==================== if_stage_flat
Figure 1. M2 wires (if_stage_flat).
Scale bar: 50 um. Cells faint in the background.
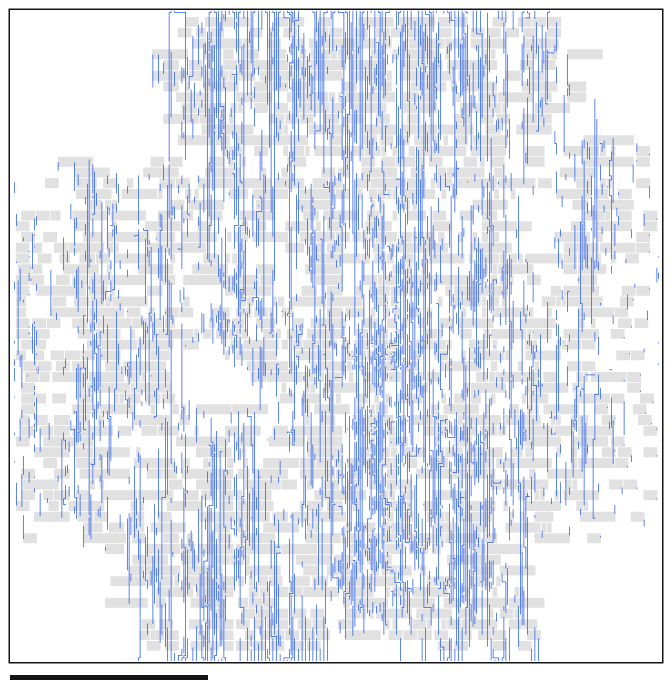

==> config.mk <==
export PLATFORM = sky130hd
export DESIGN_NAME = if_stage_flat
export DESIGN_NICKNAME = d
export VERILOG_FILES = /design/src/rtl/if_stage_if.sv /design/src/rtl/if_stage.sv /design/src/flat_wrapper.sv
export SDC_FILE = /design/constraint.sdc
export NUM_CORES = 1
export LEC_CHECK = 0
export CAP_MARGIN = 20
export CORE_UTILIZATION = 40
export CTS_BUF_LIST = sky130_fd_sc_hd__clkbuf_8
export CTS_CLUSTER_DIAMETER = 50
export DETAILED_ROUTE_END_ITERATION = 8
export GPL_ROUTABILITY_DRIVEN = 0
export GPL_TIMING_DRIVEN = 0
export HOLD_SLACK_MARGIN = 0.12
export MAX_ROUTING_LAYER = met4
export PLACE_DENSITY = 0.7
export SKIP_LAST_GASP = 1
export SYNTH_ARGS = -nofsm -noshare
export SYNTH_HDL_FRONTEND = slang
export SYNTH_SLANG_ARGS = --single-unit
==> constraint.sdc <==
create_clock -name clk -period 22.9 [get_ports clk]
set_input_delay 3.435 -clock clk [delete_from_list [all_inputs] [get_ports clk]]
set_output_delay 3.435 -clock clk [all_outputs]
set_load 0.1 [all_outputs]
==> src/rtl/if_stage_if.sv <==
// Instruction-memory fetch handshake between the IF stage (master) and imem (slave).
interface if_stage_if;
  logic        imem_req;
  logic [31:0] imem_addr;
  logic        imem_ack;
  logic [31:0] imem_rdata;

  modport master (output imem_req, imem_addr, input imem_ack, imem_rdata);
  modport slave  (input imem_req, imem_addr, output imem_ack, imem_rdata);
endinterface

==> src/rtl/if_stage.sv <==
// Instruction-fetch stage: PC register, imem request/ack handshake and IF/ID register.
// state   | meaning
// FETCH   | request outstanding at pc
// HOLD    | word received while ID stalled, parked in hold buffer, no request
// DISCARD | redirect arrived mid-request; next ack is stale, then fetch redir_pc
module if_stage #(
  parameter logic [31:0] RESET_PC = 32'h0000_0000,
  parameter logic [31:0] NOP_INST = 32'h0000_0013
) (
  input  logic        clk,
  input  logic        rst,
  input  logic [31:0] npc,
  input  logic [1:0]  jump,
  input  logic        stall,
  output logic [31:0] pc,
  if_stage_if.master  imem,
  output logic        id_valid,
  output logic [31:0] id_pc,
  output logic [31:0] id_pc4,
  output logic [31:0] id_inst
);

  typedef enum logic [1:0] {FETCH, HOLD, DISCARD} state_t;

  state_t      state, state_nx;
  logic [31:0] pc_nx;
  logic [31:0] redir_pc, redir_nx;
  logic [31:0] hold_pc, hold_pc_nx;
  logic [31:0] hold_inst, hold_inst_nx;
  logic        id_load, id_flush;
  logic [31:0] id_load_pc, id_load_inst;
  logic        redirect;

  assign redirect = (jump != 2'b00);

  // Address comes straight from pc: pc is frozen in DISCARD, so the old
  // request address stays stable until the stale ack.
  assign imem.imem_req  = !rst && (state != HOLD);
  assign imem.imem_addr = pc;

  always_ff @(posedge clk or posedge rst) begin
    if (rst) begin
      state     <= FETCH;
      pc        <= RESET_PC;
      redir_pc  <= 32'h0;
      hold_pc   <= 32'h0;
      hold_inst <= 32'h0;
    end else begin
      state     <= state_nx;
      pc        <= pc_nx;
      redir_pc  <= redir_nx;
      hold_pc   <= hold_pc_nx;
      hold_inst <= hold_inst_nx;
    end
  end

  always_comb begin
    state_nx     = state;
    pc_nx        = pc;
    redir_nx     = redir_pc;
    hold_pc_nx   = hold_pc;
    hold_inst_nx = hold_inst;
    id_load      = 1'b0;
    id_flush     = 1'b0;
    id_load_pc   = pc;
    id_load_inst = imem.imem_rdata;
    case (state)
      FETCH: begin
        if (redirect) begin
          id_flush = 1'b1;
          if (imem.imem_ack) begin
            pc_nx = npc;
          end else begin
            redir_nx = npc;
            state_nx = DISCARD;
          end
        end else if (imem.imem_ack) begin
          if (stall) begin
            hold_pc_nx   = pc;
            hold_inst_nx = imem.imem_rdata;
            state_nx     = HOLD;
          end else begin
            id_load = 1'b1;
            pc_nx   = npc;
          end
        end else if (!stall) begin
          id_flush = 1'b1;
        end
      end
      HOLD: begin
        if (redirect) begin
          id_flush = 1'b1;
          pc_nx    = npc;
          state_nx = FETCH;
        end else if (!stall) begin
          id_load      = 1'b1;
          id_load_pc   = hold_pc;
          id_load_inst = hold_inst;
          pc_nx        = npc;
          state_nx     = FETCH;
        end
      end
      DISCARD: begin
        if (redirect) begin
          id_flush = 1'b1;
          redir_nx = npc;
        end else if (!stall) begin
          id_flush = 1'b1;
        end
        // A redirect landing on the stale ack itself is the newest target.
        if (imem.imem_ack) begin
          pc_nx    = redirect ? npc : redir_pc;
          state_nx = FETCH;
        end
      end
      default: state_nx = FETCH;
    endcase
  end

  always_ff @(posedge clk or posedge rst) begin
    if (rst) begin
      id_valid <= 1'b0;
      id_pc    <= 32'h0;
      id_pc4   <= 32'h0;
      id_inst  <= NOP_INST;
    end else if (id_flush) begin
      id_valid <= 1'b0;
      id_inst  <= NOP_INST;
    end else if (id_load) begin
      id_valid <= 1'b1;
      id_pc    <= id_load_pc;
      id_pc4   <= id_load_pc + 32'd4;
      id_inst  <= id_load_inst;
    end
  end

endmodule
==> src/flat_wrapper.sv <==
// flat-port wrapper written by rule: the top's interface ports become plain ports
module if_stage_flat 
#(
  parameter logic [31:0] RESET_PC = 32'h0000_0000,
  parameter logic [31:0] NOP_INST = 32'h0000_0013
)
  (clk, rst, npc, jump, stall, pc, id_valid, id_pc, id_pc4, id_inst, imem_imem_req, imem_imem_addr, imem_imem_ack, imem_imem_rdata);
  if_stage_if imem_i ();
  input  logic clk;
  input  logic rst;
  input  logic [31:0] npc;
  input  logic [1:0] jump;
  input  logic stall;
  output logic [31:0] pc;
  output logic id_valid;
  output logic [31:0] id_pc;
  output logic [31:0] id_pc4;
  output logic [31:0] id_inst;
  output wire logic [$bits(imem_i.imem_req)-1:0] imem_imem_req;
  output wire logic [$bits(imem_i.imem_addr)-1:0] imem_imem_addr;
  input wire logic [$bits(imem_i.imem_ack)-1:0] imem_imem_ack;
  input wire logic [$bits(imem_i.imem_rdata)-1:0] imem_imem_rdata;
  assign imem_imem_req = imem_i.imem_req;
  assign imem_imem_addr = imem_i.imem_addr;
  assign imem_i.imem_ack = imem_imem_ack;
  assign imem_i.imem_rdata = imem_imem_rdata;
  if_stage #(.RESET_PC(RESET_PC), .NOP_INST(NOP_INST)) u_core (.clk(clk), .rst(rst), .npc(npc), .jump(jump), .stall(stall), .pc(pc), .imem(imem_i), .id_valid(id_valid), .id_pc(id_pc), .id_pc4(id_pc4), .id_inst(id_inst));
endmodule
==================== pipe_stall_ctrl
===== src/rtl/pipe_stall_ctrl.sv =====
// Pipeline hazard/stall controller: load-use interlock, branch flush,
// data-memory wait with timeout, and a saturating stalled-fetch counter.
module pipe_stall_ctrl #(
    parameter int unsigned TIMEOUT = 16
) (
    input  logic        clk,
    input  logic        rst,
    input  logic        ID_EX_MemRead,
    input  logic [4:0]  ID_EX_Rt,
    input  logic [4:0]  IF_ID_Rs,
    input  logic [4:0]  IF_ID_Rt,
    input  logic        EX_MEM_MemAccess,
    input  logic        dmem_ack,
    input  logic        branch_taken,
    output logic        en_pc,
    output logic        en_if_id,
    output logic        en_id_ex,
    output logic        en_ex_mem,
    output logic        en_mem_wb,
    output logic        flush_if_id,
    output logic        bubble_id_ex,
    output logic        dmem_req,
    output logic        mem_err,
    output logic [15:0] stall_cnt
);

    typedef enum logic [1:0] {
        StRun     = 2'd0,
        StMemWait = 2'd1,
        StErr     = 2'd2
    } state_e;

    // Last wait_cnt value tolerated before declaring the memory dead.
    localparam logic [7:0] LastWait = 8'(TIMEOUT - 1);

    state_e      r_state;
    state_e      w_state_d;
    logic [7:0]  r_wait_cnt;
    logic [7:0]  w_wait_cnt_d;
    logic [15:0] r_stall_cnt;

    logic        w_mem_stall;
    logic        w_lu_hazard;

    // Hazard detection terms.
    always_comb begin
        w_mem_stall = EX_MEM_MemAccess && !dmem_ack && (r_state != StErr);
        w_lu_hazard = ID_EX_MemRead && (ID_EX_Rt != 5'd0) &&
                      ((ID_EX_Rt == IF_ID_Rs) || (ID_EX_Rt == IF_ID_Rt));
    end

    // State and wait counter registers.
    always_ff @(posedge clk or negedge rst) begin
        if (!rst) begin
            r_state    <= StRun;
            r_wait_cnt <= 8'd0;
        end else begin
            r_state    <= w_state_d;
            r_wait_cnt <= w_wait_cnt_d;
        end
    end

    // Next-state logic for the memory-wait FSM.
    always_comb begin
        w_state_d    = r_state;
        w_wait_cnt_d = r_wait_cnt;
        unique case (r_state)
            StRun: begin
                if (w_mem_stall) begin
                    w_state_d    = StMemWait;
                    w_wait_cnt_d = 8'd0;
                end
            end
            StMemWait: begin
                if (!w_mem_stall) begin
                    w_state_d    = StRun;
                    w_wait_cnt_d = 8'd0;
                end else if (r_wait_cnt == LastWait) begin
                    w_state_d = StErr;
                end else begin
                    w_wait_cnt_d = r_wait_cnt + 8'd1;
                end
            end
            StErr: begin
                // Only reset leaves the error state.
                w_state_d = StErr;
            end
            default: begin
                w_state_d    = StRun;
                w_wait_cnt_d = 8'd0;
            end
        endcase
    end

    // Prioritised pipeline controls; rst gates them so reset is seen immediately.
    always_comb begin
        en_pc        = 1'b0;
        en_if_id     = 1'b0;
        en_id_ex     = 1'b0;
        en_ex_mem    = 1'b0;
        en_mem_wb    = 1'b0;
        flush_if_id  = 1'b0;
        bubble_id_ex = 1'b0;
        dmem_req     = 1'b0;
        if (rst && (r_state != StErr)) begin
            dmem_req = EX_MEM_MemAccess;
            if (w_mem_stall) begin
                // Whole pipeline freezes; enables stay 0.
            end else if (branch_taken) begin
                // Wrong-path hazard is irrelevant; flush and bubble instead.
                en_pc        = 1'b1;
                en_if_id     = 1'b1;
                en_id_ex     = 1'b1;
                en_ex_mem    = 1'b1;
                en_mem_wb    = 1'b1;
                flush_if_id  = 1'b1;
                bubble_id_ex = 1'b1;
            end else if (w_lu_hazard) begin
                en_id_ex     = 1'b1;
                en_ex_mem    = 1'b1;
                en_mem_wb    = 1'b1;
                bubble_id_ex = 1'b1;
            end else begin
                en_pc     = 1'b1;
                en_if_id  = 1'b1;
                en_id_ex  = 1'b1;
                en_ex_mem = 1'b1;
                en_mem_wb = 1'b1;
            end
        end
    end

    // Error flag follows the state register directly.
    always_comb begin
        mem_err = (r_state == StErr);
    end

    // Saturating count of cycles in which fetch was held.
    always_ff @(posedge clk or negedge rst) begin
        if (!rst) begin
            r_stall_cnt <= 16'd0;
        end else if (!en_pc && (r_state != StErr) && (r_stall_cnt != 16'hFFFF)) begin
            r_stall_cnt <= r_stall_cnt + 16'd1;
        end
    end

    assign stall_cnt = r_stall_cnt;

endmodule

===== config.mk =====
export PLATFORM = sky130hd
export DESIGN_NAME = pipe_stall_ctrl
export DESIGN_NICKNAME = d
export VERILOG_FILES = /design/src/rtl/pipe_stall_ctrl.sv
export SDC_FILE = /design/constraint.sdc
export NUM_CORES = 1
export LEC_CHECK = 0
export CORE_ASPECT_RATIO = 0.8
export CORE_MARGIN = 4
export CORE_UTILIZATION = 26
export CTS_CLUSTER_DIAMETER = 40
export DETAILED_ROUTE_END_ITERATION = 12
export GPL_ROUTABILITY_DRIVEN = 1
export PLACE_DENSITY = 0.51
export SYNTH_ARGS = -nofsm -noshare
export SYNTH_HDL_FRONTEND = slang
export SYNTH_SLANG_ARGS = --single-unit

===== constraint.sdc =====
create_clock -name clk -period 5.2 [get_ports clk]
set_input_delay 1.04 -clock clk [delete_from_list [all_inputs] [get_ports clk]]
set_output_delay 1.04 -clock clk [all_outputs]
set_load 0.05 [all_outputs]

==================== vna_iq_demod
===== src/rtl/vna_dsp_pkg.sv =====
// -----------------------------------------------------------------------------
// vna_dsp_pkg
// Shared definitions for the VNA DSP core readout path.
//   - ADC_W            : width of one ADC sample
//   - meas_state_e     : measurement FSM state encoding
//   - RES_IA..RES_QB   : rd_sel indices of the four I/Q results
//   - offset_bin_to_signed : offset-binary ADC code -> two's complement
// -----------------------------------------------------------------------------
package vna_dsp_pkg;

    localparam int ADC_W = 12;

    typedef enum logic [1:0] {
        ST_IDLE   = 2'd0,
        ST_SETTLE = 2'd1,
        ST_ACCUM  = 2'd2,
        ST_LATCH  = 2'd3
    } meas_state_e;

    localparam logic [1:0] RES_IA = 2'd0;
    localparam logic [1:0] RES_QA = 2'd1;
    localparam logic [1:0] RES_IB = 2'd2;
    localparam logic [1:0] RES_QB = 2'd3;

    // Offset binary puts mid-scale at 0x800; flipping the MSB re-centres it on 0.
    function automatic logic signed [ADC_W-1:0] offset_bin_to_signed(
        input logic [ADC_W-1:0] code
    );
        return {~code[ADC_W-1], code[ADC_W-2:0]};
    endfunction

endpackage


===== src/rtl/vna_adc_capture.sv =====
// -----------------------------------------------------------------------------
// vna_adc_capture
// Brings the ADC conversion clock into the sys_clk domain and captures one
// sample pair per conversion.
// Ports:
//   sys_clk      in   system clock
//   rst          in   synchronous active-high reset
//   adc_conv_clk in   ADC conversion clock, treated as asynchronous data
//   adc_a/adc_b  in   raw 12-bit ADC codes
//   sample_stb   out  one-cycle pulse per conversion, aligned with xa/xb
//   xa/xb        out  captured samples in two's complement
// -----------------------------------------------------------------------------
module vna_adc_capture
    import vna_dsp_pkg::*;
#(
    parameter int ADC_OFFSET_BIN = 1
) (
    input  logic                    sys_clk,
    input  logic                    rst,
    input  logic                    adc_conv_clk,
    input  logic [ADC_W-1:0]        adc_a,
    input  logic [ADC_W-1:0]        adc_b,
    output logic                    sample_stb,
    output logic signed [ADC_W-1:0] xa,
    output logic signed [ADC_W-1:0] xb
);

    logic                    sync1_q, sync1_d;
    logic                    sync2_q, sync2_d;
    logic                    prev_q, prev_d;
    logic                    stb_q, stb_d;
    logic signed [ADC_W-1:0] xa_q, xa_d;
    logic signed [ADC_W-1:0] xb_q, xb_d;
    logic                    conv_rise;

    function automatic logic signed [ADC_W-1:0] to_signed(input logic [ADC_W-1:0] code);
        if (ADC_OFFSET_BIN != 0) begin
            return offset_bin_to_signed(code);
        end
        return signed'(code);
    endfunction

    // sync1/sync2 form the synchronizer; prev holds the last synchronized
    // level so a rising edge is seen exactly once. The ADC data is stable
    // around its conversion edge, so it is taken directly on the detect cycle.
    always_comb begin
        sync1_d   = adc_conv_clk;
        sync2_d   = sync1_q;
        prev_d    = sync2_q;
        conv_rise = sync2_q & ~prev_q;
        stb_d     = conv_rise;
        xa_d      = xa_q;
        xb_d      = xb_q;
        if (conv_rise) begin
            xa_d = to_signed(adc_a);
            xb_d = to_signed(adc_b);
        end
    end

    always_ff @(posedge sys_clk) begin
        if (rst) begin
            sync1_q <= 1'b0;
            sync2_q <= 1'b0;
            prev_q  <= 1'b0;
            stb_q   <= 1'b0;
            xa_q    <= '0;
            xb_q    <= '0;
        end else begin
            sync1_q <= sync1_d;
            sync2_q <= sync2_d;
            prev_q  <= prev_d;
            stb_q   <= stb_d;
            xa_q    <= xa_d;
            xb_q    <= xb_d;
        end
    end

    assign sample_stb = stb_q;
    assign xa         = xa_q;
    assign xb         = xb_q;

endmodule


===== src/rtl/vna_iq_demod.sv =====
// -----------------------------------------------------------------------------
// vna_iq_demod
// Two-channel fs/4 I/Q demodulator. Mixes each ADC channel with a digital
// LO whose cos/sin take the values {1,0,-1,0}/{0,1,0,-1}, sums over N=2^LOG2_N
// samples after SETTLE discarded samples, and holds the four sums for readout.
// Ports:
//   sys_clk      in   system clock
//   rst          in   synchronous active-high reset
//   start        in   one-cycle measurement request (ignored while busy)
//   adc_conv_clk in   ADC conversion clock (asynchronous)
//   adc_a/adc_b  in   12-bit ADC samples
//   busy         out  measurement in progress
//   meas_done    out  results valid; held until the next accepted start
//   rd_sel       in   result select: 0=I_A 1=Q_A 2=I_B 3=Q_B
//   rd_data      out  selected result, registered (one-cycle latency)
// -----------------------------------------------------------------------------
module vna_iq_demod
    import vna_dsp_pkg::*;
#(
    parameter int LOG2_N         = 10,
    parameter int SETTLE         = 16,
    parameter int ACC_W          = 12 + LOG2_N,
    parameter int ADC_OFFSET_BIN = 1
) (
    input  logic             sys_clk,
    input  logic             rst,
    input  logic             start,
    input  logic             adc_conv_clk,
    input  logic [ADC_W-1:0] adc_a,
    input  logic [ADC_W-1:0] adc_b,
    output logic             busy,
    output logic             meas_done,
    input  logic [1:0]       rd_sel,
    output logic [ACC_W-1:0] rd_data
);

    localparam int N        = 1 << LOG2_N;
    localparam int SET_BITS = $clog2(SETTLE + 1);
    localparam int CNT_W    = (SET_BITS > LOG2_N + 1) ? SET_BITS : LOG2_N + 1;
    localparam logic [CNT_W-1:0] N_CNT       = CNT_W'(N);
    localparam logic [CNT_W-1:0] SETTLE_LAST = CNT_W'(SETTLE - 1);

    logic                    sample_stb;
    logic signed [ADC_W-1:0] xa;
    logic signed [ADC_W-1:0] xb;
    logic signed [ACC_W-1:0] xa_ext;
    logic signed [ACC_W-1:0] xb_ext;

    meas_state_e             state_q, state_d;
    logic [CNT_W-1:0]        cnt_q, cnt_d;
    logic signed [ACC_W-1:0] acc_q [4];
    logic signed [ACC_W-1:0] acc_d [4];
    logic signed [ACC_W-1:0] res_q [4];
    logic signed [ACC_W-1:0] res_d [4];
    logic                    busy_q, busy_d;
    logic                    done_q, done_d;
    logic [ACC_W-1:0]        rd_data_q, rd_data_d;

    vna_adc_capture #(
        .ADC_OFFSET_BIN(ADC_OFFSET_BIN)
    ) u_capture (
        .sys_clk     (sys_clk),
        .rst         (rst),
        .adc_conv_clk(adc_conv_clk),
        .adc_a       (adc_a),
        .adc_b       (adc_b),
        .sample_stb  (sample_stb),
        .xa          (xa),
        .xb          (xb)
    );

    assign xa_ext = {{(ACC_W - ADC_W){xa[ADC_W-1]}}, xa};
    assign xb_ext = {{(ACC_W - ADC_W){xb[ADC_W-1]}}, xb};

    always_comb begin
        state_d   = state_q;
        cnt_d     = cnt_q;
        acc_d     = acc_q;
        res_d     = res_q;
        busy_d    = busy_q;
        done_d    = done_q;
        rd_data_d = res_q[rd_sel];

        case (state_q)
            ST_IDLE: begin
                if (start) begin
                    cnt_d  = '0;
                    for (int i = 0; i < 4; i++) begin
                        acc_d[i] = '0;
                    end
                    busy_d  = 1'b1;
                    done_d  = 1'b0;
                    state_d = (SETTLE == 0) ? ST_ACCUM : ST_SETTLE;
                end
            end

            ST_SETTLE: begin
                if (sample_stb) begin
                    if (cnt_q == SETTLE_LAST) begin
                        cnt_d   = '0;
                        state_d = ST_ACCUM;
                    end else begin
                        cnt_d = cnt_q + CNT_W'(1);
                    end
                end
            end

            // The LO phase is the low two bits of the sample count. The exit
            // test runs one cycle after the N-th update, which puts meas_done
            // three cycles after the final strobe.
            ST_ACCUM: begin
                if (cnt_q == N_CNT) begin
                    state_d = ST_LATCH;
                end else if (sample_stb) begin
                    case (cnt_q[1:0])
                        2'd0: begin
                            acc_d[RES_IA] = acc_q[RES_IA] + xa_ext;
                            acc_d[RES_IB] = acc_q[RES_IB] + xb_ext;
                        end
                        2'd1: begin
                            acc_d[RES_QA] = acc_q[RES_QA] + xa_ext;
                            acc_d[RES_QB] = acc_q[RES_QB] + xb_ext;
                        end
                        2'd2: begin
                            acc_d[RES_IA] = acc_q[RES_IA] - xa_ext;
                            acc_d[RES_IB] = acc_q[RES_IB] - xb_ext;
                        end
                        default: begin
                            acc_d[RES_QA] = acc_q[RES_QA] - xa_ext;
                            acc_d[RES_QB] = acc_q[RES_QB] - xb_ext;
                        end
                    endcase
                    cnt_d = cnt_q + CNT_W'(1);
                end
            end

            ST_LATCH: begin
                res_d   = acc_q;
                done_d  = 1'b1;
                busy_d  = 1'b0;
                state_d = ST_IDLE;
            end

            default: begin
                state_d = ST_IDLE;
            end
        endcase
    end

    always_ff @(posedge sys_clk) begin
        if (rst) begin
            state_q   <= ST_IDLE;
            cnt_q     <= '0;
            busy_q    <= 1'b0;
            done_q    <= 1'b0;
            rd_data_q <= '0;
            for (int i = 0; i < 4; i++) begin
                acc_q[i] <= '0;
                res_q[i] <= '0;
            end
        end else begin
            state_q   <= state_d;
            cnt_q     <= cnt_d;
            busy_q    <= busy_d;
            done_q    <= done_d;
            rd_data_q <= rd_data_d;
            for (int i = 0; i < 4; i++) begin
                acc_q[i] <= acc_d[i];
                res_q[i] <= res_d[i];
            end
        end
    end

    assign busy      = busy_q;
    assign meas_done = done_q;
    assign rd_data   = rd_data_q;

endmodule

===== config.mk =====
export PLATFORM = sky130hd
export DESIGN_NAME = vna_iq_demod
export DESIGN_NICKNAME = d
export VERILOG_FILES = /design/src/rtl/vna_dsp_pkg.sv /design/src/rtl/vna_adc_capture.sv /design/src/rtl/vna_iq_demod.sv
export SDC_FILE = /design/constraint.sdc
export NUM_CORES = 1
export LEC_CHECK = 0
export CORE_MARGIN = 4
export CORE_UTILIZATION = 50
export DETAILED_ROUTE_END_ITERATION = 7
export PLACE_DENSITY = 0.7
export SKIP_CTS_REPAIR_TIMING = 1
export SYNTH_ARGS = -nofsm -noshare
export SYNTH_HDL_FRONTEND = slang
export SYNTH_SLANG_ARGS = --single-unit

===== constraint.sdc =====
create_clock -name sys_clk -period 3.6 [get_ports sys_clk]
set_clock_uncertainty 0.15 [all_clocks]
set_input_delay 0.9 -clock sys_clk [delete_from_list [all_inputs] [get_ports sys_clk]]
set_output_delay 0.9 -clock sys_clk [all_outputs]
set_load 0.05 [all_outputs]

==================== sevenseg_scan_ctrl
## src/rtl/sevenseg_scan_ctrl.sv

```systemverilog
// sevenseg_scan_ctrl: time-multiplexed common-anode 7-segment scanner with a frame-coherent shadow copy.
// Optional LEADING_ZERO_BLANK_EN: suppress leading-zero digits (digit 0 always lit).
module sevenseg_scan_ctrl #(
    parameter int NUM_DIGITS   = 4,
    parameter int REFRESH_DIV  = 50000,
    parameter int BLANK_CYCLES = 500
) (
    input  logic                    clk,
    input  logic                    rst,
    input  logic [4*NUM_DIGITS-1:0] value_in,
    input  logic                    load,
    output logic [3:0]              digit_data,
    output logic [NUM_DIGITS-1:0]   anode,
    output logic                    frame_done
);
    localparam int CMAX = REFRESH_DIV > BLANK_CYCLES ? REFRESH_DIV : BLANK_CYCLES;
    localparam int CW = $clog2(CMAX + 1);
    localparam int IW = NUM_DIGITS > 1 ? $clog2(NUM_DIGITS) : 1;
    localparam logic [CW-1:0] SHOW_LAST = CW'(REFRESH_DIV - 1);
    localparam logic [CW-1:0] BLANK_LAST = CW'(BLANK_CYCLES > 0 ? BLANK_CYCLES - 1 : 0);
    localparam logic [IW-1:0] IDX_LAST = IW'(NUM_DIGITS - 1);

    typedef enum logic {BLANK, SHOW} state_t;

    state_t                  state_q, state_d;
    logic [CW-1:0]           cnt_q, cnt_d;
    logic [IW-1:0]           idx_q, idx_d;
    logic [4*NUM_DIGITS-1:0] pending_q, pending_d, shadow_q, shadow_d;
    logic [3:0]              digit_q, digit_d;
    logic [NUM_DIGITS-1:0]   anode_q, anode_d;
    logic                    frame_done_q, slot_end, boundary, suppress;

    // Output registers are loaded from next-state values so they line up with the state they describe.
    always_comb begin
        slot_end  = state_q == SHOW ? cnt_q == SHOW_LAST : (BLANK_CYCLES == 0 || cnt_q == BLANK_LAST);
        boundary  = state_q == SHOW && slot_end && idx_q == IDX_LAST;
        state_d   = slot_end ? ((state_q == BLANK || BLANK_CYCLES == 0) ? SHOW : BLANK) : state_q;
        cnt_d     = slot_end ? '0 : cnt_q + 1'b1;
        idx_d     = (state_q == SHOW && slot_end) ? (idx_q == IDX_LAST ? '0 : idx_q + 1'b1) : idx_q;
        pending_d = load ? value_in : pending_q;
        shadow_d  = boundary ? pending_d : shadow_q;
`ifdef LEADING_ZERO_BLANK_EN
        suppress  = idx_d != '0 && (shadow_d >> {idx_d, 2'b00}) == '0;
`else
        suppress  = 1'b0;
`endif
        digit_d   = suppress ? 4'hF : 4'(shadow_d >> {idx_d, 2'b00});
        anode_d   = (state_d == SHOW && !suppress) ? ~(NUM_DIGITS'(1) << idx_d) : '1;
    end

    always_ff @(posedge clk or posedge rst) begin
        if (rst) begin
            state_q      <= BLANK;
            cnt_q        <= '0;
            idx_q        <= '0;
            pending_q    <= '0;
            shadow_q     <= '0;
            digit_q      <= 4'hF;
            anode_q      <= '1;
            frame_done_q <= 1'b0;
        end else begin
            state_q      <= state_d;
            cnt_q        <= cnt_d;
            idx_q        <= idx_d;
            pending_q    <= pending_d;
            shadow_q     <= shadow_d;
            digit_q      <= digit_d;
            anode_q      <= anode_d;
            frame_done_q <= boundary;
        end
    end

    assign digit_data = digit_q;
    assign anode      = anode_q;
    assign frame_done = frame_done_q;
endmodule

```

## config.mk

```make
export PLATFORM = sky130hd
export DESIGN_NAME = sevenseg_scan_ctrl
export DESIGN_NICKNAME = d
export VERILOG_FILES = /design/src/rtl/sevenseg_scan_ctrl.sv
export SDC_FILE = /design/constraint.sdc
export NUM_CORES = 1
export LEC_CHECK = 0
export CORE_UTILIZATION = 35
export CTS_BUF_LIST = sky130_fd_sc_hd__clkbuf_4 sky130_fd_sc_hd__clkbuf_8
export DETAILED_ROUTE_END_ITERATION = 8
export PLACE_DENSITY_LB_ADDON = 0.05
export SLEW_MARGIN = 30
export SYNTH_ARGS = -nofsm -noshare
export SYNTH_HDL_FRONTEND = slang
export SYNTH_SLANG_ARGS = --single-unit
```

## constraint.sdc

```tcl
create_clock -name clk -period 6.6 [get_ports clk]
set_clock_uncertainty 0.05 [all_clocks]
set_input_delay 1.65 -clock clk [delete_from_list [all_inputs] [get_ports clk]]
set_output_delay 1.65 -clock clk [all_outputs]
set_load 0.02 [all_outputs]
```


## Gallery

Signal wires on met3.
image #1
Scale bar: 50 um. Cells faint in the background.
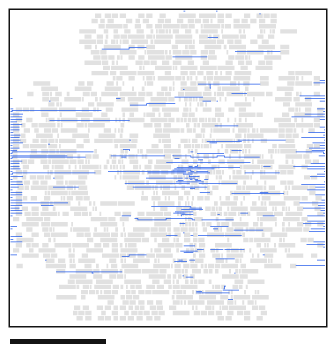
image #2
Scale bar: 20 um. Cells faint in the background.
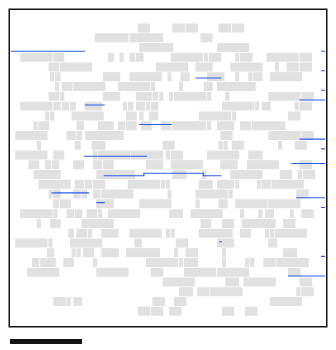
image #3
Scale bar: 50 um. Cells faint in the background.
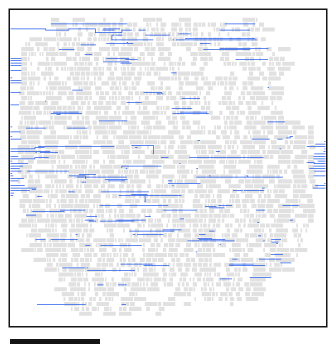
image #4
Scale bar: 20 um. Cells faint in the background.
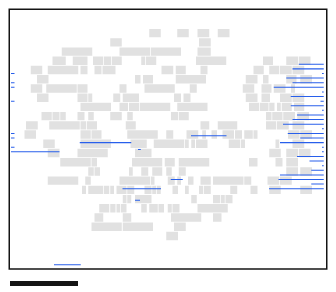
image #4 -> pipe_stall_ctrl
image #3 -> vna_iq_demod
image #2 -> sevenseg_scan_ctrl
image #1 -> if_stage_flat

Figure 2. Cell density map (pipe_stall_ctrl).
The die is cut into 9 by 8 equal tiles; white is low, dark blue is high, 0 to 100% covered.
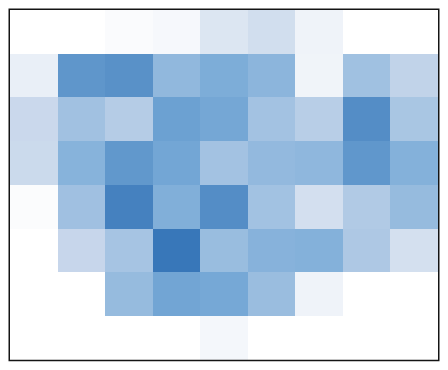
fullest tile: 71%
mean over tiles: 28%
densest ninth of the die: centre
Floorplan Utilization: 27.2%
core area: 5560 um^2
final core utilization: 37.4%

Figure 3. M1 wires (pipe_stall_ctrl).
Scale bar: 20 um.
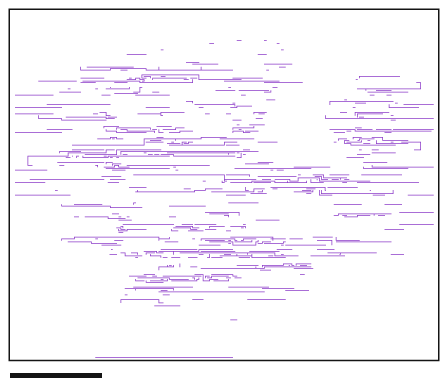
nets with wire on the layer: 192
main direction: horizontal
met1 Track Usage GR: 16.9%
WL final: 3620 um
detailed-route via count: 1274

==> flow_summary.yaml, pipe_stall_ctrl <==
# physical design summary
finish:
  clk_share_pct: 2.65
  areaGrowthSynthToFinish_pct: 37.4
  lay_top_cells: "clkdlybuf4s50_1, dfrtp_1, xor2_1, xnor2_1, nand2_1"
  comb_area_share_pct: 38.6
critical_path:
  crit_slowest_cell: "clkdlybuf4s50_1"
  required_ns: 4.16
  cp.depth: 7
  worstPathArrival_ns: 3.33
  cp_max_fo: 3
  setup.worst_path.start_class: "input port"
outcome:
  status: "finished clean"
drt:
  wl_met2_um: 1300
global_routing:
  antenna_found_initial: 0
  grt.busiest_layer: "met1"
floorplanning:
  taps: 78
  dieArea_um2: 7100
yosys:
  ys_ff: 26
  ys_sh_xor_pct: 16.2
  synthArstFlopShare_pct: 100
  synth_area_um2: 1510
  aoi_share_pct: 9.52
pwr:
  p_per_area_nw_per_um2: 180
  power_leakage_uw: 0.000857
  powerClk_uw: 136
  vdd_drop_max_uv: 76.4
place:
  dpl.cell_count: 272
  dp_hpwl_um: 2700
sta:
  period_minus_slack_ns: 4.37
  slew_violations: 0
  skew_ns: 0.00524
clock_tree:
  clk_latency_ns: 0.28
  cts_buffer_depth: 2
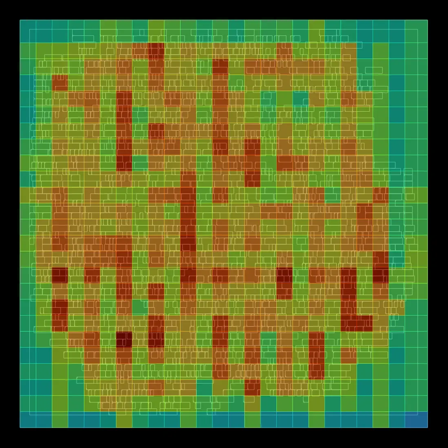
Figure 4: vna_iq_demod, routing congestion.
final core utilization: 62.8%
busiest grt layer: met2
met1 Track Usage GR: 32.3%
GR Util All Layers: 23.9%
met3 Use GR: 2.84%

==> flow_summary.yaml, vna_iq_demod <==
# physical design summary
critical_path:
  crit_slowest_cell: "a311oi_4"
  criticalPathCategory: "register to register"
yosys:
  top_area_cell: "dfxtp_1"
  synth-adder-area-share_pct: 9.41
  ys_seq_share_pct: 34.4
  ys_sh_xor_pct: 7.00
  ff_type: "dfxtp_1"
  ys_ff: 241
finish:
  logic_gates: 1255
  seq_cell_count: 241
  layout.area.seq_um2: 4840
  n_antenna_cell: 0
place:
  gp_congestion: 0.935
  dpl_cell_area_um2: 15900
drt:
  drt-met1-wl_um: 17200
  drc: 0
  via_per_inst: 5.64
  ant_nets: 0
clock_tree:
  clkTransAtPathRegs_ns: 0.06
  clk_latency_ns: 0.55
global_routing:
  gr-total-overflow: 0
  grt_pass1_wl_um: 60600
pwr:
  sw_frac_of_total_pct: 35.3
  p_comb_share_pct: 38.2
  power.net_switching_uw: 3300
  powerClk_uw: 2920
  p_per_area_nw_per_um2: 537
floorplanning:
  rows: 61
  dieArea_um2: 30800
sta:
  hold_viol_final: 0
  holdWs_ns: 0.302
  worstMarginPinSlew_ns: 1.11
  max_freq_mhz: 279
outcome:
  status: "finished clean"
job:
  warning_count: 40
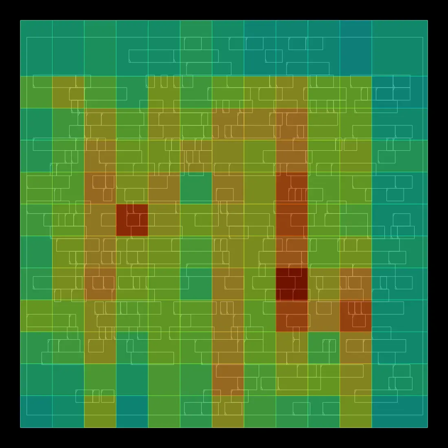
Figure 5: sevenseg_scan_ctrl, routing congestion.
met3 Use GR: 3.11%
final core utilization: 45.9%
GR Util All Layers: 14.9%

==> flow_summary.yaml, sevenseg_scan_ctrl <==
# physical design summary
drt:
  dr.pass1.iters: 4
  num_vias: 1675
  wl_met2_um: 2450
  dr.max_layer_used: "met4"
  ant_nets: 0
  drt-total-wl_um: 4990
  first_iter_violations: 48
critical_path:
  cp_max_fo: 17
  worst-r2r-cell-count: 10
  regToRegSetupSlack_ns: 2.99
  critPathCapture: "digit_data[3]"
  max_stage_delay_ns: 0.49
  setup.worst_path.start_class: "register"
  cp_top_family: "simple AND/OR/NAND/NOR gates"
global_routing:
  use_met2_pct: 24.5
  met1_usage_pct: 18.2
finish:
  logic_area_um2: 927
  clk_share_pct: 8.40
  fin_cells: 358
  lay_top_cells: "dfrtp_1, clkdlybuf4s50_1, nor2_1"
  drive_above_1_share_pct: 15.3
  final_area_um2: 3200
  fillers: 671
  num-nets-final: 279
  inv_count: 26
  areaGrowthSynthToFinish_pct: 23.9
yosys:
  aoi_share_pct: 8.37
  ys_warn_count: 0
  ys_sh_xor_pct: 4.06
  ff_type: "dfrtp_1"
  synth_area_um2: 2590
pwr:
  p_total_uw: 851
  clock_power_share_pct: 50.9
  intPower_uw: 690
clock_tree:
  cts.sinks: 60
  tritoncts: "done"
  clkTransAtPathRegs_ns: 0.07
  postCtsResizedCells: 0
job:
  warning_count: 26
sta:
  hold_viol_final: 0
  grt_setup_unrepaired: "no"
floorplanning:
  fp.dieH_um: 88.0
  die_x_um: 88.0
outcome:
  status: "finished clean"
Figure 6. Routing congestion (if_stage_flat).
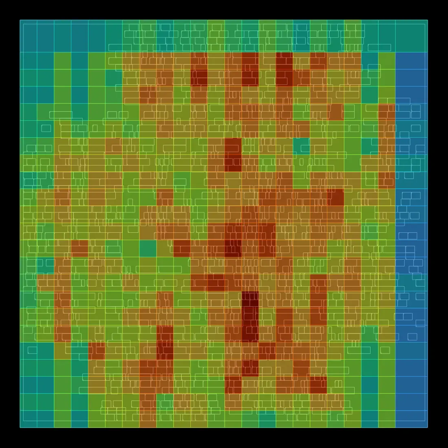
routed len/inst: 18.5 um
busiest grt layer: met2
met1 Track Usage GR: 31.7%

About Figure 1:
main direction: vertical
nets with wire on the layer: 1118
wire length on this layer: 13800 um
share of all routed wire: 46%
longest straight run: 72.8 um
GR Layer Usage met2: 33.7%
WL final: 30000 um
detailed-route via count: 8488

==> flow_summary.yaml, if_stage_flat <==
# physical design summary
clock_tree:
  ctsHtreeMaxLevel: 2
yosys:
  ys_ff: 225
floorplanning:
  dieArea_um2: 27200
  design.core.area_um2: 26100
pwr:
  seqPwrFrac_pct: 35.7
  intPower_uw: 862
  p_seq_uw: 543
  vdd_drop_max_uv: 78.1
  power_leakage_uw: 0.00627
sta:
  skew_ns: 0.0182
  setup_violations: 0
  max_freq_mhz: 113
critical_path:
  r2r_end: "u_core.id_pc4[16]"
  regToRegSetupSlack_ns: 18.06
  r2r-start: "u_core.state[1]"
  max_stage_delay_ns: 1.18
  worstPathArrival_ns: 5.40
finish:
  top_area_cell_class: "sequential cells"
  utilization_pct: 54.6
  seq_cell_count: 225
  buffers: 325
min_path:
  min_path_cells: 2
drt:
  drt-met1-wl_um: 13900
  ant_nets: 0
global_routing:
  grt_pass1_vias: 8068
  grt.total_usage_pct: 22.5
  grt_start_max_net_pins: 115
  grt_use_met3_pct: 3.54
outcome:
  status: "finished clean"

==================== serial_addsub_unit_flat
Figure 7. M2 wires (serial_addsub_unit_flat).
Scale bar: 20 um. Cells faint in the background.
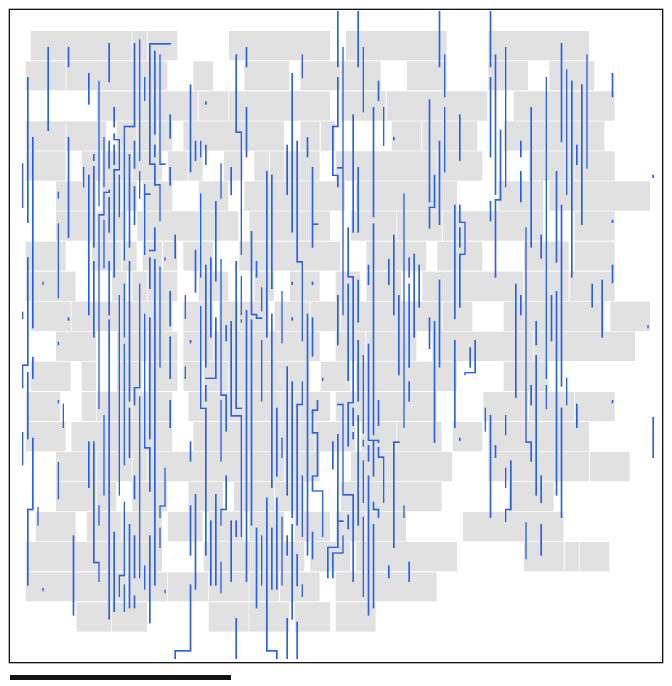

`src/rtl/serial_addsub_if.sv`:
```
// Handshake bundle for the bit-serial add/subtract unit: operand request side and
// result response side, each with its own valid/ready pair.
interface serial_addsub_if #(
  parameter int WIDTH = 8
);
  logic             start_valid;
  logic             start_ready;
  logic [WIDTH-1:0] a;
  logic [WIDTH-1:0] b;
  logic             op;
  logic             res_valid;
  logic             res_ready;
  logic [WIDTH-1:0] result;
  logic             cout;
  logic             overflow;

  modport master (
    output start_valid, a, b, op, res_ready,
    input  start_ready, res_valid, result, cout, overflow
  );

  modport slave (
    input  start_valid, a, b, op, res_ready,
    output start_ready, res_valid, result, cout, overflow
  );
endinterface

```
`src/rtl/serial_addsub_unit.sv`:
```
// Bit-serial adder/subtractor: one full-adder cell, one bit per clock, LSB first.
// Subtraction is A + ~B + 1, with the +1 injected as the initial carry.
module serial_addsub_unit #(
  parameter int WIDTH = 8
) (
  input  logic            clk,
  input  logic            rst,
  serial_addsub_if.slave  bus
);
  localparam int CW = (WIDTH > 2) ? $clog2(WIDTH) : 1;
  localparam logic [CW-1:0] LAST = CW'(WIDTH - 1);

  typedef enum logic [1:0] {IDLE, RUN, DONE} state_t;

  state_t           state_q, state_d;
  logic [WIDTH-1:0] sa_q, sa_d;
  logic [WIDTH-1:0] sb_q, sb_d;
  logic [WIDTH-1:0] acc_q, acc_d;
  logic [WIDTH-1:0] res_q, res_d;
  logic [CW-1:0]    cnt_q, cnt_d;
  logic             c_q, c_d;
  logic             cout_q, cout_d;
  logic             ovf_q, ovf_d;
  logic             start_ready, res_valid;
  logic             fa_sum, fa_cy;

  // The single full-adder cell shared across all bit positions
  assign fa_sum = sa_q[0] ^ sb_q[0] ^ c_q;
  assign fa_cy  = (sa_q[0] & sb_q[0]) | (sa_q[0] & c_q) | (sb_q[0] & c_q);

  always_comb begin
    state_d     = state_q;
    sa_d        = sa_q;
    sb_d        = sb_q;
    acc_d       = acc_q;
    res_d       = res_q;
    cnt_d       = cnt_q;
    c_d         = c_q;
    cout_d      = cout_q;
    ovf_d       = ovf_q;
    start_ready = 1'b0;
    res_valid   = 1'b0;
    case (state_q)
      IDLE: begin
        start_ready = 1'b1;
        if (bus.start_valid) begin
          sa_d    = bus.a;
          sb_d    = bus.op ? ~bus.b : bus.b;
          c_d     = bus.op;
          cnt_d   = '0;
          state_d = RUN;
        end
      end
      RUN: begin
        c_d   = fa_cy;
        acc_d = {fa_sum, acc_q[WIDTH-1:1]};
        sa_d  = sa_q >> 1;
        sb_d  = sb_q >> 1;
        cnt_d = cnt_q + 1'b1;
        // Published result only updates on completion, so it stays stable while busy
        if (cnt_q == LAST) begin
          res_d   = {fa_sum, acc_q[WIDTH-1:1]};
          cout_d  = fa_cy;
          ovf_d   = c_q ^ fa_cy;
          state_d = DONE;
        end
      end
      DONE: begin
        res_valid = 1'b1;
        if (bus.res_ready) state_d = IDLE;
      end
      default: state_d = IDLE;
    endcase
  end

  always_ff @(posedge clk or posedge rst) begin
    if (rst) begin
      state_q <= IDLE;
      sa_q    <= '0;
      sb_q    <= '0;
      acc_q   <= '0;
      res_q   <= '0;
      cnt_q   <= '0;
      c_q     <= 1'b0;
      cout_q  <= 1'b0;
      ovf_q   <= 1'b0;
    end else begin
      state_q <= state_d;
      sa_q    <= sa_d;
      sb_q    <= sb_d;
      acc_q   <= acc_d;
      res_q   <= res_d;
      cnt_q   <= cnt_d;
      c_q     <= c_d;
      cout_q  <= cout_d;
      ovf_q   <= ovf_d;
    end
  end

  assign bus.start_ready = start_ready;
  assign bus.res_valid   = res_valid;
  assign bus.result      = res_q;
  assign bus.cout        = cout_q;
  assign bus.overflow    = ovf_q;
endmodule

```
`src/flat_wrapper.sv`:
```
// flat-port wrapper written by rule: the top's interface ports become plain ports
module serial_addsub_unit_flat 
#(
  parameter int WIDTH = 8
)
  (clk, rst, bus_start_valid, bus_a, bus_b, bus_op, bus_res_ready, bus_start_ready, bus_res_valid, bus_result, bus_cout, bus_overflow);
  serial_addsub_if #(.WIDTH(WIDTH)) bus_i ();
  input  logic clk;
  input  logic rst;
  input wire logic [$bits(bus_i.start_valid)-1:0] bus_start_valid;
  input wire logic [$bits(bus_i.a)-1:0] bus_a;
  input wire logic [$bits(bus_i.b)-1:0] bus_b;
  input wire logic [$bits(bus_i.op)-1:0] bus_op;
  input wire logic [$bits(bus_i.res_ready)-1:0] bus_res_ready;
  output wire logic [$bits(bus_i.start_ready)-1:0] bus_start_ready;
  output wire logic [$bits(bus_i.res_valid)-1:0] bus_res_valid;
  output wire logic [$bits(bus_i.result)-1:0] bus_result;
  output wire logic [$bits(bus_i.cout)-1:0] bus_cout;
  output wire logic [$bits(bus_i.overflow)-1:0] bus_overflow;
  assign bus_i.start_valid = bus_start_valid;
  assign bus_i.a = bus_a;
  assign bus_i.b = bus_b;
  assign bus_i.op = bus_op;
  assign bus_i.res_ready = bus_res_ready;
  assign bus_start_ready = bus_i.start_ready;
  assign bus_res_valid = bus_i.res_valid;
  assign bus_result = bus_i.result;
  assign bus_cout = bus_i.cout;
  assign bus_overflow = bus_i.overflow;
  serial_addsub_unit #(.WIDTH(WIDTH)) u_core (.clk(clk), .rst(rst), .bus(bus_i));
endmodule
```
`config.mk`:
```
export PLATFORM = sky130hd
export DESIGN_NAME = serial_addsub_unit_flat
export DESIGN_NICKNAME = d
export VERILOG_FILES = /design/src/rtl/serial_addsub_if.sv /design/src/rtl/serial_addsub_unit.sv /design/src/flat_wrapper.sv
export SDC_FILE = /design/constraint.sdc
export NUM_CORES = 1
export LEC_CHECK = 0
export ABC_CLOCK_PERIOD_IN_PS = 1700
export CAP_MARGIN = 20
export CORE_UTILIZATION = 53
export CTS_BUF_LIST = sky130_fd_sc_hd__clkbuf_2 sky130_fd_sc_hd__clkbuf_4 sky130_fd_sc_hd__clkbuf_8
export DETAILED_ROUTE_END_ITERATION = 6
export PLACE_DENSITY = 0.91
export SETUP_SLACK_MARGIN = 0.05
export SLEW_MARGIN = 20
export SYNTH_ARGS = -nofsm -noshare
export SYNTH_HDL_FRONTEND = slang
export SYNTH_SLANG_ARGS = --single-unit
```
`constraint.sdc`:
```
create_clock -name clk -period 1.7 [get_ports clk]
set_input_delay 0.17 -clock clk [delete_from_list [all_inputs] [get_ports clk]]
set_output_delay 0.17 -clock clk [all_outputs]
set_load 0.01 [all_outputs]
```
==================== frame_wr_scheduler
**config.mk**
```make
export PLATFORM = sky130hd
export DESIGN_NAME = frame_wr_scheduler
export DESIGN_NICKNAME = d
export VERILOG_FILES = /design/src/rtl/axi_tg_pkg.sv /design/src/rtl/frame_wr_scheduler.sv
export SDC_FILE = /design/constraint.sdc
export NUM_CORES = 1
export LEC_CHECK = 0
export ABC_AREA = 1
export CAP_MARGIN = 20
export CORE_MARGIN = 1.5
export CORE_UTILIZATION = 38
export CTS_CLUSTER_SIZE = 14
export DETAILED_ROUTE_END_ITERATION = 10
export GPL_ROUTABILITY_DRIVEN = 0
export HOLD_SLACK_MARGIN = 0.06
export PLACE_DENSITY = 0.72
export SLEW_MARGIN = 20
export SYNTH_ARGS = -nofsm -noshare
export SYNTH_HDL_FRONTEND = slang
export SYNTH_SLANG_ARGS = --single-unit
```
**constraint.sdc**
```tcl
create_clock -name aclk -period 3.9 [get_ports aclk]
set_input_delay 0.585 -clock aclk [delete_from_list [all_inputs] [get_ports aclk]]
set_output_delay 0.585 -clock aclk [all_outputs]
set_load 0.01 [all_outputs]
```
**src/rtl/axi_tg_pkg.sv**
```systemverilog
// Shared definitions for the frame write path: scheduler state encoding,
// AXI write-response codes and the burst size derivation used by the
// scheduler, the burst engine and the frame generator.
package axi_tg_pkg;

    typedef enum logic [2:0] {
        ST_IDLE      = 3'd0,
        ST_ISSUE     = 3'd1,
        ST_WAIT_RESP = 3'd2,
        ST_FRAME_END = 3'd3,
        ST_HOLD      = 3'd4
    } sched_state_t;

    localparam logic [1:0] AXI_RESP_OKAY   = 2'b00;
    localparam logic [1:0] AXI_RESP_EXOKAY = 2'b01;
    localparam logic [1:0] AXI_RESP_SLVERR = 2'b10;
    localparam logic [1:0] AXI_RESP_DECERR = 2'b11;

    // Bytes moved by one burst of (burst_len+1) beats of data_w bits.
    function automatic int unsigned burst_bytes(input int unsigned burst_len,
                                                input int unsigned data_w);
        return (burst_len + 1) * data_w / 8;
    endfunction

endpackage

```
**src/rtl/frame_wr_scheduler.sv**
```systemverilog
// Frame write scheduler: walks the active frame buffer one fixed-length
// burst at a time, counts failed write responses, pulses an interrupt at
// frame end and swaps buffers once the display side has released the other.
//
// state      | meaning
// -----------+-------------------------------------------------------------
// IDLE       | scheduler stopped; offset held at 0
// ISSUE      | request the burst at base(wr_buf)+offset when engine is free
// WAIT_RESP  | one burst outstanding, waiting for its write response
// FRAME_END  | one cycle: irq, frame count, swap if buffer already released
// HOLD       | frame done, waiting for the display to release the buffer
module frame_wr_scheduler
    import axi_tg_pkg::*;
#(
    parameter int unsigned         ADDR_W      = 32,
    parameter int unsigned         DATA_W      = 64,
    parameter int unsigned         BURST_LEN   = 15,
    parameter logic [ADDR_W-1:0]   BUF0_BASE   = 32'h10000000,
    parameter logic [ADDR_W-1:0]   BUF1_BASE   = 32'h10800000,
    parameter int unsigned         FRAME_BYTES = 8294400
) (
    input  logic              aclk,
    input  logic              areset,
    input  logic              enable,
    input  logic              eng_free,
    output logic              eng_start,
    output logic [ADDR_W-1:0] eng_addr,
    output logic [3:0]        eng_len,
    input  logic              eng_resp_valid,
    input  logic [1:0]        eng_resp,
    input  logic              buf_release,
    output logic              wr_buf,
    output logic [3:0]        frame_cnt,
    output logic              frame_irq,
    output logic [15:0]       err_cnt,
    output logic              busy
);

    localparam int unsigned       BURST_BYTES = burst_bytes(BURST_LEN, DATA_W);
    localparam logic [ADDR_W-1:0] BURST_STEP  = ADDR_W'(BURST_BYTES);
    localparam logic [ADDR_W-1:0] LAST_OFFSET = ADDR_W'(FRAME_BYTES - BURST_BYTES);

    sched_state_t      state;
    sched_state_t      state_nxt;
    logic [ADDR_W-1:0] offset;
    logic [15:0]       err_cnt_q;
    logic              rel_flag;
    logic              swap_buf;
    logic              resp_is_err;
    logic              last_burst;

    // EXOKAY is a successful completion; only SLVERR and DECERR count.
    assign resp_is_err = (eng_resp == AXI_RESP_SLVERR) || (eng_resp == AXI_RESP_DECERR);
    assign last_burst  = (offset == LAST_OFFSET);

    assign eng_len = 4'(BURST_LEN);
    assign err_cnt = err_cnt_q;
    assign busy    = (state != ST_IDLE);
    // Address is only meaningful alongside eng_start; drive 0 otherwise.
    assign eng_addr = eng_start ? ((wr_buf ? BUF1_BASE : BUF0_BASE) + offset) : '0;

    // State register.
    always_ff @(posedge aclk or posedge areset) begin
        if (areset) begin
            state <= ST_IDLE;
        end else begin
            state <= state_nxt;
        end
    end

    // Next-state decode and state-derived outputs.
    always_comb begin
        state_nxt = state;
        eng_start = 1'b0;
        frame_irq = 1'b0;
        swap_buf  = 1'b0;
        case (state)
            ST_IDLE: begin
                if (enable) state_nxt = ST_ISSUE;
            end
            ST_ISSUE: begin
                eng_start = eng_free;
                if (eng_free) state_nxt = ST_WAIT_RESP;
            end
            ST_WAIT_RESP: begin
                if (eng_resp_valid) begin
                    if (last_burst)  state_nxt = ST_FRAME_END;
                    else if (enable) state_nxt = ST_ISSUE;
                    else             state_nxt = ST_IDLE;
                end
            end
            ST_FRAME_END: begin
                frame_irq = 1'b1;
                if (rel_flag || buf_release) begin
                    swap_buf  = 1'b1;
                    state_nxt = enable ? ST_ISSUE : ST_IDLE;
                end else begin
                    state_nxt = ST_HOLD;
                end
            end
            ST_HOLD: begin
                if (buf_release) begin
                    swap_buf  = 1'b1;
                    state_nxt = enable ? ST_ISSUE : ST_IDLE;
                end
            end
            default: state_nxt = ST_IDLE;
        endcase
    end

    // Burst offset, frame/error counters, buffer select and release flag.
    always_ff @(posedge aclk or posedge areset) begin
        if (areset) begin
            offset    <= '0;
            err_cnt_q <= '0;
            frame_cnt <= '0;
            wr_buf    <= 1'b0;
            rel_flag  <= 1'b1;
        end else begin
            case (state)
                ST_IDLE: begin
                    offset <= '0;
                end
                ST_WAIT_RESP: begin
                    if (eng_resp_valid) begin
                        if (resp_is_err && (err_cnt_q != 16'hFFFF)) begin
                            err_cnt_q <= err_cnt_q + 16'd1;
                        end
                        if (!last_burst) begin
                            offset <= offset + BURST_STEP;
                        end
                    end
                end
                ST_FRAME_END: begin
                    offset    <= '0;
                    frame_cnt <= frame_cnt + 4'd1;
                end
                default: ;
            endcase

            // A release during FRAME_END/HOLD is consumed by the swap itself.
            if (swap_buf) begin
                wr_buf   <= ~wr_buf;
                rel_flag <= 1'b0;
            end else if (buf_release && (state != ST_FRAME_END) && (state != ST_HOLD)) begin
                rel_flag <= 1'b1;
            end
        end
    end

endmodule

```
==================== dmem_responder
[config.mk]
export PLATFORM = sky130hd
export DESIGN_NAME = dmem_responder
export DESIGN_NICKNAME = d
export VERILOG_FILES = /design/src/rtl/dmem_responder.sv
export SDC_FILE = /design/constraint.sdc
export NUM_CORES = 2
export LEC_CHECK = 0
export CAP_MARGIN = 0
export CORE_ASPECT_RATIO = 2
export CORE_MARGIN = 2
export CORE_UTILIZATION = 40
export CTS_BUF_LIST = sky130_fd_sc_hd__clkbuf_8
export DETAILED_ROUTE_END_ITERATION = 10
export GPL_TIMING_DRIVEN = 0
export SKIP_LAST_GASP = 1
export SYNTH_ARGS = -nofsm -noshare
export SYNTH_HDL_FRONTEND = slang
export SYNTH_SLANG_ARGS = --single-unit
[constraint.sdc]
create_clock -name clk -period 5.6 [get_ports clk]
set_clock_uncertainty 0.1 [all_clocks]
set_input_delay 0.84 -clock clk [delete_from_list [all_inputs] [get_ports clk]]
set_output_delay 0.84 -clock clk [all_outputs]
set_load 0.05 [all_outputs]
[src/rtl/dmem_responder.sv]
// Multi-cycle data-memory responder: captures a load/store on req, waits a fixed
// number of cycles, then answers with a one-cycle ack carrying rdata and err.
module dmem_responder #(
  parameter int DEPTH_WORDS = 64,
  parameter int WAIT_STATES = 2
) (
  input  logic        clk,
  input  logic        reset,
  input  logic        req,
  input  logic        we,
  input  logic [31:0] addr,
  input  logic [31:0] wdata,
  output logic [31:0] rdata,
  output logic        ack,
  output logic        err,
  output logic        busy
);

  localparam int AW = $clog2(DEPTH_WORDS);

  localparam logic [1:0] S_IDLE = 2'd0;
  localparam logic [1:0] S_WAIT = 2'd1;
  localparam logic [1:0] S_RESP = 2'd2;

  logic [1:0]    r_state;
  logic [3:0]    r_cnt;
  logic          r_we;
  logic [31:0]   r_addr;
  logic [31:0]   r_wdata;
  logic [31:0]   r_rdata;
  logic          r_err;
  logic [31:0]   r_mem [DEPTH_WORDS];

  logic          w_live;
  logic          w_op_we;
  logic [31:0]   w_op_addr;
  logic [31:0]   w_op_wdata;
  logic [AW-1:0] w_idx;
  logic          w_bad;
  logic          w_enter_resp;
  logic          w_wr_en;

  // With zero wait states the access completes on the accepting edge, so the
  // operation must come straight from the inputs rather than the capture regs.
  assign w_live     = (r_state == S_IDLE);
  assign w_op_we    = w_live ? we    : r_we;
  assign w_op_addr  = w_live ? addr  : r_addr;
  assign w_op_wdata = w_live ? wdata : r_wdata;

  assign w_idx = w_op_addr[AW+1:2];
  assign w_bad = (w_op_addr[1:0] != 2'b00) || (w_op_addr[31:AW+2] != '0);

  assign w_enter_resp = ((r_state == S_IDLE) && req && (WAIT_STATES == 0)) ||
                        ((r_state == S_WAIT) && (r_cnt == 4'd1));
  assign w_wr_en      = reset && w_enter_resp && w_op_we && !w_bad;

  always_ff @(posedge clk) begin
    if (!reset) begin
      r_state <= S_IDLE;
      r_cnt   <= '0;
      r_we    <= 1'b0;
      r_addr  <= '0;
      r_wdata <= '0;
      r_rdata <= '0;
      r_err   <= 1'b0;
    end else begin
      case (r_state)
        S_IDLE: begin
          if (req) begin
            r_we    <= we;
            r_addr  <= addr;
            r_wdata <= wdata;
            r_cnt   <= 4'(WAIT_STATES);
            r_state <= (WAIT_STATES == 0) ? S_RESP : S_WAIT;
          end
        end
        S_WAIT: begin
          r_cnt <= r_cnt - 4'd1;
          if (r_cnt == 4'd1) begin
            r_state <= S_RESP;
          end
        end
        default: r_state <= S_IDLE;
      endcase

      // rdata is only touched on completion so it holds between responses
      if (w_enter_resp) begin
        r_err   <= w_bad;
        r_rdata <= w_bad ? '0 : (w_op_we ? w_op_wdata : r_mem[w_idx]);
      end
    end
  end

  always_ff @(posedge clk) begin
    if (w_wr_en) begin
      r_mem[w_idx] <= w_op_wdata;
    end
  end

  assign rdata = r_rdata;
  assign ack   = (r_state == S_RESP);
  assign err   = (r_state == S_RESP) && r_err;
  assign busy  = (r_state != S_IDLE);

endmodule

==================== duty_cycle_tx
==> src/rtl/duty_tx_pkg.sv <==
// duty_tx_pkg: shared types and constants for the duty-cycle transmitter.
//   state_t       - handshake FSM state encoding (IDLE, REQ_HI, REQ_LO)
//   DEFAULT_WIDTH - default duty-cycle sample width
package duty_tx_pkg;

  localparam int DEFAULT_WIDTH = 12;

  typedef enum logic [1:0] {
    IDLE   = 2'd0,
    REQ_HI = 2'd1,
    REQ_LO = 2'd2
  } state_t;

endpackage

==> src/rtl/sync_fifo.sv <==
// sync_fifo: single-clock FIFO with registered occupancy count.
// Ports:
//   clk, rst - clock and asynchronous active-high reset
//   wr_en    - push request; ignored while full
//   wr_data  - data to push
//   rd_en    - pop request; ignored while empty
//   rd_data  - current head entry (valid while count != 0)
//   full     - high when count == DEPTH
//   count    - number of stored entries, 0..DEPTH
// DEPTH must be a power of two so the pointers wrap naturally.
module sync_fifo #(
  parameter int WIDTH = 12,
  parameter int DEPTH = 8
) (
  input  logic                     clk,
  input  logic                     rst,
  input  logic                     wr_en,
  input  logic [WIDTH-1:0]         wr_data,
  input  logic                     rd_en,
  output logic [WIDTH-1:0]         rd_data,
  output logic                     full,
  output logic [$clog2(DEPTH):0]   count
);

  localparam int AW = $clog2(DEPTH);
  localparam int CW = AW + 1;
  localparam logic [CW-1:0] DEPTH_CNT = CW'(DEPTH);
  localparam logic [CW-1:0] CNT_ONE   = CW'(1);
  localparam logic [AW-1:0] PTR_ONE   = AW'(1);

  logic [WIDTH-1:0] mem_q [DEPTH];
  logic [AW-1:0]    wr_ptr_q, wr_ptr_d;
  logic [AW-1:0]    rd_ptr_q, rd_ptr_d;
  logic [CW-1:0]    count_q, count_d;
  logic             full_q, full_d;
  logic             push_s;
  logic             pop_s;

  // Accept/pop qualification and next pointer/count values. Full is taken
  // from the registered flag, so a write in the same cycle as a pop of a
  // full FIFO is still dropped.
  always_comb begin
    push_s   = wr_en && !full_q;
    pop_s    = rd_en && (count_q != {CW{1'b0}});
    wr_ptr_d = wr_ptr_q;
    rd_ptr_d = rd_ptr_q;
    count_d  = count_q;
    if (push_s) begin
      wr_ptr_d = wr_ptr_q + PTR_ONE;
    end else begin
      wr_ptr_d = wr_ptr_q;
    end
    if (pop_s) begin
      rd_ptr_d = rd_ptr_q + PTR_ONE;
    end else begin
      rd_ptr_d = rd_ptr_q;
    end
    case ({push_s, pop_s})
      2'b10:   count_d = count_q + CNT_ONE;
      2'b01:   count_d = count_q - CNT_ONE;
      default: count_d = count_q;
    endcase
    full_d = (count_d == DEPTH_CNT);
  end

  // Pointer, count and full-flag registers.
  always_ff @(posedge clk or posedge rst) begin
    if (rst) begin
      wr_ptr_q <= {AW{1'b0}};
      rd_ptr_q <= {AW{1'b0}};
      count_q  <= {CW{1'b0}};
      full_q   <= 1'b0;
    end else begin
      wr_ptr_q <= wr_ptr_d;
      rd_ptr_q <= rd_ptr_d;
      count_q  <= count_d;
      full_q   <= full_d;
    end
  end

  // Sample storage; contents are don't-care until written, so no reset.
  always_ff @(posedge clk) begin
    if (push_s) begin
      mem_q[wr_ptr_q] <= wr_data;
    end
  end

  assign rd_data = mem_q[rd_ptr_q];
  assign full    = full_q;
  assign count   = count_q;

endmodule

==> src/rtl/synchronizer.sv <==
// synchronizer: multi-flop level synchronizer for a single asynchronous bit.
// Ports:
//   clk - destination clock
//   rst - asynchronous active-high reset, clears every stage
//   d   - asynchronous input level
//   q   - synchronized level, STAGES cycles of latency
module synchronizer #(
  parameter int STAGES = 2
) (
  input  logic clk,
  input  logic rst,
  input  logic d,
  output logic q
);

  logic [STAGES-1:0] sync_q;
  logic [STAGES-1:0] sync_d;

  // Shift the input level one stage deeper each cycle.
  always_comb begin
    sync_d = {sync_q[STAGES-2:0], d};
  end

  // Synchronizer stage registers.
  always_ff @(posedge clk or posedge rst) begin
    if (rst) begin
      sync_q <= {STAGES{1'b0}};
    end else begin
      sync_q <= sync_d;
    end
  end

  assign q = sync_q[STAGES-1];

endmodule

==> src/rtl/duty_cycle_tx.sv <==
// duty_cycle_tx: buffers CPU-written duty-cycle samples and releases one per
// sample period to a DAC in another clock domain via a four-phase req/ack
// handshake.
// Ports:
//   clk            - CPU clock, the only clock of this block
//   rst            - asynchronous active-high reset
//   wr_en, wr_data - MMIO sample write; dropped while full
//   full, count    - FIFO full flag and occupancy
//   duty_cycle     - sample presented to the DAC, stable during handshake
//   req            - handshake request to the DAC
//   ack            - DAC acknowledge, asynchronous; synchronized internally
//   underrun_count - (only with DUTY_CYCLE_TX_UNDERRUN_CNT_EN) saturating
//                    count of sample ticks that found the FIFO empty
// Optional feature macro: DUTY_CYCLE_TX_UNDERRUN_CNT_EN
module duty_cycle_tx
  import duty_tx_pkg::*;
#(
  parameter int WIDTH         = DEFAULT_WIDTH,
  parameter int FIFO_DEPTH    = 8,
  parameter int SAMPLE_PERIOD = 1134
) (
  input  logic                          clk,
  input  logic                          rst,
  input  logic                          wr_en,
  input  logic [WIDTH-1:0]              wr_data,
  output logic                          full,
  output logic [$clog2(FIFO_DEPTH):0]   count,
  output logic [WIDTH-1:0]              duty_cycle,
  output logic                          req,
  input  logic                          ack
`ifdef DUTY_CYCLE_TX_UNDERRUN_CNT_EN
  ,
  output logic [15:0]                   underrun_count
`endif
);

  localparam int CW = $clog2(FIFO_DEPTH) + 1;
  localparam int PW = (SAMPLE_PERIOD > 1) ? $clog2(SAMPLE_PERIOD) : 1;
  localparam logic [PW-1:0] PERIOD_LAST = PW'(SAMPLE_PERIOD - 1);
  localparam logic [PW-1:0] PERIOD_ONE  = PW'(1);

  logic             ack_s;
  logic [PW-1:0]    period_q, period_d;
  logic             tick_s;
  logic             pop_s;
  logic [WIDTH-1:0] head_s;
  logic             full_s;
  logic [CW-1:0]    count_s;
  logic             has_data_s;
  state_t           state_q, state_d;
  logic             req_q, req_d;
  logic [WIDTH-1:0] duty_q, duty_d;

  synchronizer #(
    .STAGES (2)
  ) u_ack_sync (
    .clk (clk),
    .rst (rst),
    .d   (ack),
    .q   (ack_s)
  );

  sync_fifo #(
    .WIDTH (WIDTH),
    .DEPTH (FIFO_DEPTH)
  ) u_fifo (
    .clk     (clk),
    .rst     (rst),
    .wr_en   (wr_en),
    .wr_data (wr_data),
    .rd_en   (pop_s),
    .rd_data (head_s),
    .full    (full_s),
    .count   (count_s)
  );

  // Registered count means a write landing this cycle is not yet visible.
  assign has_data_s = (count_s != {CW{1'b0}});

  // Sample-period counter; tick marks the last cycle of each period.
  always_comb begin
    tick_s = (period_q == PERIOD_LAST);
    if (tick_s) begin
      period_d = {PW{1'b0}};
    end else begin
      period_d = period_q + PERIOD_ONE;
    end
  end

  // Handshake FSM next-state and output logic. Ticks outside IDLE are
  // simply not looked at, so they are neither serviced nor remembered.
  always_comb begin
    state_d = state_q;
    req_d   = req_q;
    duty_d  = duty_q;
    pop_s   = 1'b0;
    case (state_q)
      IDLE: begin
        if (tick_s && has_data_s) begin
          pop_s   = 1'b1;
          duty_d  = head_s;
          req_d   = 1'b1;
          state_d = REQ_HI;
        end else begin
          state_d = IDLE;
        end
      end
      REQ_HI: begin
        if (ack_s) begin
          req_d   = 1'b0;
          state_d = REQ_LO;
        end else begin
          state_d = REQ_HI;
        end
      end
      REQ_LO: begin
        if (!ack_s) begin
          state_d = IDLE;
        end else begin
          state_d = REQ_LO;
        end
      end
      default: begin
        req_d   = 1'b0;
        state_d = IDLE;
      end
    endcase
  end

  // Period counter and FSM/output registers.
  always_ff @(posedge clk or posedge rst) begin
    if (rst) begin
      period_q <= {PW{1'b0}};
      state_q  <= IDLE;
      req_q    <= 1'b0;
      duty_q   <= {WIDTH{1'b0}};
    end else begin
      period_q <= period_d;
      state_q  <= state_d;
      req_q    <= req_d;
      duty_q   <= duty_d;
    end
  end

  assign full       = full_s;
  assign count      = count_s;
  assign req        = req_q;
  assign duty_cycle = duty_q;

`ifdef DUTY_CYCLE_TX_UNDERRUN_CNT_EN
  logic        underrun_s;
  logic [15:0] urun_q, urun_d;

  assign underrun_s = (state_q == IDLE) && tick_s && !has_data_s;

  // Saturating underrun counter.
  always_comb begin
    if (underrun_s && (urun_q != 16'hFFFF)) begin
      urun_d = urun_q + 16'd1;
    end else begin
      urun_d = urun_q;
    end
  end

  // Underrun counter register.
  always_ff @(posedge clk or posedge rst) begin
    if (rst) begin
      urun_q <= 16'd0;
    end else begin
      urun_q <= urun_d;
    end
  end

  assign underrun_count = urun_q;
`endif

endmodule

==> config.mk <==
export PLATFORM = sky130hd
export DESIGN_NAME = duty_cycle_tx
export DESIGN_NICKNAME = d
export VERILOG_FILES = /design/src/rtl/duty_tx_pkg.sv /design/src/rtl/sync_fifo.sv /design/src/rtl/synchronizer.sv /design/src/rtl/duty_cycle_tx.sv
export SDC_FILE = /design/constraint.sdc
export NUM_CORES = 1
export LEC_CHECK = 0
export CAP_MARGIN = 15
export CORE_MARGIN = 8
export CORE_UTILIZATION = 35
export CTS_CLUSTER_DIAMETER = 30
export CTS_CLUSTER_SIZE = 30
export DETAILED_ROUTE_END_ITERATION = 12
export PLACE_DENSITY_LB_ADDON = 0.25
export RECOVER_POWER = 50
export SLEW_MARGIN = 25
export SYNTH_ARGS = -nofsm -noshare
export SYNTH_HDL_FRONTEND = slang
export SYNTH_SLANG_ARGS = --single-unit
==> constraint.sdc <==
create_clock -name clk -period 7.5 [get_ports clk]
set_input_delay 1.5 -clock clk [delete_from_list [all_inputs] [get_ports clk]]
set_output_delay 1.5 -clock clk [all_outputs]
set_load 0.1 [all_outputs]

==> screenshots <==
M2 wires.
shot_01.png
Scale bar: 20 um. Cells faint in the background.
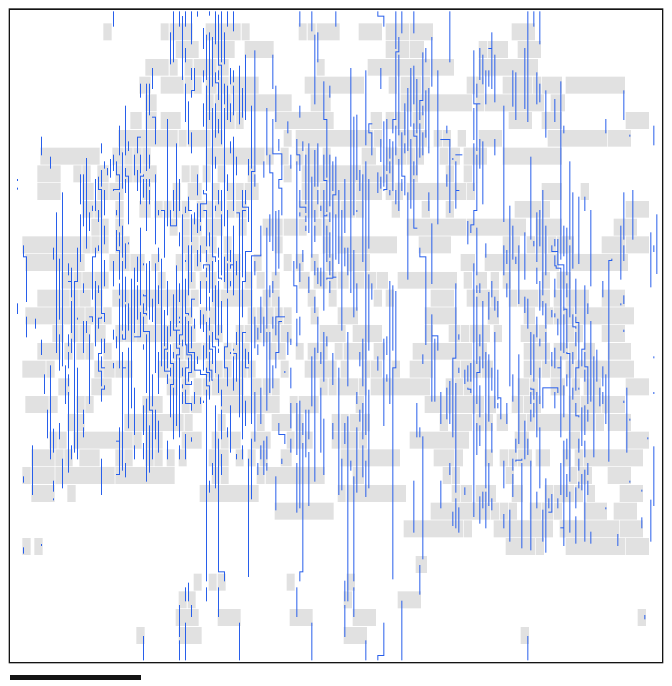
shot_02.png
Scale bar: 100 um. Cells faint in the background.
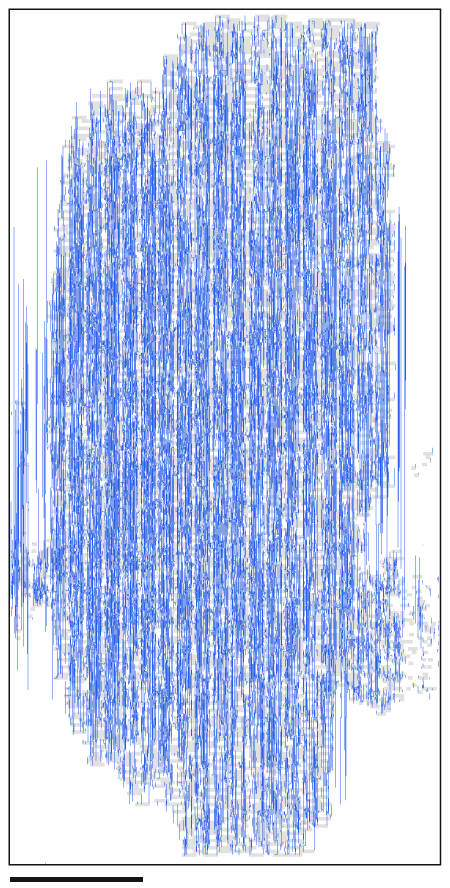
shot_03.png
Scale bar: 50 um. Cells faint in the background.
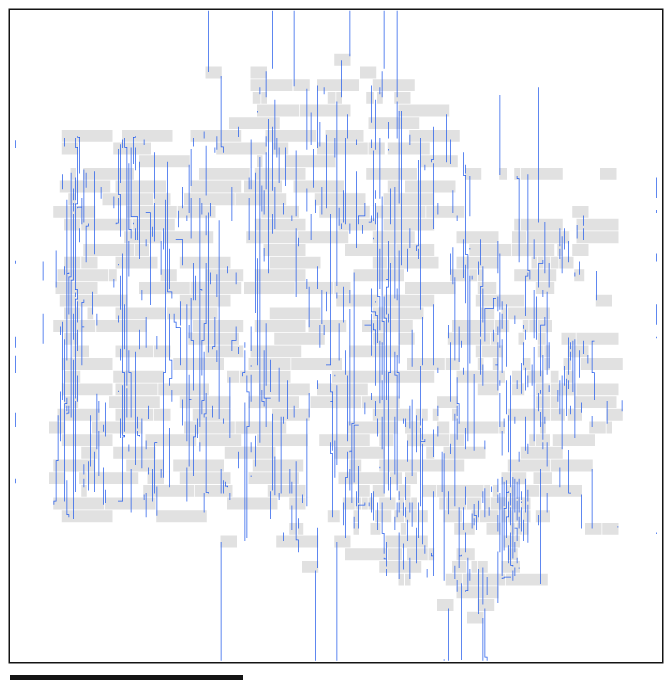
duty_cycle_tx -> shot_03.png
frame_wr_scheduler -> shot_01.png
dmem_responder -> shot_02.png
Of these, largest die: shot_02.png
Of these, smallest die: shot_01.png

Key to shot_03.png:
nets with wire on the layer: 340
wire length on this layer: 4940 um

Figure 8. Signal wires on met3 (frame_wr_scheduler).
Scale bar: 20 um. Cells faint in the background.
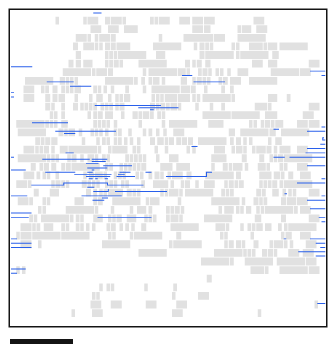
wire length on this layer: 437 um
main direction: horizontal
met3 Use GR: 2.86%
WL final: 9150 um
detailed-route via count: 3563

==> flow_summary.yaml, frame_wr_scheduler <==
# physical design summary
outcome:
  status: "finished clean"
yosys:
  ys_sh_xor_pct: 4.91
  syn_inst: 537
  top_cells_by_count: "nand2_1, nor2_1, inv_1"
  synthTopCellsByArea: "dfrtp_1, nand2_1, nor2_1"
  top_area_share_pct: 34.4
  ys_seq_share_pct: 35.1
  synthArstFlopShare_pct: 100
  ys_warn_count: 0
  synth-adder-area-share_pct: 1.75
drt:
  via_per_inst: 5.10
  drc: 0
  first_iter_violations: 237
finish:
  final_area_um2: 4220
  seq_cell_count: 50
  fillers: 916
  layout.area.seq_um2: 1250
  logic_gates: 407
  inv_count: 66
  logic_area_um2: 1920
  regMostFlops: "offset"
  fin_cells: 698
min_path:
  min_path_cells: 1
global_routing:
  use_met2_pct: 34.1
  antenna_found_initial: 0
critical_path:
  cp_top_family: "simple AND/OR/NAND/NOR gates"
  worstPathArrival_ns: 2.53
  required_ns: 3.31
floorplanning:
  dieArea_um2: 9980
  fp_util_pct: 39.0
clock_tree:
  ctsHtreeMaxLevel: 2
  clkTransAtPathRegs_ns: 0.10
  cts_buffer_depth: 2
sta:
  max_freq_mhz: 321
  skew_ns: 0.0113
  tns_ns: 0
pwr:
  p_comb_share_pct: 42.8
  vdd_drop_max_uv: 217
  intPower_uw: 1020
  p_total_uw: 1820
  clock_power_share_pct: 17.5
job:
  cap_violations: 0
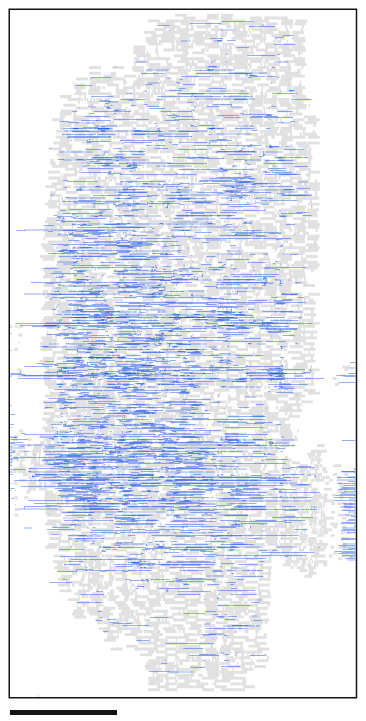
Figure 9: dmem_responder, signal wires on met3.
Scale bar: 100 um. Cells faint in the background.
wire length on this layer: 35.4 mm
share of all routed wire: 10%
longest straight run: 228 um
met3 Use GR: 7.84%
detailed-route via count: 56900
WL final: 337000 um

==> flow_summary.yaml, dmem_responder <==
# physical design summary
job:
  warning_count: 30
  cap_violations: 6
sta:
  slew_violations: 48
  worstMarginPinSlew_ns: 1.58
  setup_violations: 185
  setup_ws_ns: -0.252
  holdWs_ns: 0.365
global_routing:
  grt.busiest_layer: "met2"
yosys:
  ys_warn_count: 0
  ys_ff: 2152
place:
  dp_hpwl_um: 241000
  dpl_cell_area_um2: 89800
min_path:
  hold_path_class: "register to register"
finish:
  n_antenna_cell: 19
  num-nets-final: 6246
  fillers: 17500
  final_area_um2: 95700
critical_path:
  required_ns: 6.15
floorplanning:
  io_pins: 103
  taps: 2714
pwr:
  power_leakage_uw: 0.0311
  clock_power_share_pct: 34.9
drt:
  drc: 0
outcome:
  violations: "capacitance limit, slew limit, setup timing"
  status: "finished, violations left"
clock_tree:
  postCtsHoldBufs: 0
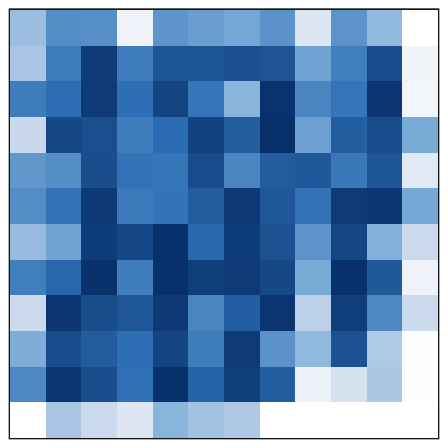
Figure 10: serial_addsub_unit_flat, cell density map.
The die is cut into 12 by 12 equal tiles; white is low, dark blue is high, 0 to 100% covered.
emptiest ninth of the die: lower right
nearly empty tiles: 6.2%
tiles over 75% full: 44%
densest ninth of the die: centre
Floorplan Utilization: 55.9%
core area: 3080 um^2

Notes on Figure 7 above:
wire length on this layer: 1870 um
share of all routed wire: 54%
nets with wire on the layer: 182
GR Layer Usage met2: 37.3%
detailed-route via count: 1257

==> flow_summary.yaml, serial_addsub_unit_flat <==
# physical design summary
outcome:
  status: "finished clean"
finish:
  seq-cell-share_pct: 42.8
  fin_cells: 226
  n_antenna_cell: 0
  inv_count: 3
  final_common_cell: "dfrtp_1"
  seq_cell_count: 39
  comb_area_share_pct: 30.3
yosys:
  fp_nets: 161
  top_area_cell: "dfrtp_1"
  synth-adder-area-share_pct: 2.62
  aoi_share_pct: 13.5
  ys_types: 23
  synth-area-yosys_um2: 1720
sta:
  worstMarginPinSlew_ns: 0.585
  grt_setup_unrepaired: "no"
  skew_ns: 0.00613
  tns_ns: 0
  max_freq_mhz: 620
  hold_viol_final: 0
place:
  io_buffer_count: 32
  dp_hpwl_um: 2300
clock_tree:
  clk_latency_ns: 0.34
  cts_buffer_depth: 2
  clockRootBuffer: "clkbuf_4"
  ctsHtreeMaxLevel: 2
  postCtsSetupBuffers: 4
drt:
  dr.pass1.iters: 5
  first_iter_violations: 30
critical_path:
  cp_max_fo: 5
  cp-end-kind: "register"
  critPathLaunch: "u_core.cnt_q[0]"
  cp_cell_sequence: "ha_1, ha_2, nand3b_1, buf_4, clkbuf_16, mux2_2"
  max_stage_delay_ns: 0.41
pwr:
  power_leakage_uw: 0.00107
  top_power_group: "sequential cells"
  powerComb_uw: 1490
  p_total_uw: 3670
global_routing:
  grt_use_met3_pct: 6.11
  met1_usage_pct: 25.6
Figure 11. Routing congestion (duty_cycle_tx).
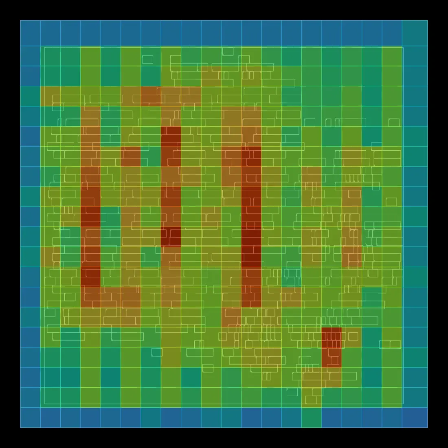
busiest grt layer: met2
met1 Track Usage GR: 14.0%
GR Layer Usage met2: 18.0%

==> flow_summary.yaml, duty_cycle_tx <==
# physical design summary
outcome:
  status: "finished, violations left"
  violations: "capacitance limit, slew limit"
yosys:
  syn_inst: 316
sta:
  worstMarginPinSlew_ns: 1.63
  setup_violations: 0
  max_freq_mhz: 257
  slew_violations: 40
  tns_ns: 0
  setup_ws_ns: 3.60
finish:
  final_area_um2: 6610
  inv_count: 6
  lay_top_cells: "edfxtp_1, dfrtp_1, nand2_1"
  seq-cell-share_pct: 58.4
  logic_area_um2: 1450
job:
  cap_violations: 1
pwr:
  power_leakage_uw: 0.00230
  power.net_switching_uw: 617
  sw_frac_of_total_pct: 28.0
  powerComb_uw: 351
  p_comb_share_pct: 15.9
  top_power_group: "sequential cells"
clock_tree:
  postCtsHoldBufs: 0
  clockRootBuffer: "clkbuf_16"
  clkTransAtPathRegs_ns: 0.06
drt:
  dr.max_layer_used: "met4"
  num_vias: 2775
  first_iter_violations: 148
critical_path:
  critPathCapture: "u_fifo.full"
  r2r-start: "period_q[1]"
  cp_top_family: "simple AND/OR/NAND/NOR gates"
floorplanning:
  dieArea_um2: 19600
  fp.dieH_um: 140
  die_x_um: 140
min_path:
  hold_path_class: "register to register"

==================== control_sequencer
Figure 12. Cell density map (control_sequencer).
The die is cut into 10 by 10 equal tiles; white is low, dark blue is high, 0 to 100% covered.
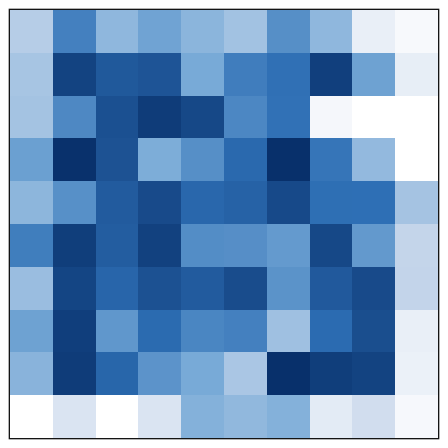

### src/rtl/control_sequencer.sv
// Hardwired control unit: fetch (T0-T2), decode and execute (T3-T5), one step per clk.
// Drives every datapath strobe; unsupported opcodes flag illegal_op and retire as nop.
module control_sequencer #(
    parameter int unsigned MEM_WAIT = 0
) (
    input  logic        clk,
    input  logic        reset,
    input  logic [31:0] ir,
    output logic        pc_out,
    output logic        pc_in,
    output logic        inc_pc,
    output logic        mar_in,
    output logic        mdr_in,
    output logic        mdr_out,
    output logic        read,
    output logic        write,
    output logic        ir_in,
    output logic        y_in,
    output logic        z_in,
    output logic        z_low_out,
    output logic        c_out,
    output logic        gra,
    output logic        grb,
    output logic        grc,
    output logic        r_in,
    output logic        r_out,
    output logic [3:0]  alu_op,
    output logic        run,
    output logic        instr_done,
    output logic        illegal_op
);

    typedef enum logic [2:0] {
        S_RST, S_T0, S_T1, S_T2, S_T3, S_T4, S_T5, S_HALT
    } state_t;

    typedef enum logic [2:0] {
        C_RTYPE, C_ITYPE, C_UNARY, C_NOP, C_HALT, C_ILLEGAL
    } op_class_t;

    localparam logic [3:0] ALU_AND = 4'b0000;
    localparam logic [3:0] ALU_OR  = 4'b0001;
    localparam logic [3:0] ALU_ADD = 4'b0010;
    localparam logic [3:0] ALU_SUB = 4'b0011;
    localparam logic [3:0] ALU_SHR = 4'b0100;
    localparam logic [3:0] ALU_SHL = 4'b0101;
    localparam logic [3:0] ALU_ROR = 4'b0110;
    localparam logic [3:0] ALU_ROL = 4'b0111;
    localparam logic [3:0] ALU_NEG = 4'b1010;
    localparam logic [3:0] ALU_NOT = 4'b1011;

    localparam logic [2:0] WAIT_LAST = 3'(MEM_WAIT);

    state_t     state;
    logic [2:0] wait_cnt;
    op_class_t  op_class;
    logic [3:0] alu_code;
    logic [4:0] opcode;

    assign opcode = ir[31:27];

    // Register fields are decoded by the datapath via gra/grb/grc, not here.
    logic unused_ir_fields;
    assign unused_ir_fields = ^ir[26:0];

    // NOTE: every variable gets a default before the case so no latch is inferred.
    always_comb begin
        op_class = C_ILLEGAL;
        alu_code = ALU_AND;
        case (opcode)
            5'b00011: begin op_class = C_RTYPE; alu_code = ALU_ADD; end
            5'b00100: begin op_class = C_RTYPE; alu_code = ALU_SUB; end
            5'b00101: begin op_class = C_RTYPE; alu_code = ALU_AND; end
            5'b00110: begin op_class = C_RTYPE; alu_code = ALU_OR;  end
            5'b00111: begin op_class = C_RTYPE; alu_code = ALU_SHR; end
            5'b01000: begin op_class = C_RTYPE; alu_code = ALU_SHL; end
            5'b01001: begin op_class = C_RTYPE; alu_code = ALU_ROR; end
            5'b01010: begin op_class = C_RTYPE; alu_code = ALU_ROL; end
            5'b01011: begin op_class = C_ITYPE; alu_code = ALU_ADD; end
            5'b01100: begin op_class = C_ITYPE; alu_code = ALU_AND; end
            5'b01101: begin op_class = C_ITYPE; alu_code = ALU_OR;  end
            5'b10000: begin op_class = C_UNARY; alu_code = ALU_NEG; end
            5'b10001: begin op_class = C_UNARY; alu_code = ALU_NOT; end
            5'b11001: op_class = C_NOP;
            5'b11010: op_class = C_HALT;
            default:  op_class = C_ILLEGAL;
        endcase
    end

    // NOTE: sequential state is updated with non-blocking assignments only.
    always_ff @(posedge clk) begin
        if (reset) begin
            state    <= S_RST;
            wait_cnt <= '0;
        end else begin
            case (state)
                S_RST: state <= S_T0;
                S_T0: begin
                    state    <= S_T1;
                    wait_cnt <= '0;
                end
                S_T1: begin
                    if (wait_cnt == WAIT_LAST) state <= S_T2;
                    else                       wait_cnt <= wait_cnt + 3'd1;
                end
                S_T2: state <= S_T3;
                S_T3: begin
                    case (op_class)
                        C_RTYPE, C_ITYPE, C_UNARY: state <= S_T4;
                        C_HALT:                    state <= S_HALT;
                        default:                   state <= S_T0;
                    endcase
                end
                S_T4:    state <= (op_class == C_UNARY) ? S_T0 : S_T5;
                S_T5:    state <= S_T0;
                S_HALT:  state <= S_HALT;
                default: state <= S_RST;
            endcase
        end
    end

    always_comb begin
        pc_out = 1'b0; pc_in = 1'b0; inc_pc = 1'b0; mar_in = 1'b0;
        mdr_in = 1'b0; mdr_out = 1'b0; read = 1'b0; write = 1'b0;
        ir_in = 1'b0; y_in = 1'b0; z_in = 1'b0; z_low_out = 1'b0;
        c_out = 1'b0; gra = 1'b0; grb = 1'b0; grc = 1'b0;
        r_in = 1'b0; r_out = 1'b0; alu_op = ALU_AND;
        instr_done = 1'b0; illegal_op = 1'b0;
        run = (state != S_RST) && (state != S_HALT);
        case (state)
            S_T0: begin
                pc_out = 1'b1; mar_in = 1'b1; inc_pc = 1'b1; z_in = 1'b1;
                alu_op = ALU_ADD;
            end
            S_T1: begin
                z_low_out = 1'b1; pc_in = 1'b1; read = 1'b1; mdr_in = 1'b1;
            end
            S_T2: begin
                mdr_out = 1'b1; ir_in = 1'b1;
            end
            S_T3: begin
                case (op_class)
                    C_RTYPE, C_ITYPE: begin
                        grb = 1'b1; r_out = 1'b1; y_in = 1'b1;
                    end
                    C_UNARY: begin
                        grb = 1'b1; r_out = 1'b1; z_in = 1'b1; alu_op = alu_code;
                    end
                    C_NOP, C_HALT: instr_done = 1'b1;
                    default: begin
                        illegal_op = 1'b1; instr_done = 1'b1;
                    end
                endcase
            end
            S_T4: begin
                case (op_class)
                    C_RTYPE: begin
                        grc = 1'b1; r_out = 1'b1; z_in = 1'b1; alu_op = alu_code;
                    end
                    C_ITYPE: begin
                        c_out = 1'b1; z_in = 1'b1; alu_op = alu_code;
                    end
                    C_UNARY: begin
                        z_low_out = 1'b1; gra = 1'b1; r_in = 1'b1; instr_done = 1'b1;
                    end
                    default: ;
                endcase
            end
            S_T5: begin
                z_low_out = 1'b1; gra = 1'b1; r_in = 1'b1; instr_done = 1'b1;
            end
            default: ;
        endcase
    end

endmodule

### config.mk
export PLATFORM = sky130hd
export DESIGN_NAME = control_sequencer
export DESIGN_NICKNAME = d
export VERILOG_FILES = /design/src/rtl/control_sequencer.sv
export SDC_FILE = /design/constraint.sdc
export NUM_CORES = 1
export LEC_CHECK = 0
export CAP_MARGIN = 10
export CORE_UTILIZATION = 35
export CTS_CLUSTER_DIAMETER = 80
export CTS_CLUSTER_SIZE = 28
export DETAILED_ROUTE_END_ITERATION = 10
export PLACE_DENSITY_LB_ADDON = 0.12
export SETUP_SLACK_MARGIN = 0.05
export SLEW_MARGIN = 20
export SYNTH_ARGS = -nofsm -noshare
export SYNTH_HDL_FRONTEND = slang
export SYNTH_SLANG_ARGS = --single-unit
### constraint.sdc
create_clock -name clk -period 2.29 [get_ports clk]
set_input_delay 0.458 -clock clk [delete_from_list [all_inputs] [get_ports clk]]
set_output_delay 0.458 -clock clk [all_outputs]
set_load 0.05 [all_outputs]
==================== dcache_wt_ctrl
### config.mk
export PLATFORM = sky130hd
export DESIGN_NAME = dcache_wt_ctrl
export DESIGN_NICKNAME = d
export VERILOG_FILES = /design/src/rtl/dcache_wt_ctrl_pkg.sv /design/src/rtl/dcache_line_array.sv /design/src/rtl/dcache_wt_ctrl.sv
export SDC_FILE = /design/constraint.sdc
export NUM_CORES = 1
export LEC_CHECK = 0
export CORE_MARGIN = 3
export CORE_UTILIZATION = 56
export CTS_BUF_LIST = sky130_fd_sc_hd__clkbuf_16
export CTS_CLUSTER_DIAMETER = 40
export CTS_CLUSTER_SIZE = 30
export DETAILED_ROUTE_END_ITERATION = 6
export GPL_TIMING_DRIVEN = 0
export PLACE_DENSITY = 0.88
export SLEW_MARGIN = 25
export SYNTH_ARGS = -nofsm -noshare
export SYNTH_HDL_FRONTEND = slang
export SYNTH_SLANG_ARGS = --single-unit
### constraint.sdc
create_clock -name clk -period 6.3 [get_ports clk]
set_input_delay 0.945 -clock clk [delete_from_list [all_inputs] [get_ports clk]]
set_output_delay 0.945 -clock clk [all_outputs]
set_load 0.05 [all_outputs]
### src/rtl/dcache_wt_ctrl_pkg.sv
// Shared definitions for the write-through data cache controller.
// These are the controller state encodings and the default geometry.
package dcache_wt_ctrl_pkg;

    localparam int DC_ADDR_W = 7;
    localparam int DC_DATA_W = 32;
    localparam int DC_IDX_W  = 3;
    localparam int DC_CNT_W  = 16;

    typedef enum logic [1:0] {
        DC_IDLE  = 2'd0,
        DC_RMISS = 2'd1,
        DC_WRITE = 2'd2,
        DC_DONE  = 2'd3
    } dc_state_e;

endpackage

### src/rtl/dcache_line_array.sv
// Direct-mapped line storage: valid/tag/data per line, combinational read port,
// one synchronous write port. Only the valid vector is reset.
module dcache_line_array #(
    parameter int IDX_W  = 3,
    parameter int TAG_W  = 4,
    parameter int DATA_W = 32
) (
    input  logic              clk,
    input  logic              rst_n,
    input  logic [IDX_W-1:0]  rd_idx_i,
    output logic              rd_valid_o,
    output logic [TAG_W-1:0]  rd_tag_o,
    output logic [DATA_W-1:0] rd_data_o,
    input  logic              we_i,
    input  logic [IDX_W-1:0]  wr_idx_i,
    input  logic [TAG_W-1:0]  wr_tag_i,
    input  logic [DATA_W-1:0] wr_data_i
);
    localparam int LINES = 1 << IDX_W;

    logic [LINES-1:0]  valid_q;
    logic [TAG_W-1:0]  tag_q  [LINES];
    logic [DATA_W-1:0] data_q [LINES];

    always_ff @(posedge clk or negedge rst_n) begin
        if (!rst_n) begin
            valid_q <= '0;
        end else if (we_i) begin
            valid_q[wr_idx_i] <= 1'b1;
        end
    end

    // Tag and data carry no reset; the valid bit guards them.
    always_ff @(posedge clk) begin
        if (we_i) begin
            tag_q[wr_idx_i]  <= wr_tag_i;
            data_q[wr_idx_i] <= wr_data_i;
        end
    end

    assign rd_valid_o = valid_q[rd_idx_i];
    assign rd_tag_o   = tag_q[rd_idx_i];
    assign rd_data_o  = data_q[rd_idx_i];

endmodule

### src/rtl/dcache_wt_ctrl.sv
// Direct-mapped, write-through, no-write-allocate data cache controller.
// Read hits complete in-cycle; misses and every store stall until mem_ready.
module dcache_wt_ctrl
    import dcache_wt_ctrl_pkg::*;
#(
    parameter int ADDR_W = DC_ADDR_W,
    parameter int DATA_W = DC_DATA_W,
    parameter int IDX_W  = DC_IDX_W,
    parameter int CNT_W  = DC_CNT_W
) (
    input  logic              clk,
    input  logic              rst_n,
    input  logic [ADDR_W-1:0] cpu_addr,
    input  logic              cpu_read,
    input  logic              cpu_write,
    input  logic [DATA_W-1:0] cpu_wdata,
    output logic [DATA_W-1:0] cpu_rdata,
    output logic              cpu_stall,
    output logic              mem_read,
    output logic              mem_write,
    output logic [ADDR_W-1:0] mem_addr_o,
    output logic [DATA_W-1:0] mem_wdata,
    input  logic [DATA_W-1:0] mem_rdata,
    input  logic              mem_ready,
    output logic [CNT_W-1:0]  hit_cnt,
    output logic [CNT_W-1:0]  miss_cnt
);
    localparam int TAG_W = ADDR_W - IDX_W;
    localparam logic [CNT_W-1:0] CNT_ONE = {{(CNT_W-1){1'b0}}, 1'b1};

    dc_state_e state_q, state_d;

    logic              mem_read_q, mem_write_q;
    logic [ADDR_W-1:0] mem_addr_q;
    logic [DATA_W-1:0] mem_wdata_q;
    logic [CNT_W-1:0]  hit_cnt_q, miss_cnt_q;

    logic [ADDR_W-1:0] lk_addr;
    logic              line_valid;
    logic [TAG_W-1:0]  line_tag;
    logic [DATA_W-1:0] line_data;
    logic              hit;

    logic              line_we;
    logic [DATA_W-1:0] line_wdata;
    logic              issue_rd, issue_wr, count_hit;

    // Outside IDLE the lookup uses the latched request address.
    assign lk_addr = (state_q == DC_IDLE) ? cpu_addr : mem_addr_q;
    assign hit     = line_valid && (line_tag == lk_addr[ADDR_W-1:IDX_W]);

    dcache_line_array #(
        .IDX_W (IDX_W),
        .TAG_W (TAG_W),
        .DATA_W(DATA_W)
    ) u_lines (
        .clk       (clk),
        .rst_n     (rst_n),
        .rd_idx_i  (lk_addr[IDX_W-1:0]),
        .rd_valid_o(line_valid),
        .rd_tag_o  (line_tag),
        .rd_data_o (line_data),
        .we_i      (line_we),
        .wr_idx_i  (mem_addr_q[IDX_W-1:0]),
        .wr_tag_i  (mem_addr_q[ADDR_W-1:IDX_W]),
        .wr_data_i (line_wdata)
    );

    always_ff @(posedge clk or negedge rst_n) begin
        if (!rst_n) begin
            state_q <= DC_IDLE;
        end else begin
            state_q <= state_d;
        end
    end

    always_comb begin
        state_d = state_q;
        case (state_q)
            DC_IDLE: begin
                if (cpu_write) begin
                    state_d = DC_WRITE;
                end else if (cpu_read && !hit) begin
                    state_d = DC_RMISS;
                end
            end
            DC_RMISS: if (mem_ready) state_d = DC_IDLE;
            DC_WRITE: if (mem_ready) state_d = DC_DONE;
            DC_DONE:  state_d = DC_IDLE;
            default:  state_d = DC_IDLE;
        endcase
    end

    always_comb begin
        cpu_stall  = 1'b0;
        cpu_rdata  = '0;
        line_we    = 1'b0;
        line_wdata = mem_rdata;
        issue_rd   = 1'b0;
        issue_wr   = 1'b0;
        count_hit  = 1'b0;
        case (state_q)
            DC_IDLE: begin
                if (cpu_write) begin
                    cpu_stall = 1'b1;
                    issue_wr  = 1'b1;
                end else if (cpu_read) begin
                    if (hit) begin
                        cpu_rdata = line_data;
                        count_hit = 1'b1;
                    end else begin
                        cpu_stall = 1'b1;
                        issue_rd  = 1'b1;
                    end
                end
            end
            DC_RMISS: begin
                cpu_stall = 1'b1;
                line_we   = mem_ready;
            end
            DC_WRITE: begin
                // Write-through updates only a line already holding this address.
                cpu_stall  = 1'b1;
                line_we    = mem_ready && hit;
                line_wdata = mem_wdata_q;
            end
            default: ;
        endcase
    end

    always_ff @(posedge clk or negedge rst_n) begin
        if (!rst_n) begin
            mem_read_q  <= 1'b0;
            mem_write_q <= 1'b0;
            mem_addr_q  <= '0;
            mem_wdata_q <= '0;
            hit_cnt_q   <= '0;
            miss_cnt_q  <= '0;
        end else begin
            if (issue_wr) begin
                mem_write_q <= 1'b1;
                mem_addr_q  <= cpu_addr;
                mem_wdata_q <= cpu_wdata;
            end else if (issue_rd) begin
                mem_read_q <= 1'b1;
                mem_addr_q <= cpu_addr;
            end
            if (state_q == DC_RMISS && mem_ready) mem_read_q <= 1'b0;
            if (state_q == DC_WRITE && mem_ready) mem_write_q <= 1'b0;
            if (count_hit && hit_cnt_q != '1) hit_cnt_q <= hit_cnt_q + CNT_ONE;
            if (issue_rd && miss_cnt_q != '1) miss_cnt_q <= miss_cnt_q + CNT_ONE;
        end
    end

    assign mem_read   = mem_read_q;
    assign mem_write  = mem_write_q;
    assign mem_addr_o = mem_addr_q;
    assign mem_wdata  = mem_wdata_q;
    assign hit_cnt    = hit_cnt_q;
    assign miss_cnt   = miss_cnt_q;

endmodule

Figure 13. Signal wires on met3 (control_sequencer).
Scale bar: 20 um. Cells faint in the background.
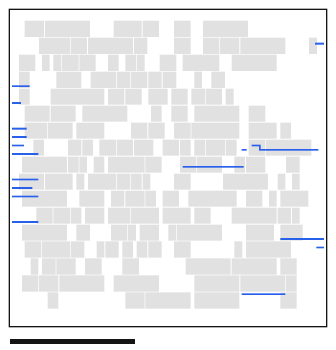
nets with wire on the layer: 14
wire length on this layer: 64.2 um
main direction: horizontal
longest straight run: 9.40 um
WL final: 2410 um
detailed-route via count: 985
met3 Use GR: 2.73%

About Figure 12:
nearly empty tiles: 5.0%
emptiest ninth of the die: upper right
mean over tiles: 58%
tiles over 75% full: 36%
fullest tile: 100%
Floorplan Utilization: 37.4%
core area: 2210 um^2
final core utilization: 68.9%

==> flow_summary.yaml, control_sequencer <==
# physical design summary
clock_tree:
  postCtsSetupBuffers: 4
  cts_buffers: 3
  ctsHtreeMaxLevel: 1
pwr:
  p_per_area_nw_per_um2: 356
  powerComb_uw: 313
yosys:
  fp_nets: 155
  avgSynthCellArea_um2: 6.95
  synth-area-yosys_um2: 827
  synth-edff-count: 0
  synth-adder-area-share_pct: 3.03
critical_path:
  r2r-start: "state[1]"
drt:
  drc: 0
sta:
  setup_ws_ns: 0.114
  setup_violations: 0
  slew_violations: 0
  grt_setup_unrepaired: "yes"
  skew_ns: 0.0105
floorplanning:
  fp.dieH_um: 50.6
global_routing:
  grt_pass1_wl_um: 4130
finish:
  layout.area.seq_um2: 123
  buffers: 53
  seq_cell_count: 6
outcome:
  status: "finished clean"
Figure 14. The metal 4 layer (dcache_wt_ctrl).
Scale bar: 50 um.
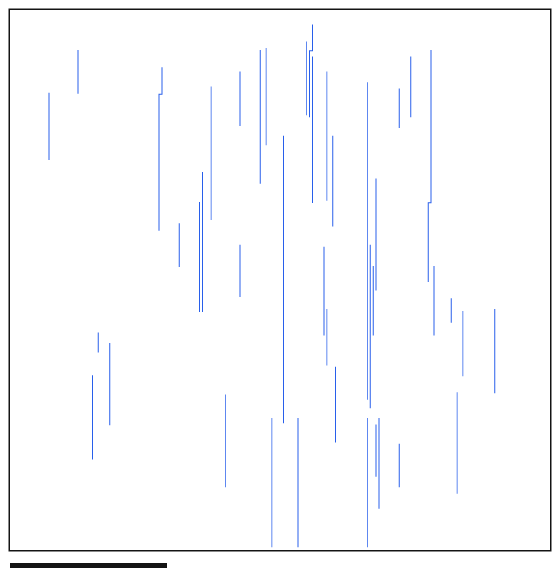
longest straight run: 101 um
main direction: vertical
WL final: 38400 um
detailed-route via count: 9570

==> flow_summary.yaml, dcache_wt_ctrl <==
# physical design summary
yosys:
  top_area_cell: "edfxtp_1"
  ys_seq_share_pct: 69.8
  synth_area_um2: 15400
  synth-adder-area-share_pct: 0.570
  synthMuxAreaShare_pct: 16.3
  synthTopCellsByArea: "edfxtp_1, dfrtp_1, mux4_2"
  synth-area-yosys_um2: 15400
  ys_ff: 371
  top_cells_by_count: "edfxtp_1, nand2_1, dfrtp_1"
drt:
  ant_nets: 0
  dr.pass1.iters: 7
  drt-met1-wl_um: 14100
floorplanning:
  design.core.area_um2: 27000
  fp_util_pct: 57.0
  dieArea_um2: 29500
finish:
  final_area_um2: 19500
  num-nets-final: 1260
  logic_gates: 496
  largest_register_ffs: 256
  n_antenna_cell: 0
pwr:
  clock_power_share_pct: 27.1
  powerComb_uw: 3560
  p_comb_share_pct: 37.8
  vdd_drop_max_uv: 391
  intPower_uw: 5910
  powerClk_uw: 2550
critical_path:
  critPathLaunch: "cpu_addr[0]"
  r2r_end: "u_lines.data_q[2][16]"
  regToRegSetupSlack_ns: 1.68
  path_buffers: 5
  cp.depth: 13
clock_tree:
  cts.sinks: 371
  tritoncts: "done"
  clkTransAtPathRegs_ns: 0.07
global_routing:
  grt_pass1_wl_um: 58500
  met1_usage_pct: 35.2
  antenna_found_initial: 0
place:
  dpl_cell_area_um2: 18100
  gp_congestion: 0.865
  io_buffer_count: 180
  place_ws_ns: 0.219
min_path:
  hold_path_class: "input port to async pin"
outcome:
  status: "finished clean"
sta:
  finalClockPeriodUsage_pct: 98.5
  setup_ws_ns: 0.0947

## Gallery

M1 wires.
Plate I
Scale bar: 20 um.
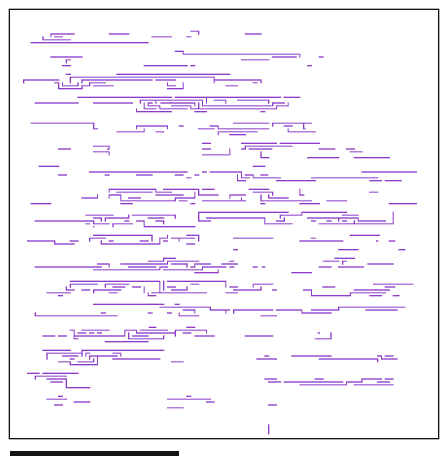
Plate II
Scale bar: 50 um.
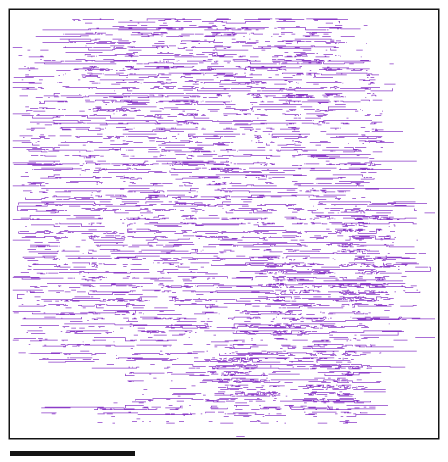
Plate II: dcache_wt_ctrl
Plate I: control_sequencer
The one with the largest die is Plate II.

Key to Plate I:
nets with wire on the layer: 136
longest straight run: 17.0 um
main direction: horizontal


==================== cordic_iter_ctrl
`config.mk`:
```
export PLATFORM = sky130hd
export DESIGN_NAME = cordic_iter_ctrl
export DESIGN_NICKNAME = d
export VERILOG_FILES = /design/src/rtl/cordic_iter_ctrl.sv
export SDC_FILE = /design/constraint.sdc
export NUM_CORES = 1
export LEC_CHECK = 0
export CAP_MARGIN = 25
export CORE_MARGIN = 5
export CORE_UTILIZATION = 60
export DETAILED_ROUTE_END_ITERATION = 8
export GPL_ROUTABILITY_DRIVEN = 1
export HOLD_SLACK_MARGIN = 0.02
export PLACE_DENSITY = 0.82
export SLEW_MARGIN = 20
export SYNTH_ARGS = -nofsm -noshare
export SYNTH_HDL_FRONTEND = slang
export SYNTH_SLANG_ARGS = --single-unit
```
`constraint.sdc`:
```
create_clock -name clk -period 11.7 [get_ports clk]
set_input_delay 1.755 -clock clk [delete_from_list [all_inputs] [get_ports clk]]
set_output_delay 1.755 -clock clk [all_outputs]
set_load 0.05 [all_outputs]
```
`src/rtl/cordic_iter_ctrl.sv`:
```
// Iterative CORDIC sequencer: quadrant pre-rotation on accept, N_ITER shift-add
// micro-rotations on one adder stage, optional gain compensation, then hold until taken.
module cordic_iter_ctrl #(
    parameter int CORDIC_WIDTH = 22,
    parameter int N_ITER       = 16
) (
    input  logic                           clk,
    input  logic                           rst_n,
    input  logic                           in_valid,
    output logic                           in_ready,
    input  logic                           mode,
    input  logic                           scale_en,
    input  logic signed [CORDIC_WIDTH-1:0] x_in,
    input  logic signed [CORDIC_WIDTH-1:0] y_in,
    input  logic signed [CORDIC_WIDTH-1:0] z_in,
    output logic                           out_valid,
    input  logic                           out_ready,
    output logic signed [CORDIC_WIDTH-1:0] x_out,
    output logic signed [CORDIC_WIDTH-1:0] y_out,
    output logic signed [CORDIC_WIDTH-1:0] z_out
);

    localparam int  W     = CORDIC_WIDTH;
    localparam int  CNT_W = $clog2(N_ITER);
    localparam real PI    = 3.14159265358979323846;

    typedef enum logic [1:0] {S_IDLE, S_ITER, S_SCALE, S_DONE} state_t;

    // Binary angle of atan(2^-i): full scale 2^(W-1) corresponds to pi.
    function automatic logic signed [W-1:0] atan_const(input int i);
        real a;
        a = $atan(1.0 / (2.0 ** i)) * (2.0 ** (W - 1)) / PI;
        return W'($rtoi(a + 0.5));
    endfunction

    // Shift-add approximation of 1/K (~0.60724); each term truncates toward -inf.
    function automatic logic signed [W-1:0] gain_comp(input logic signed [W-1:0] v);
        return (v >>> 1) + (v >>> 4) + (v >>> 5) + (v >>> 7) + (v >>> 8)
             + (v >>> 10) + (v >>> 11) + (v >>> 12) + (v >>> 14);
    endfunction

    logic signed [W-1:0] atan_tbl [N_ITER];

    for (genvar g = 0; g < N_ITER; g++) begin : g_atan
        localparam logic signed [W-1:0] ATAN_G = atan_const(g);
        assign atan_tbl[g] = ATAN_G;
    end

    state_t              state_q, state_d;
    logic [CNT_W-1:0]    cnt_q, cnt_d;
    logic signed [W-1:0] x_q, x_d, y_q, y_d, z_q, z_d;
    logic                mode_q, mode_d;
    logic                scale_en_q, scale_en_d;
    logic                out_valid_q, out_valid_d;
    logic                in_ready_q, in_ready_d;

    logic                d_pos;
    logic signed [W-1:0] x_sh, y_sh;

    always_comb begin
        // NOTE: every variable gets a default first so no path can infer a latch.
        state_d     = state_q;
        cnt_d       = cnt_q;
        x_d         = x_q;
        y_d         = y_q;
        z_d         = z_q;
        mode_d      = mode_q;
        scale_en_d  = scale_en_q;
        out_valid_d = out_valid_q;
        in_ready_d  = in_ready_q;

        d_pos = mode_q ? y_q[W-1] : ~z_q[W-1];
        x_sh  = x_q >>> cnt_q;
        y_sh  = y_q >>> cnt_q;

        unique case (state_q)
            S_IDLE: begin
                if (in_valid && in_ready_q) begin
                    state_d    = S_ITER;
                    in_ready_d = 1'b0;
                    cnt_d      = '0;
                    mode_d     = mode;
                    scale_en_d = scale_en;
                    x_d        = x_in;
                    y_d        = y_in;
                    z_d        = z_in;
                    // Fold the operand into the +/-pi/2 convergence range by a pi rotation.
                    if (!mode) begin
                        if (z_in[W-1] != z_in[W-2]) begin
                            x_d = -x_in;
                            y_d = -y_in;
                            z_d = {~z_in[W-1], z_in[W-2:0]};
                        end
                    end else if (x_in[W-1]) begin
                        x_d = -x_in;
                        y_d = -y_in;
                        z_d = {1'b1, {(W-1){1'b0}}};
                    end else begin
                        z_d = '0;
                    end
                end
            end
            S_ITER: begin
                if (d_pos) begin
                    x_d = x_q - y_sh;
                    y_d = y_q + x_sh;
                    z_d = z_q - atan_tbl[cnt_q];
                end else begin
                    x_d = x_q + y_sh;
                    y_d = y_q - x_sh;
                    z_d = z_q + atan_tbl[cnt_q];
                end
                cnt_d = cnt_q + CNT_W'(1);
                if (cnt_q == CNT_W'(N_ITER - 1)) begin
                    state_d = S_SCALE;
                end
            end
            S_SCALE: begin
                if (scale_en_q) begin
                    x_d = gain_comp(x_q);
                    y_d = gain_comp(y_q);
                end
                state_d     = S_DONE;
                out_valid_d = 1'b1;
            end
            S_DONE: begin
                if (out_ready) begin
                    state_d     = S_IDLE;
                    out_valid_d = 1'b0;
                    in_ready_d  = 1'b1;
                end
            end
            default: state_d = S_IDLE;
        endcase
    end

    always_ff @(posedge clk or negedge rst_n) begin
        if (!rst_n) begin
            state_q     <= S_IDLE;
            cnt_q       <= '0;
            x_q         <= '0;
            y_q         <= '0;
            z_q         <= '0;
            mode_q      <= 1'b0;
            scale_en_q  <= 1'b0;
            out_valid_q <= 1'b0;
            in_ready_q  <= 1'b1;
        end else begin
            // NOTE: non-blocking assignments so every flop samples the pre-edge values.
            state_q     <= state_d;
            cnt_q       <= cnt_d;
            x_q         <= x_d;
            y_q         <= y_d;
            z_q         <= z_d;
            mode_q      <= mode_d;
            scale_en_q  <= scale_en_d;
            out_valid_q <= out_valid_d;
            in_ready_q  <= in_ready_d;
        end
    end

    assign in_ready  = in_ready_q;
    assign out_valid = out_valid_q;
    assign x_out     = x_q;
    assign y_out     = y_q;
    assign z_out     = z_q;

endmodule
```
==================== bram_channel_arbiter_flat
File: src/rtl/bram_channel_arbiter_if.sv
// bram_channel_arbiter_if: channel request/response and BRAM port B signals of the arbiter
interface bram_channel_arbiter_if #(
  parameter int NUM_CH = 4,
  parameter int DATA_W = 32,
  parameter int ADDR_W = 32
);
  logic [NUM_CH-1:0]          wr_req;
  logic [NUM_CH*DATA_W-1:0]   wr_data;
  logic [NUM_CH*DATA_W/8-1:0] wr_be;
  logic [NUM_CH-1:0]          wr_ack;
  logic [NUM_CH-1:0]          rd_req;
  logic [NUM_CH*DATA_W-1:0]   rd_data;
  logic [NUM_CH-1:0]          rd_valid;
  logic [ADDR_W-1:0]          addrb;
  logic                       clkb;
  logic                       rstb;
  logic [DATA_W-1:0]          dinb;
  logic [DATA_W-1:0]          doutb;
  logic                       enb;
  logic [DATA_W/8-1:0]        web;
  modport master (
    input  wr_req, wr_data, wr_be, rd_req, doutb,
    output wr_ack, rd_data, rd_valid, addrb, clkb, rstb, dinb, enb, web
  );
  modport slave (
    output wr_req, wr_data, wr_be, rd_req, doutb,
    input  wr_ack, rd_data, rd_valid, addrb, clkb, rstb, dinb, enb, web
  );
endinterface

File: src/rtl/bram_channel_arbiter.sv
// bram_channel_arbiter: round-robin multi-channel BRAM port B master with pipelined reads
module bram_channel_arbiter #(
  parameter int                NUM_CH     = 4,
  parameter int                DATA_W     = 32,
  parameter int                ADDR_W     = 32,
  parameter logic [ADDR_W-1:0] BASE_ADDR  = 32'h4000_0000,
  parameter int                STRIDE     = 4,
  parameter int                RD_LATENCY = 1
) (
  input logic A_CLK,
  input logic A_RESETN,
  bram_channel_arbiter_if.master bus
);
  localparam int CW = NUM_CH > 1 ? $clog2(NUM_CH) : 1;
  localparam int BW = DATA_W / 8;
  typedef struct packed {
    logic          v;
    logic [CW-1:0] ch;
  } rd_tag_t;
  rd_tag_t [RD_LATENCY:0] pipe;
  logic [CW-1:0] ptr, gnt, idx;
  logic gnt_v, gnt_wr;
  logic [NUM_CH-1:0] tog, rd_busy, wr_el, rd_el, elig;
  assign bus.clkb = A_CLK;
  assign bus.rstb = ~A_RESETN;
  // a channel stays read-busy from issue through its rd_valid cycle
  always_comb begin
    rd_busy = bus.rd_valid;
    for (int i = 0; i <= RD_LATENCY; i++)
      if (pipe[i].v) rd_busy[pipe[i].ch] = 1'b1;
  end
  assign wr_el = bus.wr_req & ~bus.wr_ack;
  assign rd_el = bus.rd_req & ~rd_busy;
  assign elig  = wr_el | rd_el;
  // descending scan so the lowest offset from ptr wins
  always_comb begin
    gnt_v = 1'b0;
    gnt   = '0;
    idx   = '0;
    for (int i = NUM_CH - 1; i >= 0; i--) begin
      idx = CW'((int'(ptr) + i) % NUM_CH);
      if (elig[idx]) begin
        gnt_v = 1'b1;
        gnt   = idx;
      end
    end
    gnt_wr = wr_el[gnt] & (~rd_el[gnt] | ~tog[gnt]);
  end
  always_ff @(posedge A_CLK) begin
    if (!A_RESETN) begin
      ptr          <= '0;
      tog          <= '0;
      pipe         <= '0;
      bus.enb      <= 1'b0;
      bus.web      <= '0;
      bus.dinb     <= '0;
      bus.addrb    <= '0;
      bus.wr_ack   <= '0;
      bus.rd_valid <= '0;
      bus.rd_data  <= '0;
    end else begin
      bus.enb      <= gnt_v;
      bus.web      <= gnt_v && gnt_wr ? bus.wr_be[gnt*BW +: BW] : '0;
      bus.dinb     <= gnt_v && gnt_wr ? bus.wr_data[gnt*DATA_W +: DATA_W] : '0;
      bus.wr_ack   <= gnt_v && gnt_wr ? NUM_CH'(1) << gnt : '0;
      pipe         <= {pipe[RD_LATENCY-1:0], rd_tag_t'{gnt_v & ~gnt_wr, gnt}};
      bus.rd_valid <= '0;
      if (gnt_v) begin
        bus.addrb <= BASE_ADDR + ADDR_W'(STRIDE * int'(gnt));
        ptr       <= gnt == CW'(NUM_CH - 1) ? '0 : gnt + 1'b1;
        tog[gnt]  <= ~tog[gnt];
      end
      if (pipe[RD_LATENCY].v) begin
        bus.rd_valid[pipe[RD_LATENCY].ch]                    <= 1'b1;
        bus.rd_data[pipe[RD_LATENCY].ch*DATA_W +: DATA_W] <= bus.doutb;
      end
    end
  end
endmodule

File: src/flat_wrapper.sv
// flat-port wrapper written by rule: the top's interface ports become plain ports
module bram_channel_arbiter_flat 
#(
  parameter int                NUM_CH     = 4,
  parameter int                DATA_W     = 32,
  parameter int                ADDR_W     = 32,
  parameter logic [ADDR_W-1:0] BASE_ADDR  = 32'h4000_0000,
  parameter int                STRIDE     = 4,
  parameter int                RD_LATENCY = 1
)
  (A_CLK, A_RESETN, bus_wr_req, bus_wr_data, bus_wr_be, bus_rd_req, bus_doutb, bus_wr_ack, bus_rd_data, bus_rd_valid, bus_addrb, bus_clkb, bus_rstb, bus_dinb, bus_enb, bus_web);
  bram_channel_arbiter_if #(.NUM_CH(NUM_CH), .DATA_W(DATA_W), .ADDR_W(ADDR_W)) bus_i ();
  input logic A_CLK;
  input logic A_RESETN;
  input wire logic [$bits(bus_i.wr_req)-1:0] bus_wr_req;
  input wire logic [$bits(bus_i.wr_data)-1:0] bus_wr_data;
  input wire logic [$bits(bus_i.wr_be)-1:0] bus_wr_be;
  input wire logic [$bits(bus_i.rd_req)-1:0] bus_rd_req;
  input wire logic [$bits(bus_i.doutb)-1:0] bus_doutb;
  output wire logic [$bits(bus_i.wr_ack)-1:0] bus_wr_ack;
  output wire logic [$bits(bus_i.rd_data)-1:0] bus_rd_data;
  output wire logic [$bits(bus_i.rd_valid)-1:0] bus_rd_valid;
  output wire logic [$bits(bus_i.addrb)-1:0] bus_addrb;
  output wire logic [$bits(bus_i.clkb)-1:0] bus_clkb;
  output wire logic [$bits(bus_i.rstb)-1:0] bus_rstb;
  output wire logic [$bits(bus_i.dinb)-1:0] bus_dinb;
  output wire logic [$bits(bus_i.enb)-1:0] bus_enb;
  output wire logic [$bits(bus_i.web)-1:0] bus_web;
  assign bus_i.wr_req = bus_wr_req;
  assign bus_i.wr_data = bus_wr_data;
  assign bus_i.wr_be = bus_wr_be;
  assign bus_i.rd_req = bus_rd_req;
  assign bus_i.doutb = bus_doutb;
  assign bus_wr_ack = bus_i.wr_ack;
  assign bus_rd_data = bus_i.rd_data;
  assign bus_rd_valid = bus_i.rd_valid;
  assign bus_addrb = bus_i.addrb;
  assign bus_clkb = bus_i.clkb;
  assign bus_rstb = bus_i.rstb;
  assign bus_dinb = bus_i.dinb;
  assign bus_enb = bus_i.enb;
  assign bus_web = bus_i.web;
  bram_channel_arbiter #(.NUM_CH(NUM_CH), .DATA_W(DATA_W), .ADDR_W(ADDR_W), .BASE_ADDR(BASE_ADDR), .STRIDE(STRIDE), .RD_LATENCY(RD_LATENCY)) u_core (.A_CLK(A_CLK), .A_RESETN(A_RESETN), .bus(bus_i));
endmodule
File: config.mk
export PLATFORM = sky130hd
export DESIGN_NAME = bram_channel_arbiter_flat
export DESIGN_NICKNAME = d
export VERILOG_FILES = /design/src/rtl/bram_channel_arbiter_if.sv /design/src/rtl/bram_channel_arbiter.sv /design/src/flat_wrapper.sv
export SDC_FILE = /design/constraint.sdc
export NUM_CORES = 1
export LEC_CHECK = 0
export CORE_AREA = 2 2 151 153
export DETAILED_ROUTE_END_ITERATION = 10
export DIE_AREA = 0 0 153 155
export PLACE_DENSITY = 0.81
export SKIP_LAST_GASP = 1
export SLEW_MARGIN = 5
export SYNTH_ARGS = -nofsm -noshare
export SYNTH_HDL_FRONTEND = slang
export SYNTH_SLANG_ARGS = --single-unit
File: constraint.sdc
create_clock -name A_CLK -period 4.6 [get_ports A_CLK]
set_clock_uncertainty 0.15 [all_clocks]
set_input_delay 0.92 -clock A_CLK [delete_from_list [all_inputs] [get_ports A_CLK]]
set_output_delay 0.92 -clock A_CLK [all_outputs]
set_load 0.005 [all_outputs]
Figure 15. M1 wires (cordic_iter_ctrl).
Scale bar: 50 um.
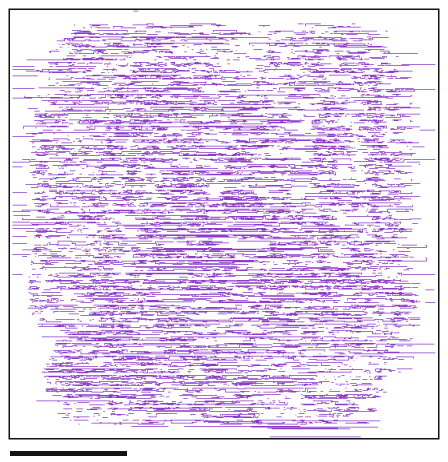
main direction: horizontal
longest straight run: 63.9 um
share of all routed wire: 41%
met1 Track Usage GR: 46.0%
WL final: 56200 um
detailed-route via count: 16800

==> flow_summary.yaml, cordic_iter_ctrl <==
# physical design summary
finish:
  seq_cell_count: 76
  bufAreaShareNonClock_pct: 7.87
  num-nets-final: 2624
  lay_top_cells: "inv_1, ha_1, nor2_1"
  comb_area_share_pct: 72.9
  seq-cell-share_pct: 9.64
  fin_cells: 2622
  logic_area_um2: 14400
  nClkBuffers: 9
critical_path:
  required_ns: 11.97
  crit_slowest_cell: "inv_1"
  criticalPathCategory: "register to register"
  cp_cell_sequence: "buf_4, inv_1, ha_1, inv_1, a21oi_1, nor2_1, a21oi_1, ha_1, and3_1, nand2b_1, a2111oi_0, nand2_1, nand2_1, xor2_1, ha_1, a21o_1, a21o_1, a21oi_1, nor3b_1, a211oi_1, o31ai_1, xnor2_1, nor4_1, a211oi_1"
  regToRegSetupSlack_ns: 5.31
  max_stage_delay_ns: 0.58
  critPathLaunch: "cnt_q[0]"
  cp_max_fo: 56
sta:
  setup_ws_ns: 5.31
  period_minus_slack_ns: 6.39
  finalClockPeriodUsage_pct: 54.6
  setup_violations: 0
  slew_violations: 0
  tns_ns: 0
  hold_viol_final: 0
outcome:
  status: "finished clean"
yosys:
  ff_type: "dfrtp_1"
  fp_nets: 2539
  syn_inst: 2142
  aoi_share_pct: 20.9
  ys_ff: 76
  top_cell: "inv_1"
  synthTopCellsByArea: "fa_1, ha_1, dfrtp_1"
floorplanning:
  dieArea_um2: 33200
  rows: 63
  fp_util_pct: 60.4
drt:
  drc: 0
  via_per_inst: 6.40
  ant_nets: 0
clock_tree:
  ctsHtreeMaxLevel: 3
  postCtsResizedCells: 0
place:
  dpl.cell_count: 2605
Figure 16. Routing congestion (bram_channel_arbiter_flat).
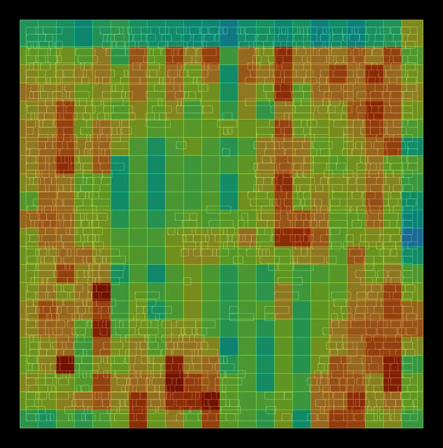
met1 Track Usage GR: 24.9%
GR Layer Usage met2: 40.8%
final core utilization: 55.6%

Figure 17. M2 wires (bram_channel_arbiter_flat).
Scale bar: 50 um. Cells faint in the background.
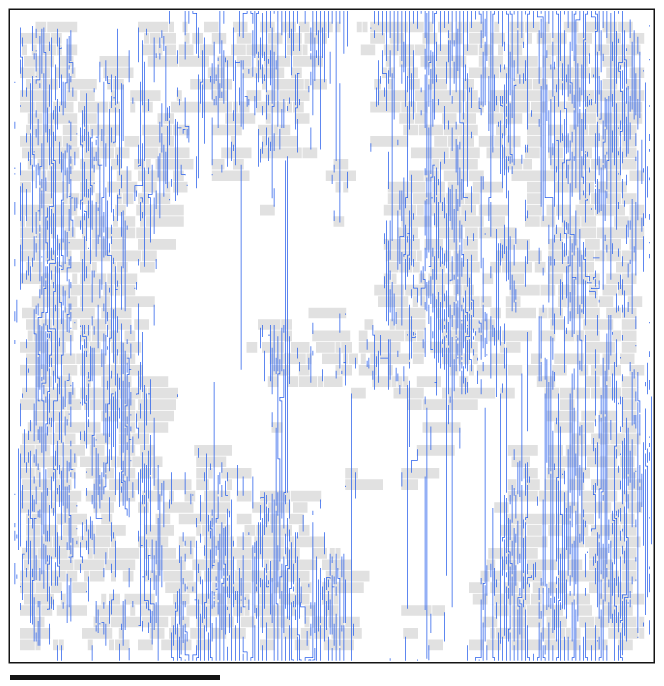
nets with wire on the layer: 1169
wire length on this layer: 14100 um
longest straight run: 79.9 um
WL final: 28100 um
detailed-route via count: 7502

==> flow_summary.yaml, bram_channel_arbiter_flat <==
# physical design summary
drt:
  wl_met2_um: 14100
  wl_per_cell_um: 19.6
  drt-met1-wl_um: 10700
floorplanning:
  die_x_um: 153
finish:
  final_common_cell: "clkdlybuf4s50_1"
  top_regs: "u_core.bus.rd_data (128), u_core.bus.dinb (32), u_core.pipe (6)"
  nClkBuffers: 21
  comb_area_share_pct: 30.2
  seq-cell-share_pct: 30.4
critical_path:
  cp.depth: 3
  critPathCapture: "bus_clkb"
  worst-r2r-cell-count: 12
  worstPathArrival_ns: 2.98
  r2r-start: "u_core.pipe[3]"
yosys:
  top_area_share_pct: 47.0
  synth-edff-count: 0
  syn_inst: 800
min_path:
  min_path_cells: 2
place:
  place_ws_ns: 0.381
sta:
  setup_violations: 0
clock_tree:
  postCtsHoldBufs: 0
outcome:
  status: "finished clean"


==> screenshots <==
Routing congestion.
picture 1
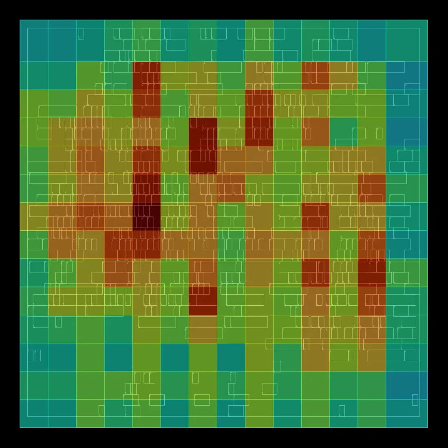
picture 2
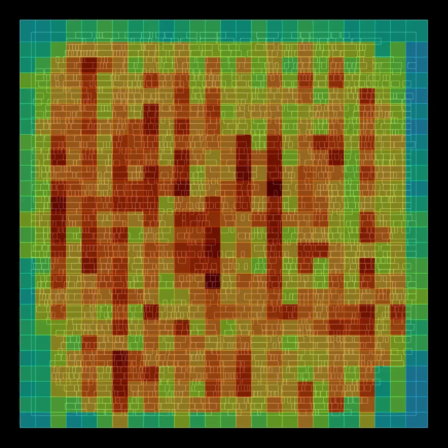
picture 3
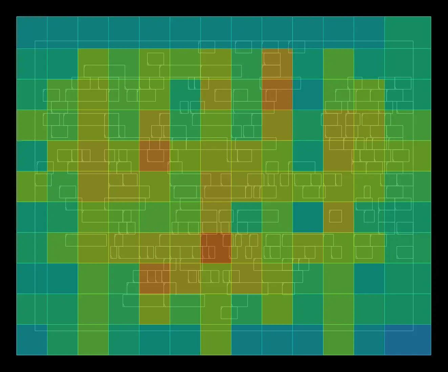
picture 4
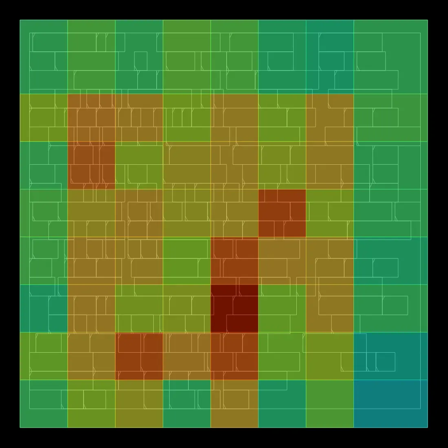
picture 5
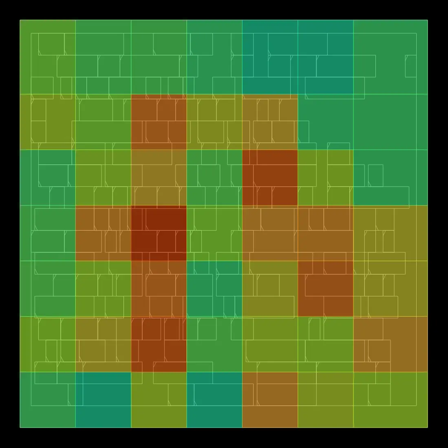
picture 6
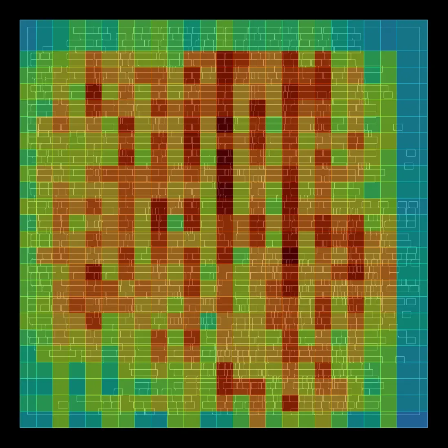
Of these, highest track usage: picture 2
serial_addsub_unit_flat: picture 4
control_sequencer: picture 5
dcache_wt_ctrl: picture 6
frame_wr_scheduler: picture 1
cordic_iter_ctrl: picture 2
pipe_stall_ctrl: picture 3


==> notes/layouts.md <==
Pictures saved along the way, in no particular order.

M2 wires.
(a)
Scale bar: 20 um. Cells faint in the background.
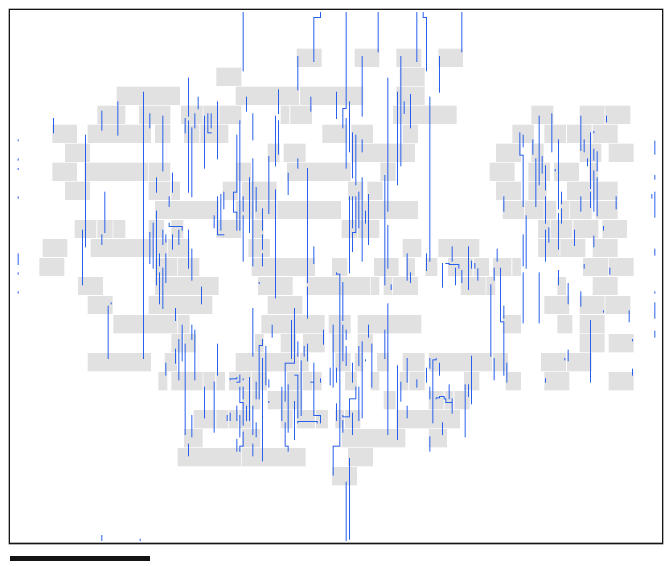
(b)
Scale bar: 20 um. Cells faint in the background.
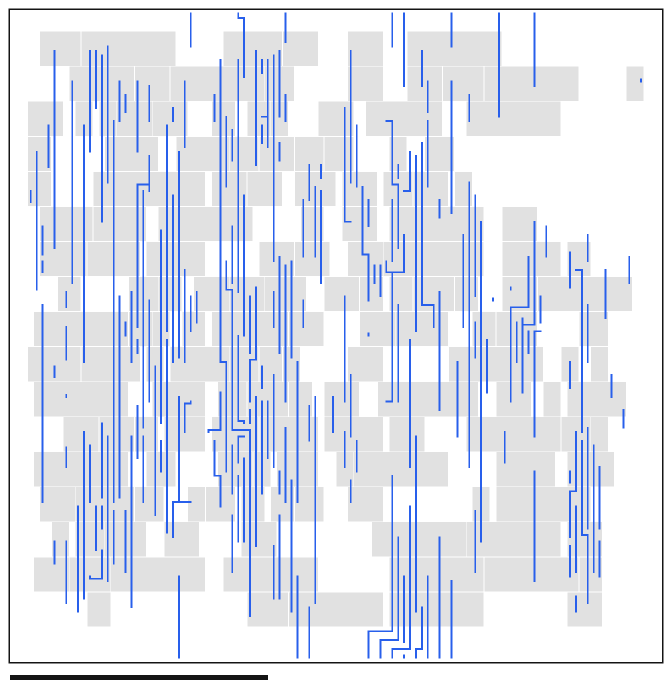
(c)
Scale bar: 50 um. Cells faint in the background.
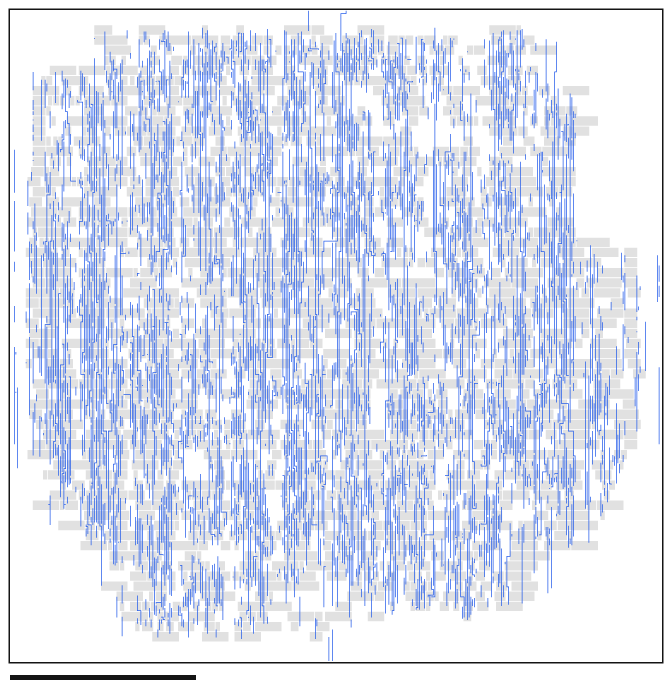
(d)
Scale bar: 50 um. Cells faint in the background.
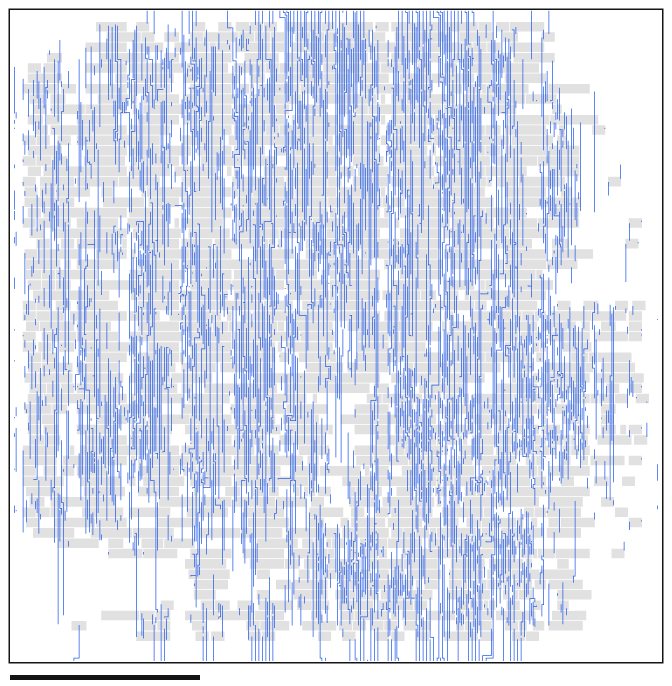
(e)
Scale bar: 20 um. Cells faint in the background.
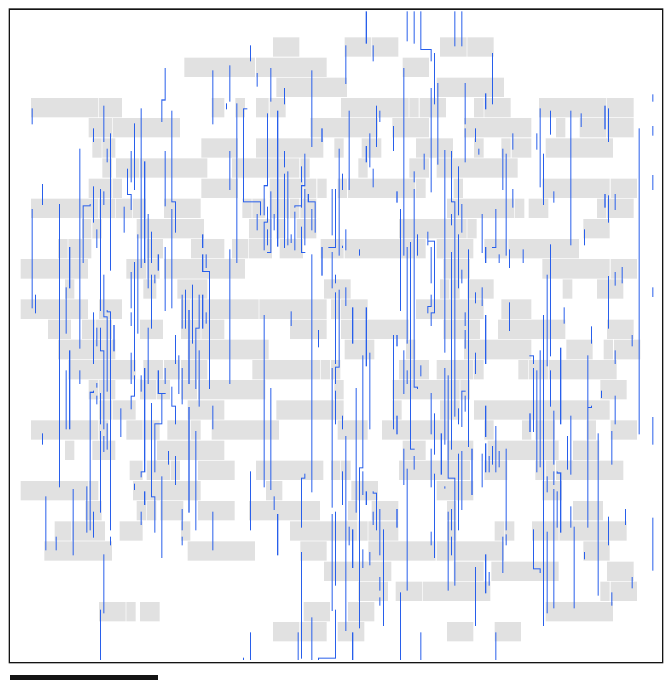
(f)
Scale bar: 50 um. Cells faint in the background.
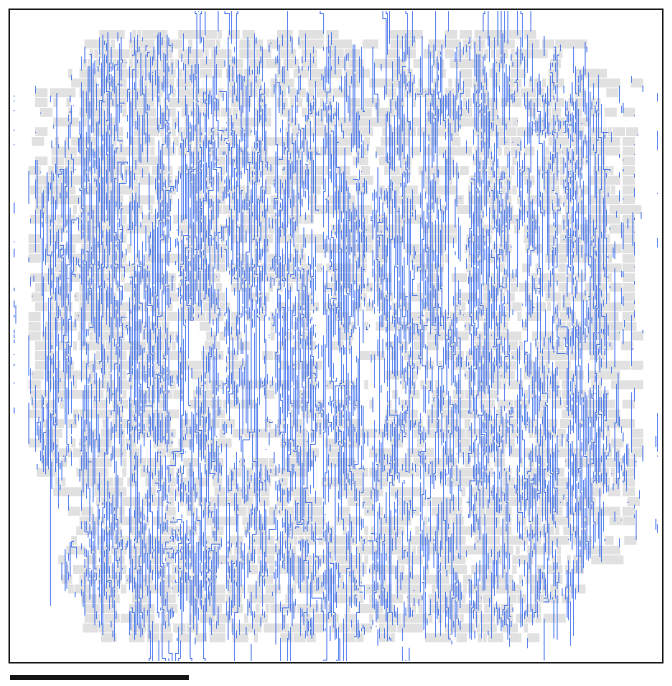
For control_sequencer, see (b).
For vna_iq_demod, see (c).
For dcache_wt_ctrl, see (d).
For sevenseg_scan_ctrl, see (e).
For cordic_iter_ctrl, see (f).
For pipe_stall_ctrl, see (a).
- smallest die: (b)

Key to (c):
share of all routed wire: 47%
wire length on this layer: 18200 um
main direction: vertical

Power figures rest on the tool's default switching activity, not on a simulated workload.
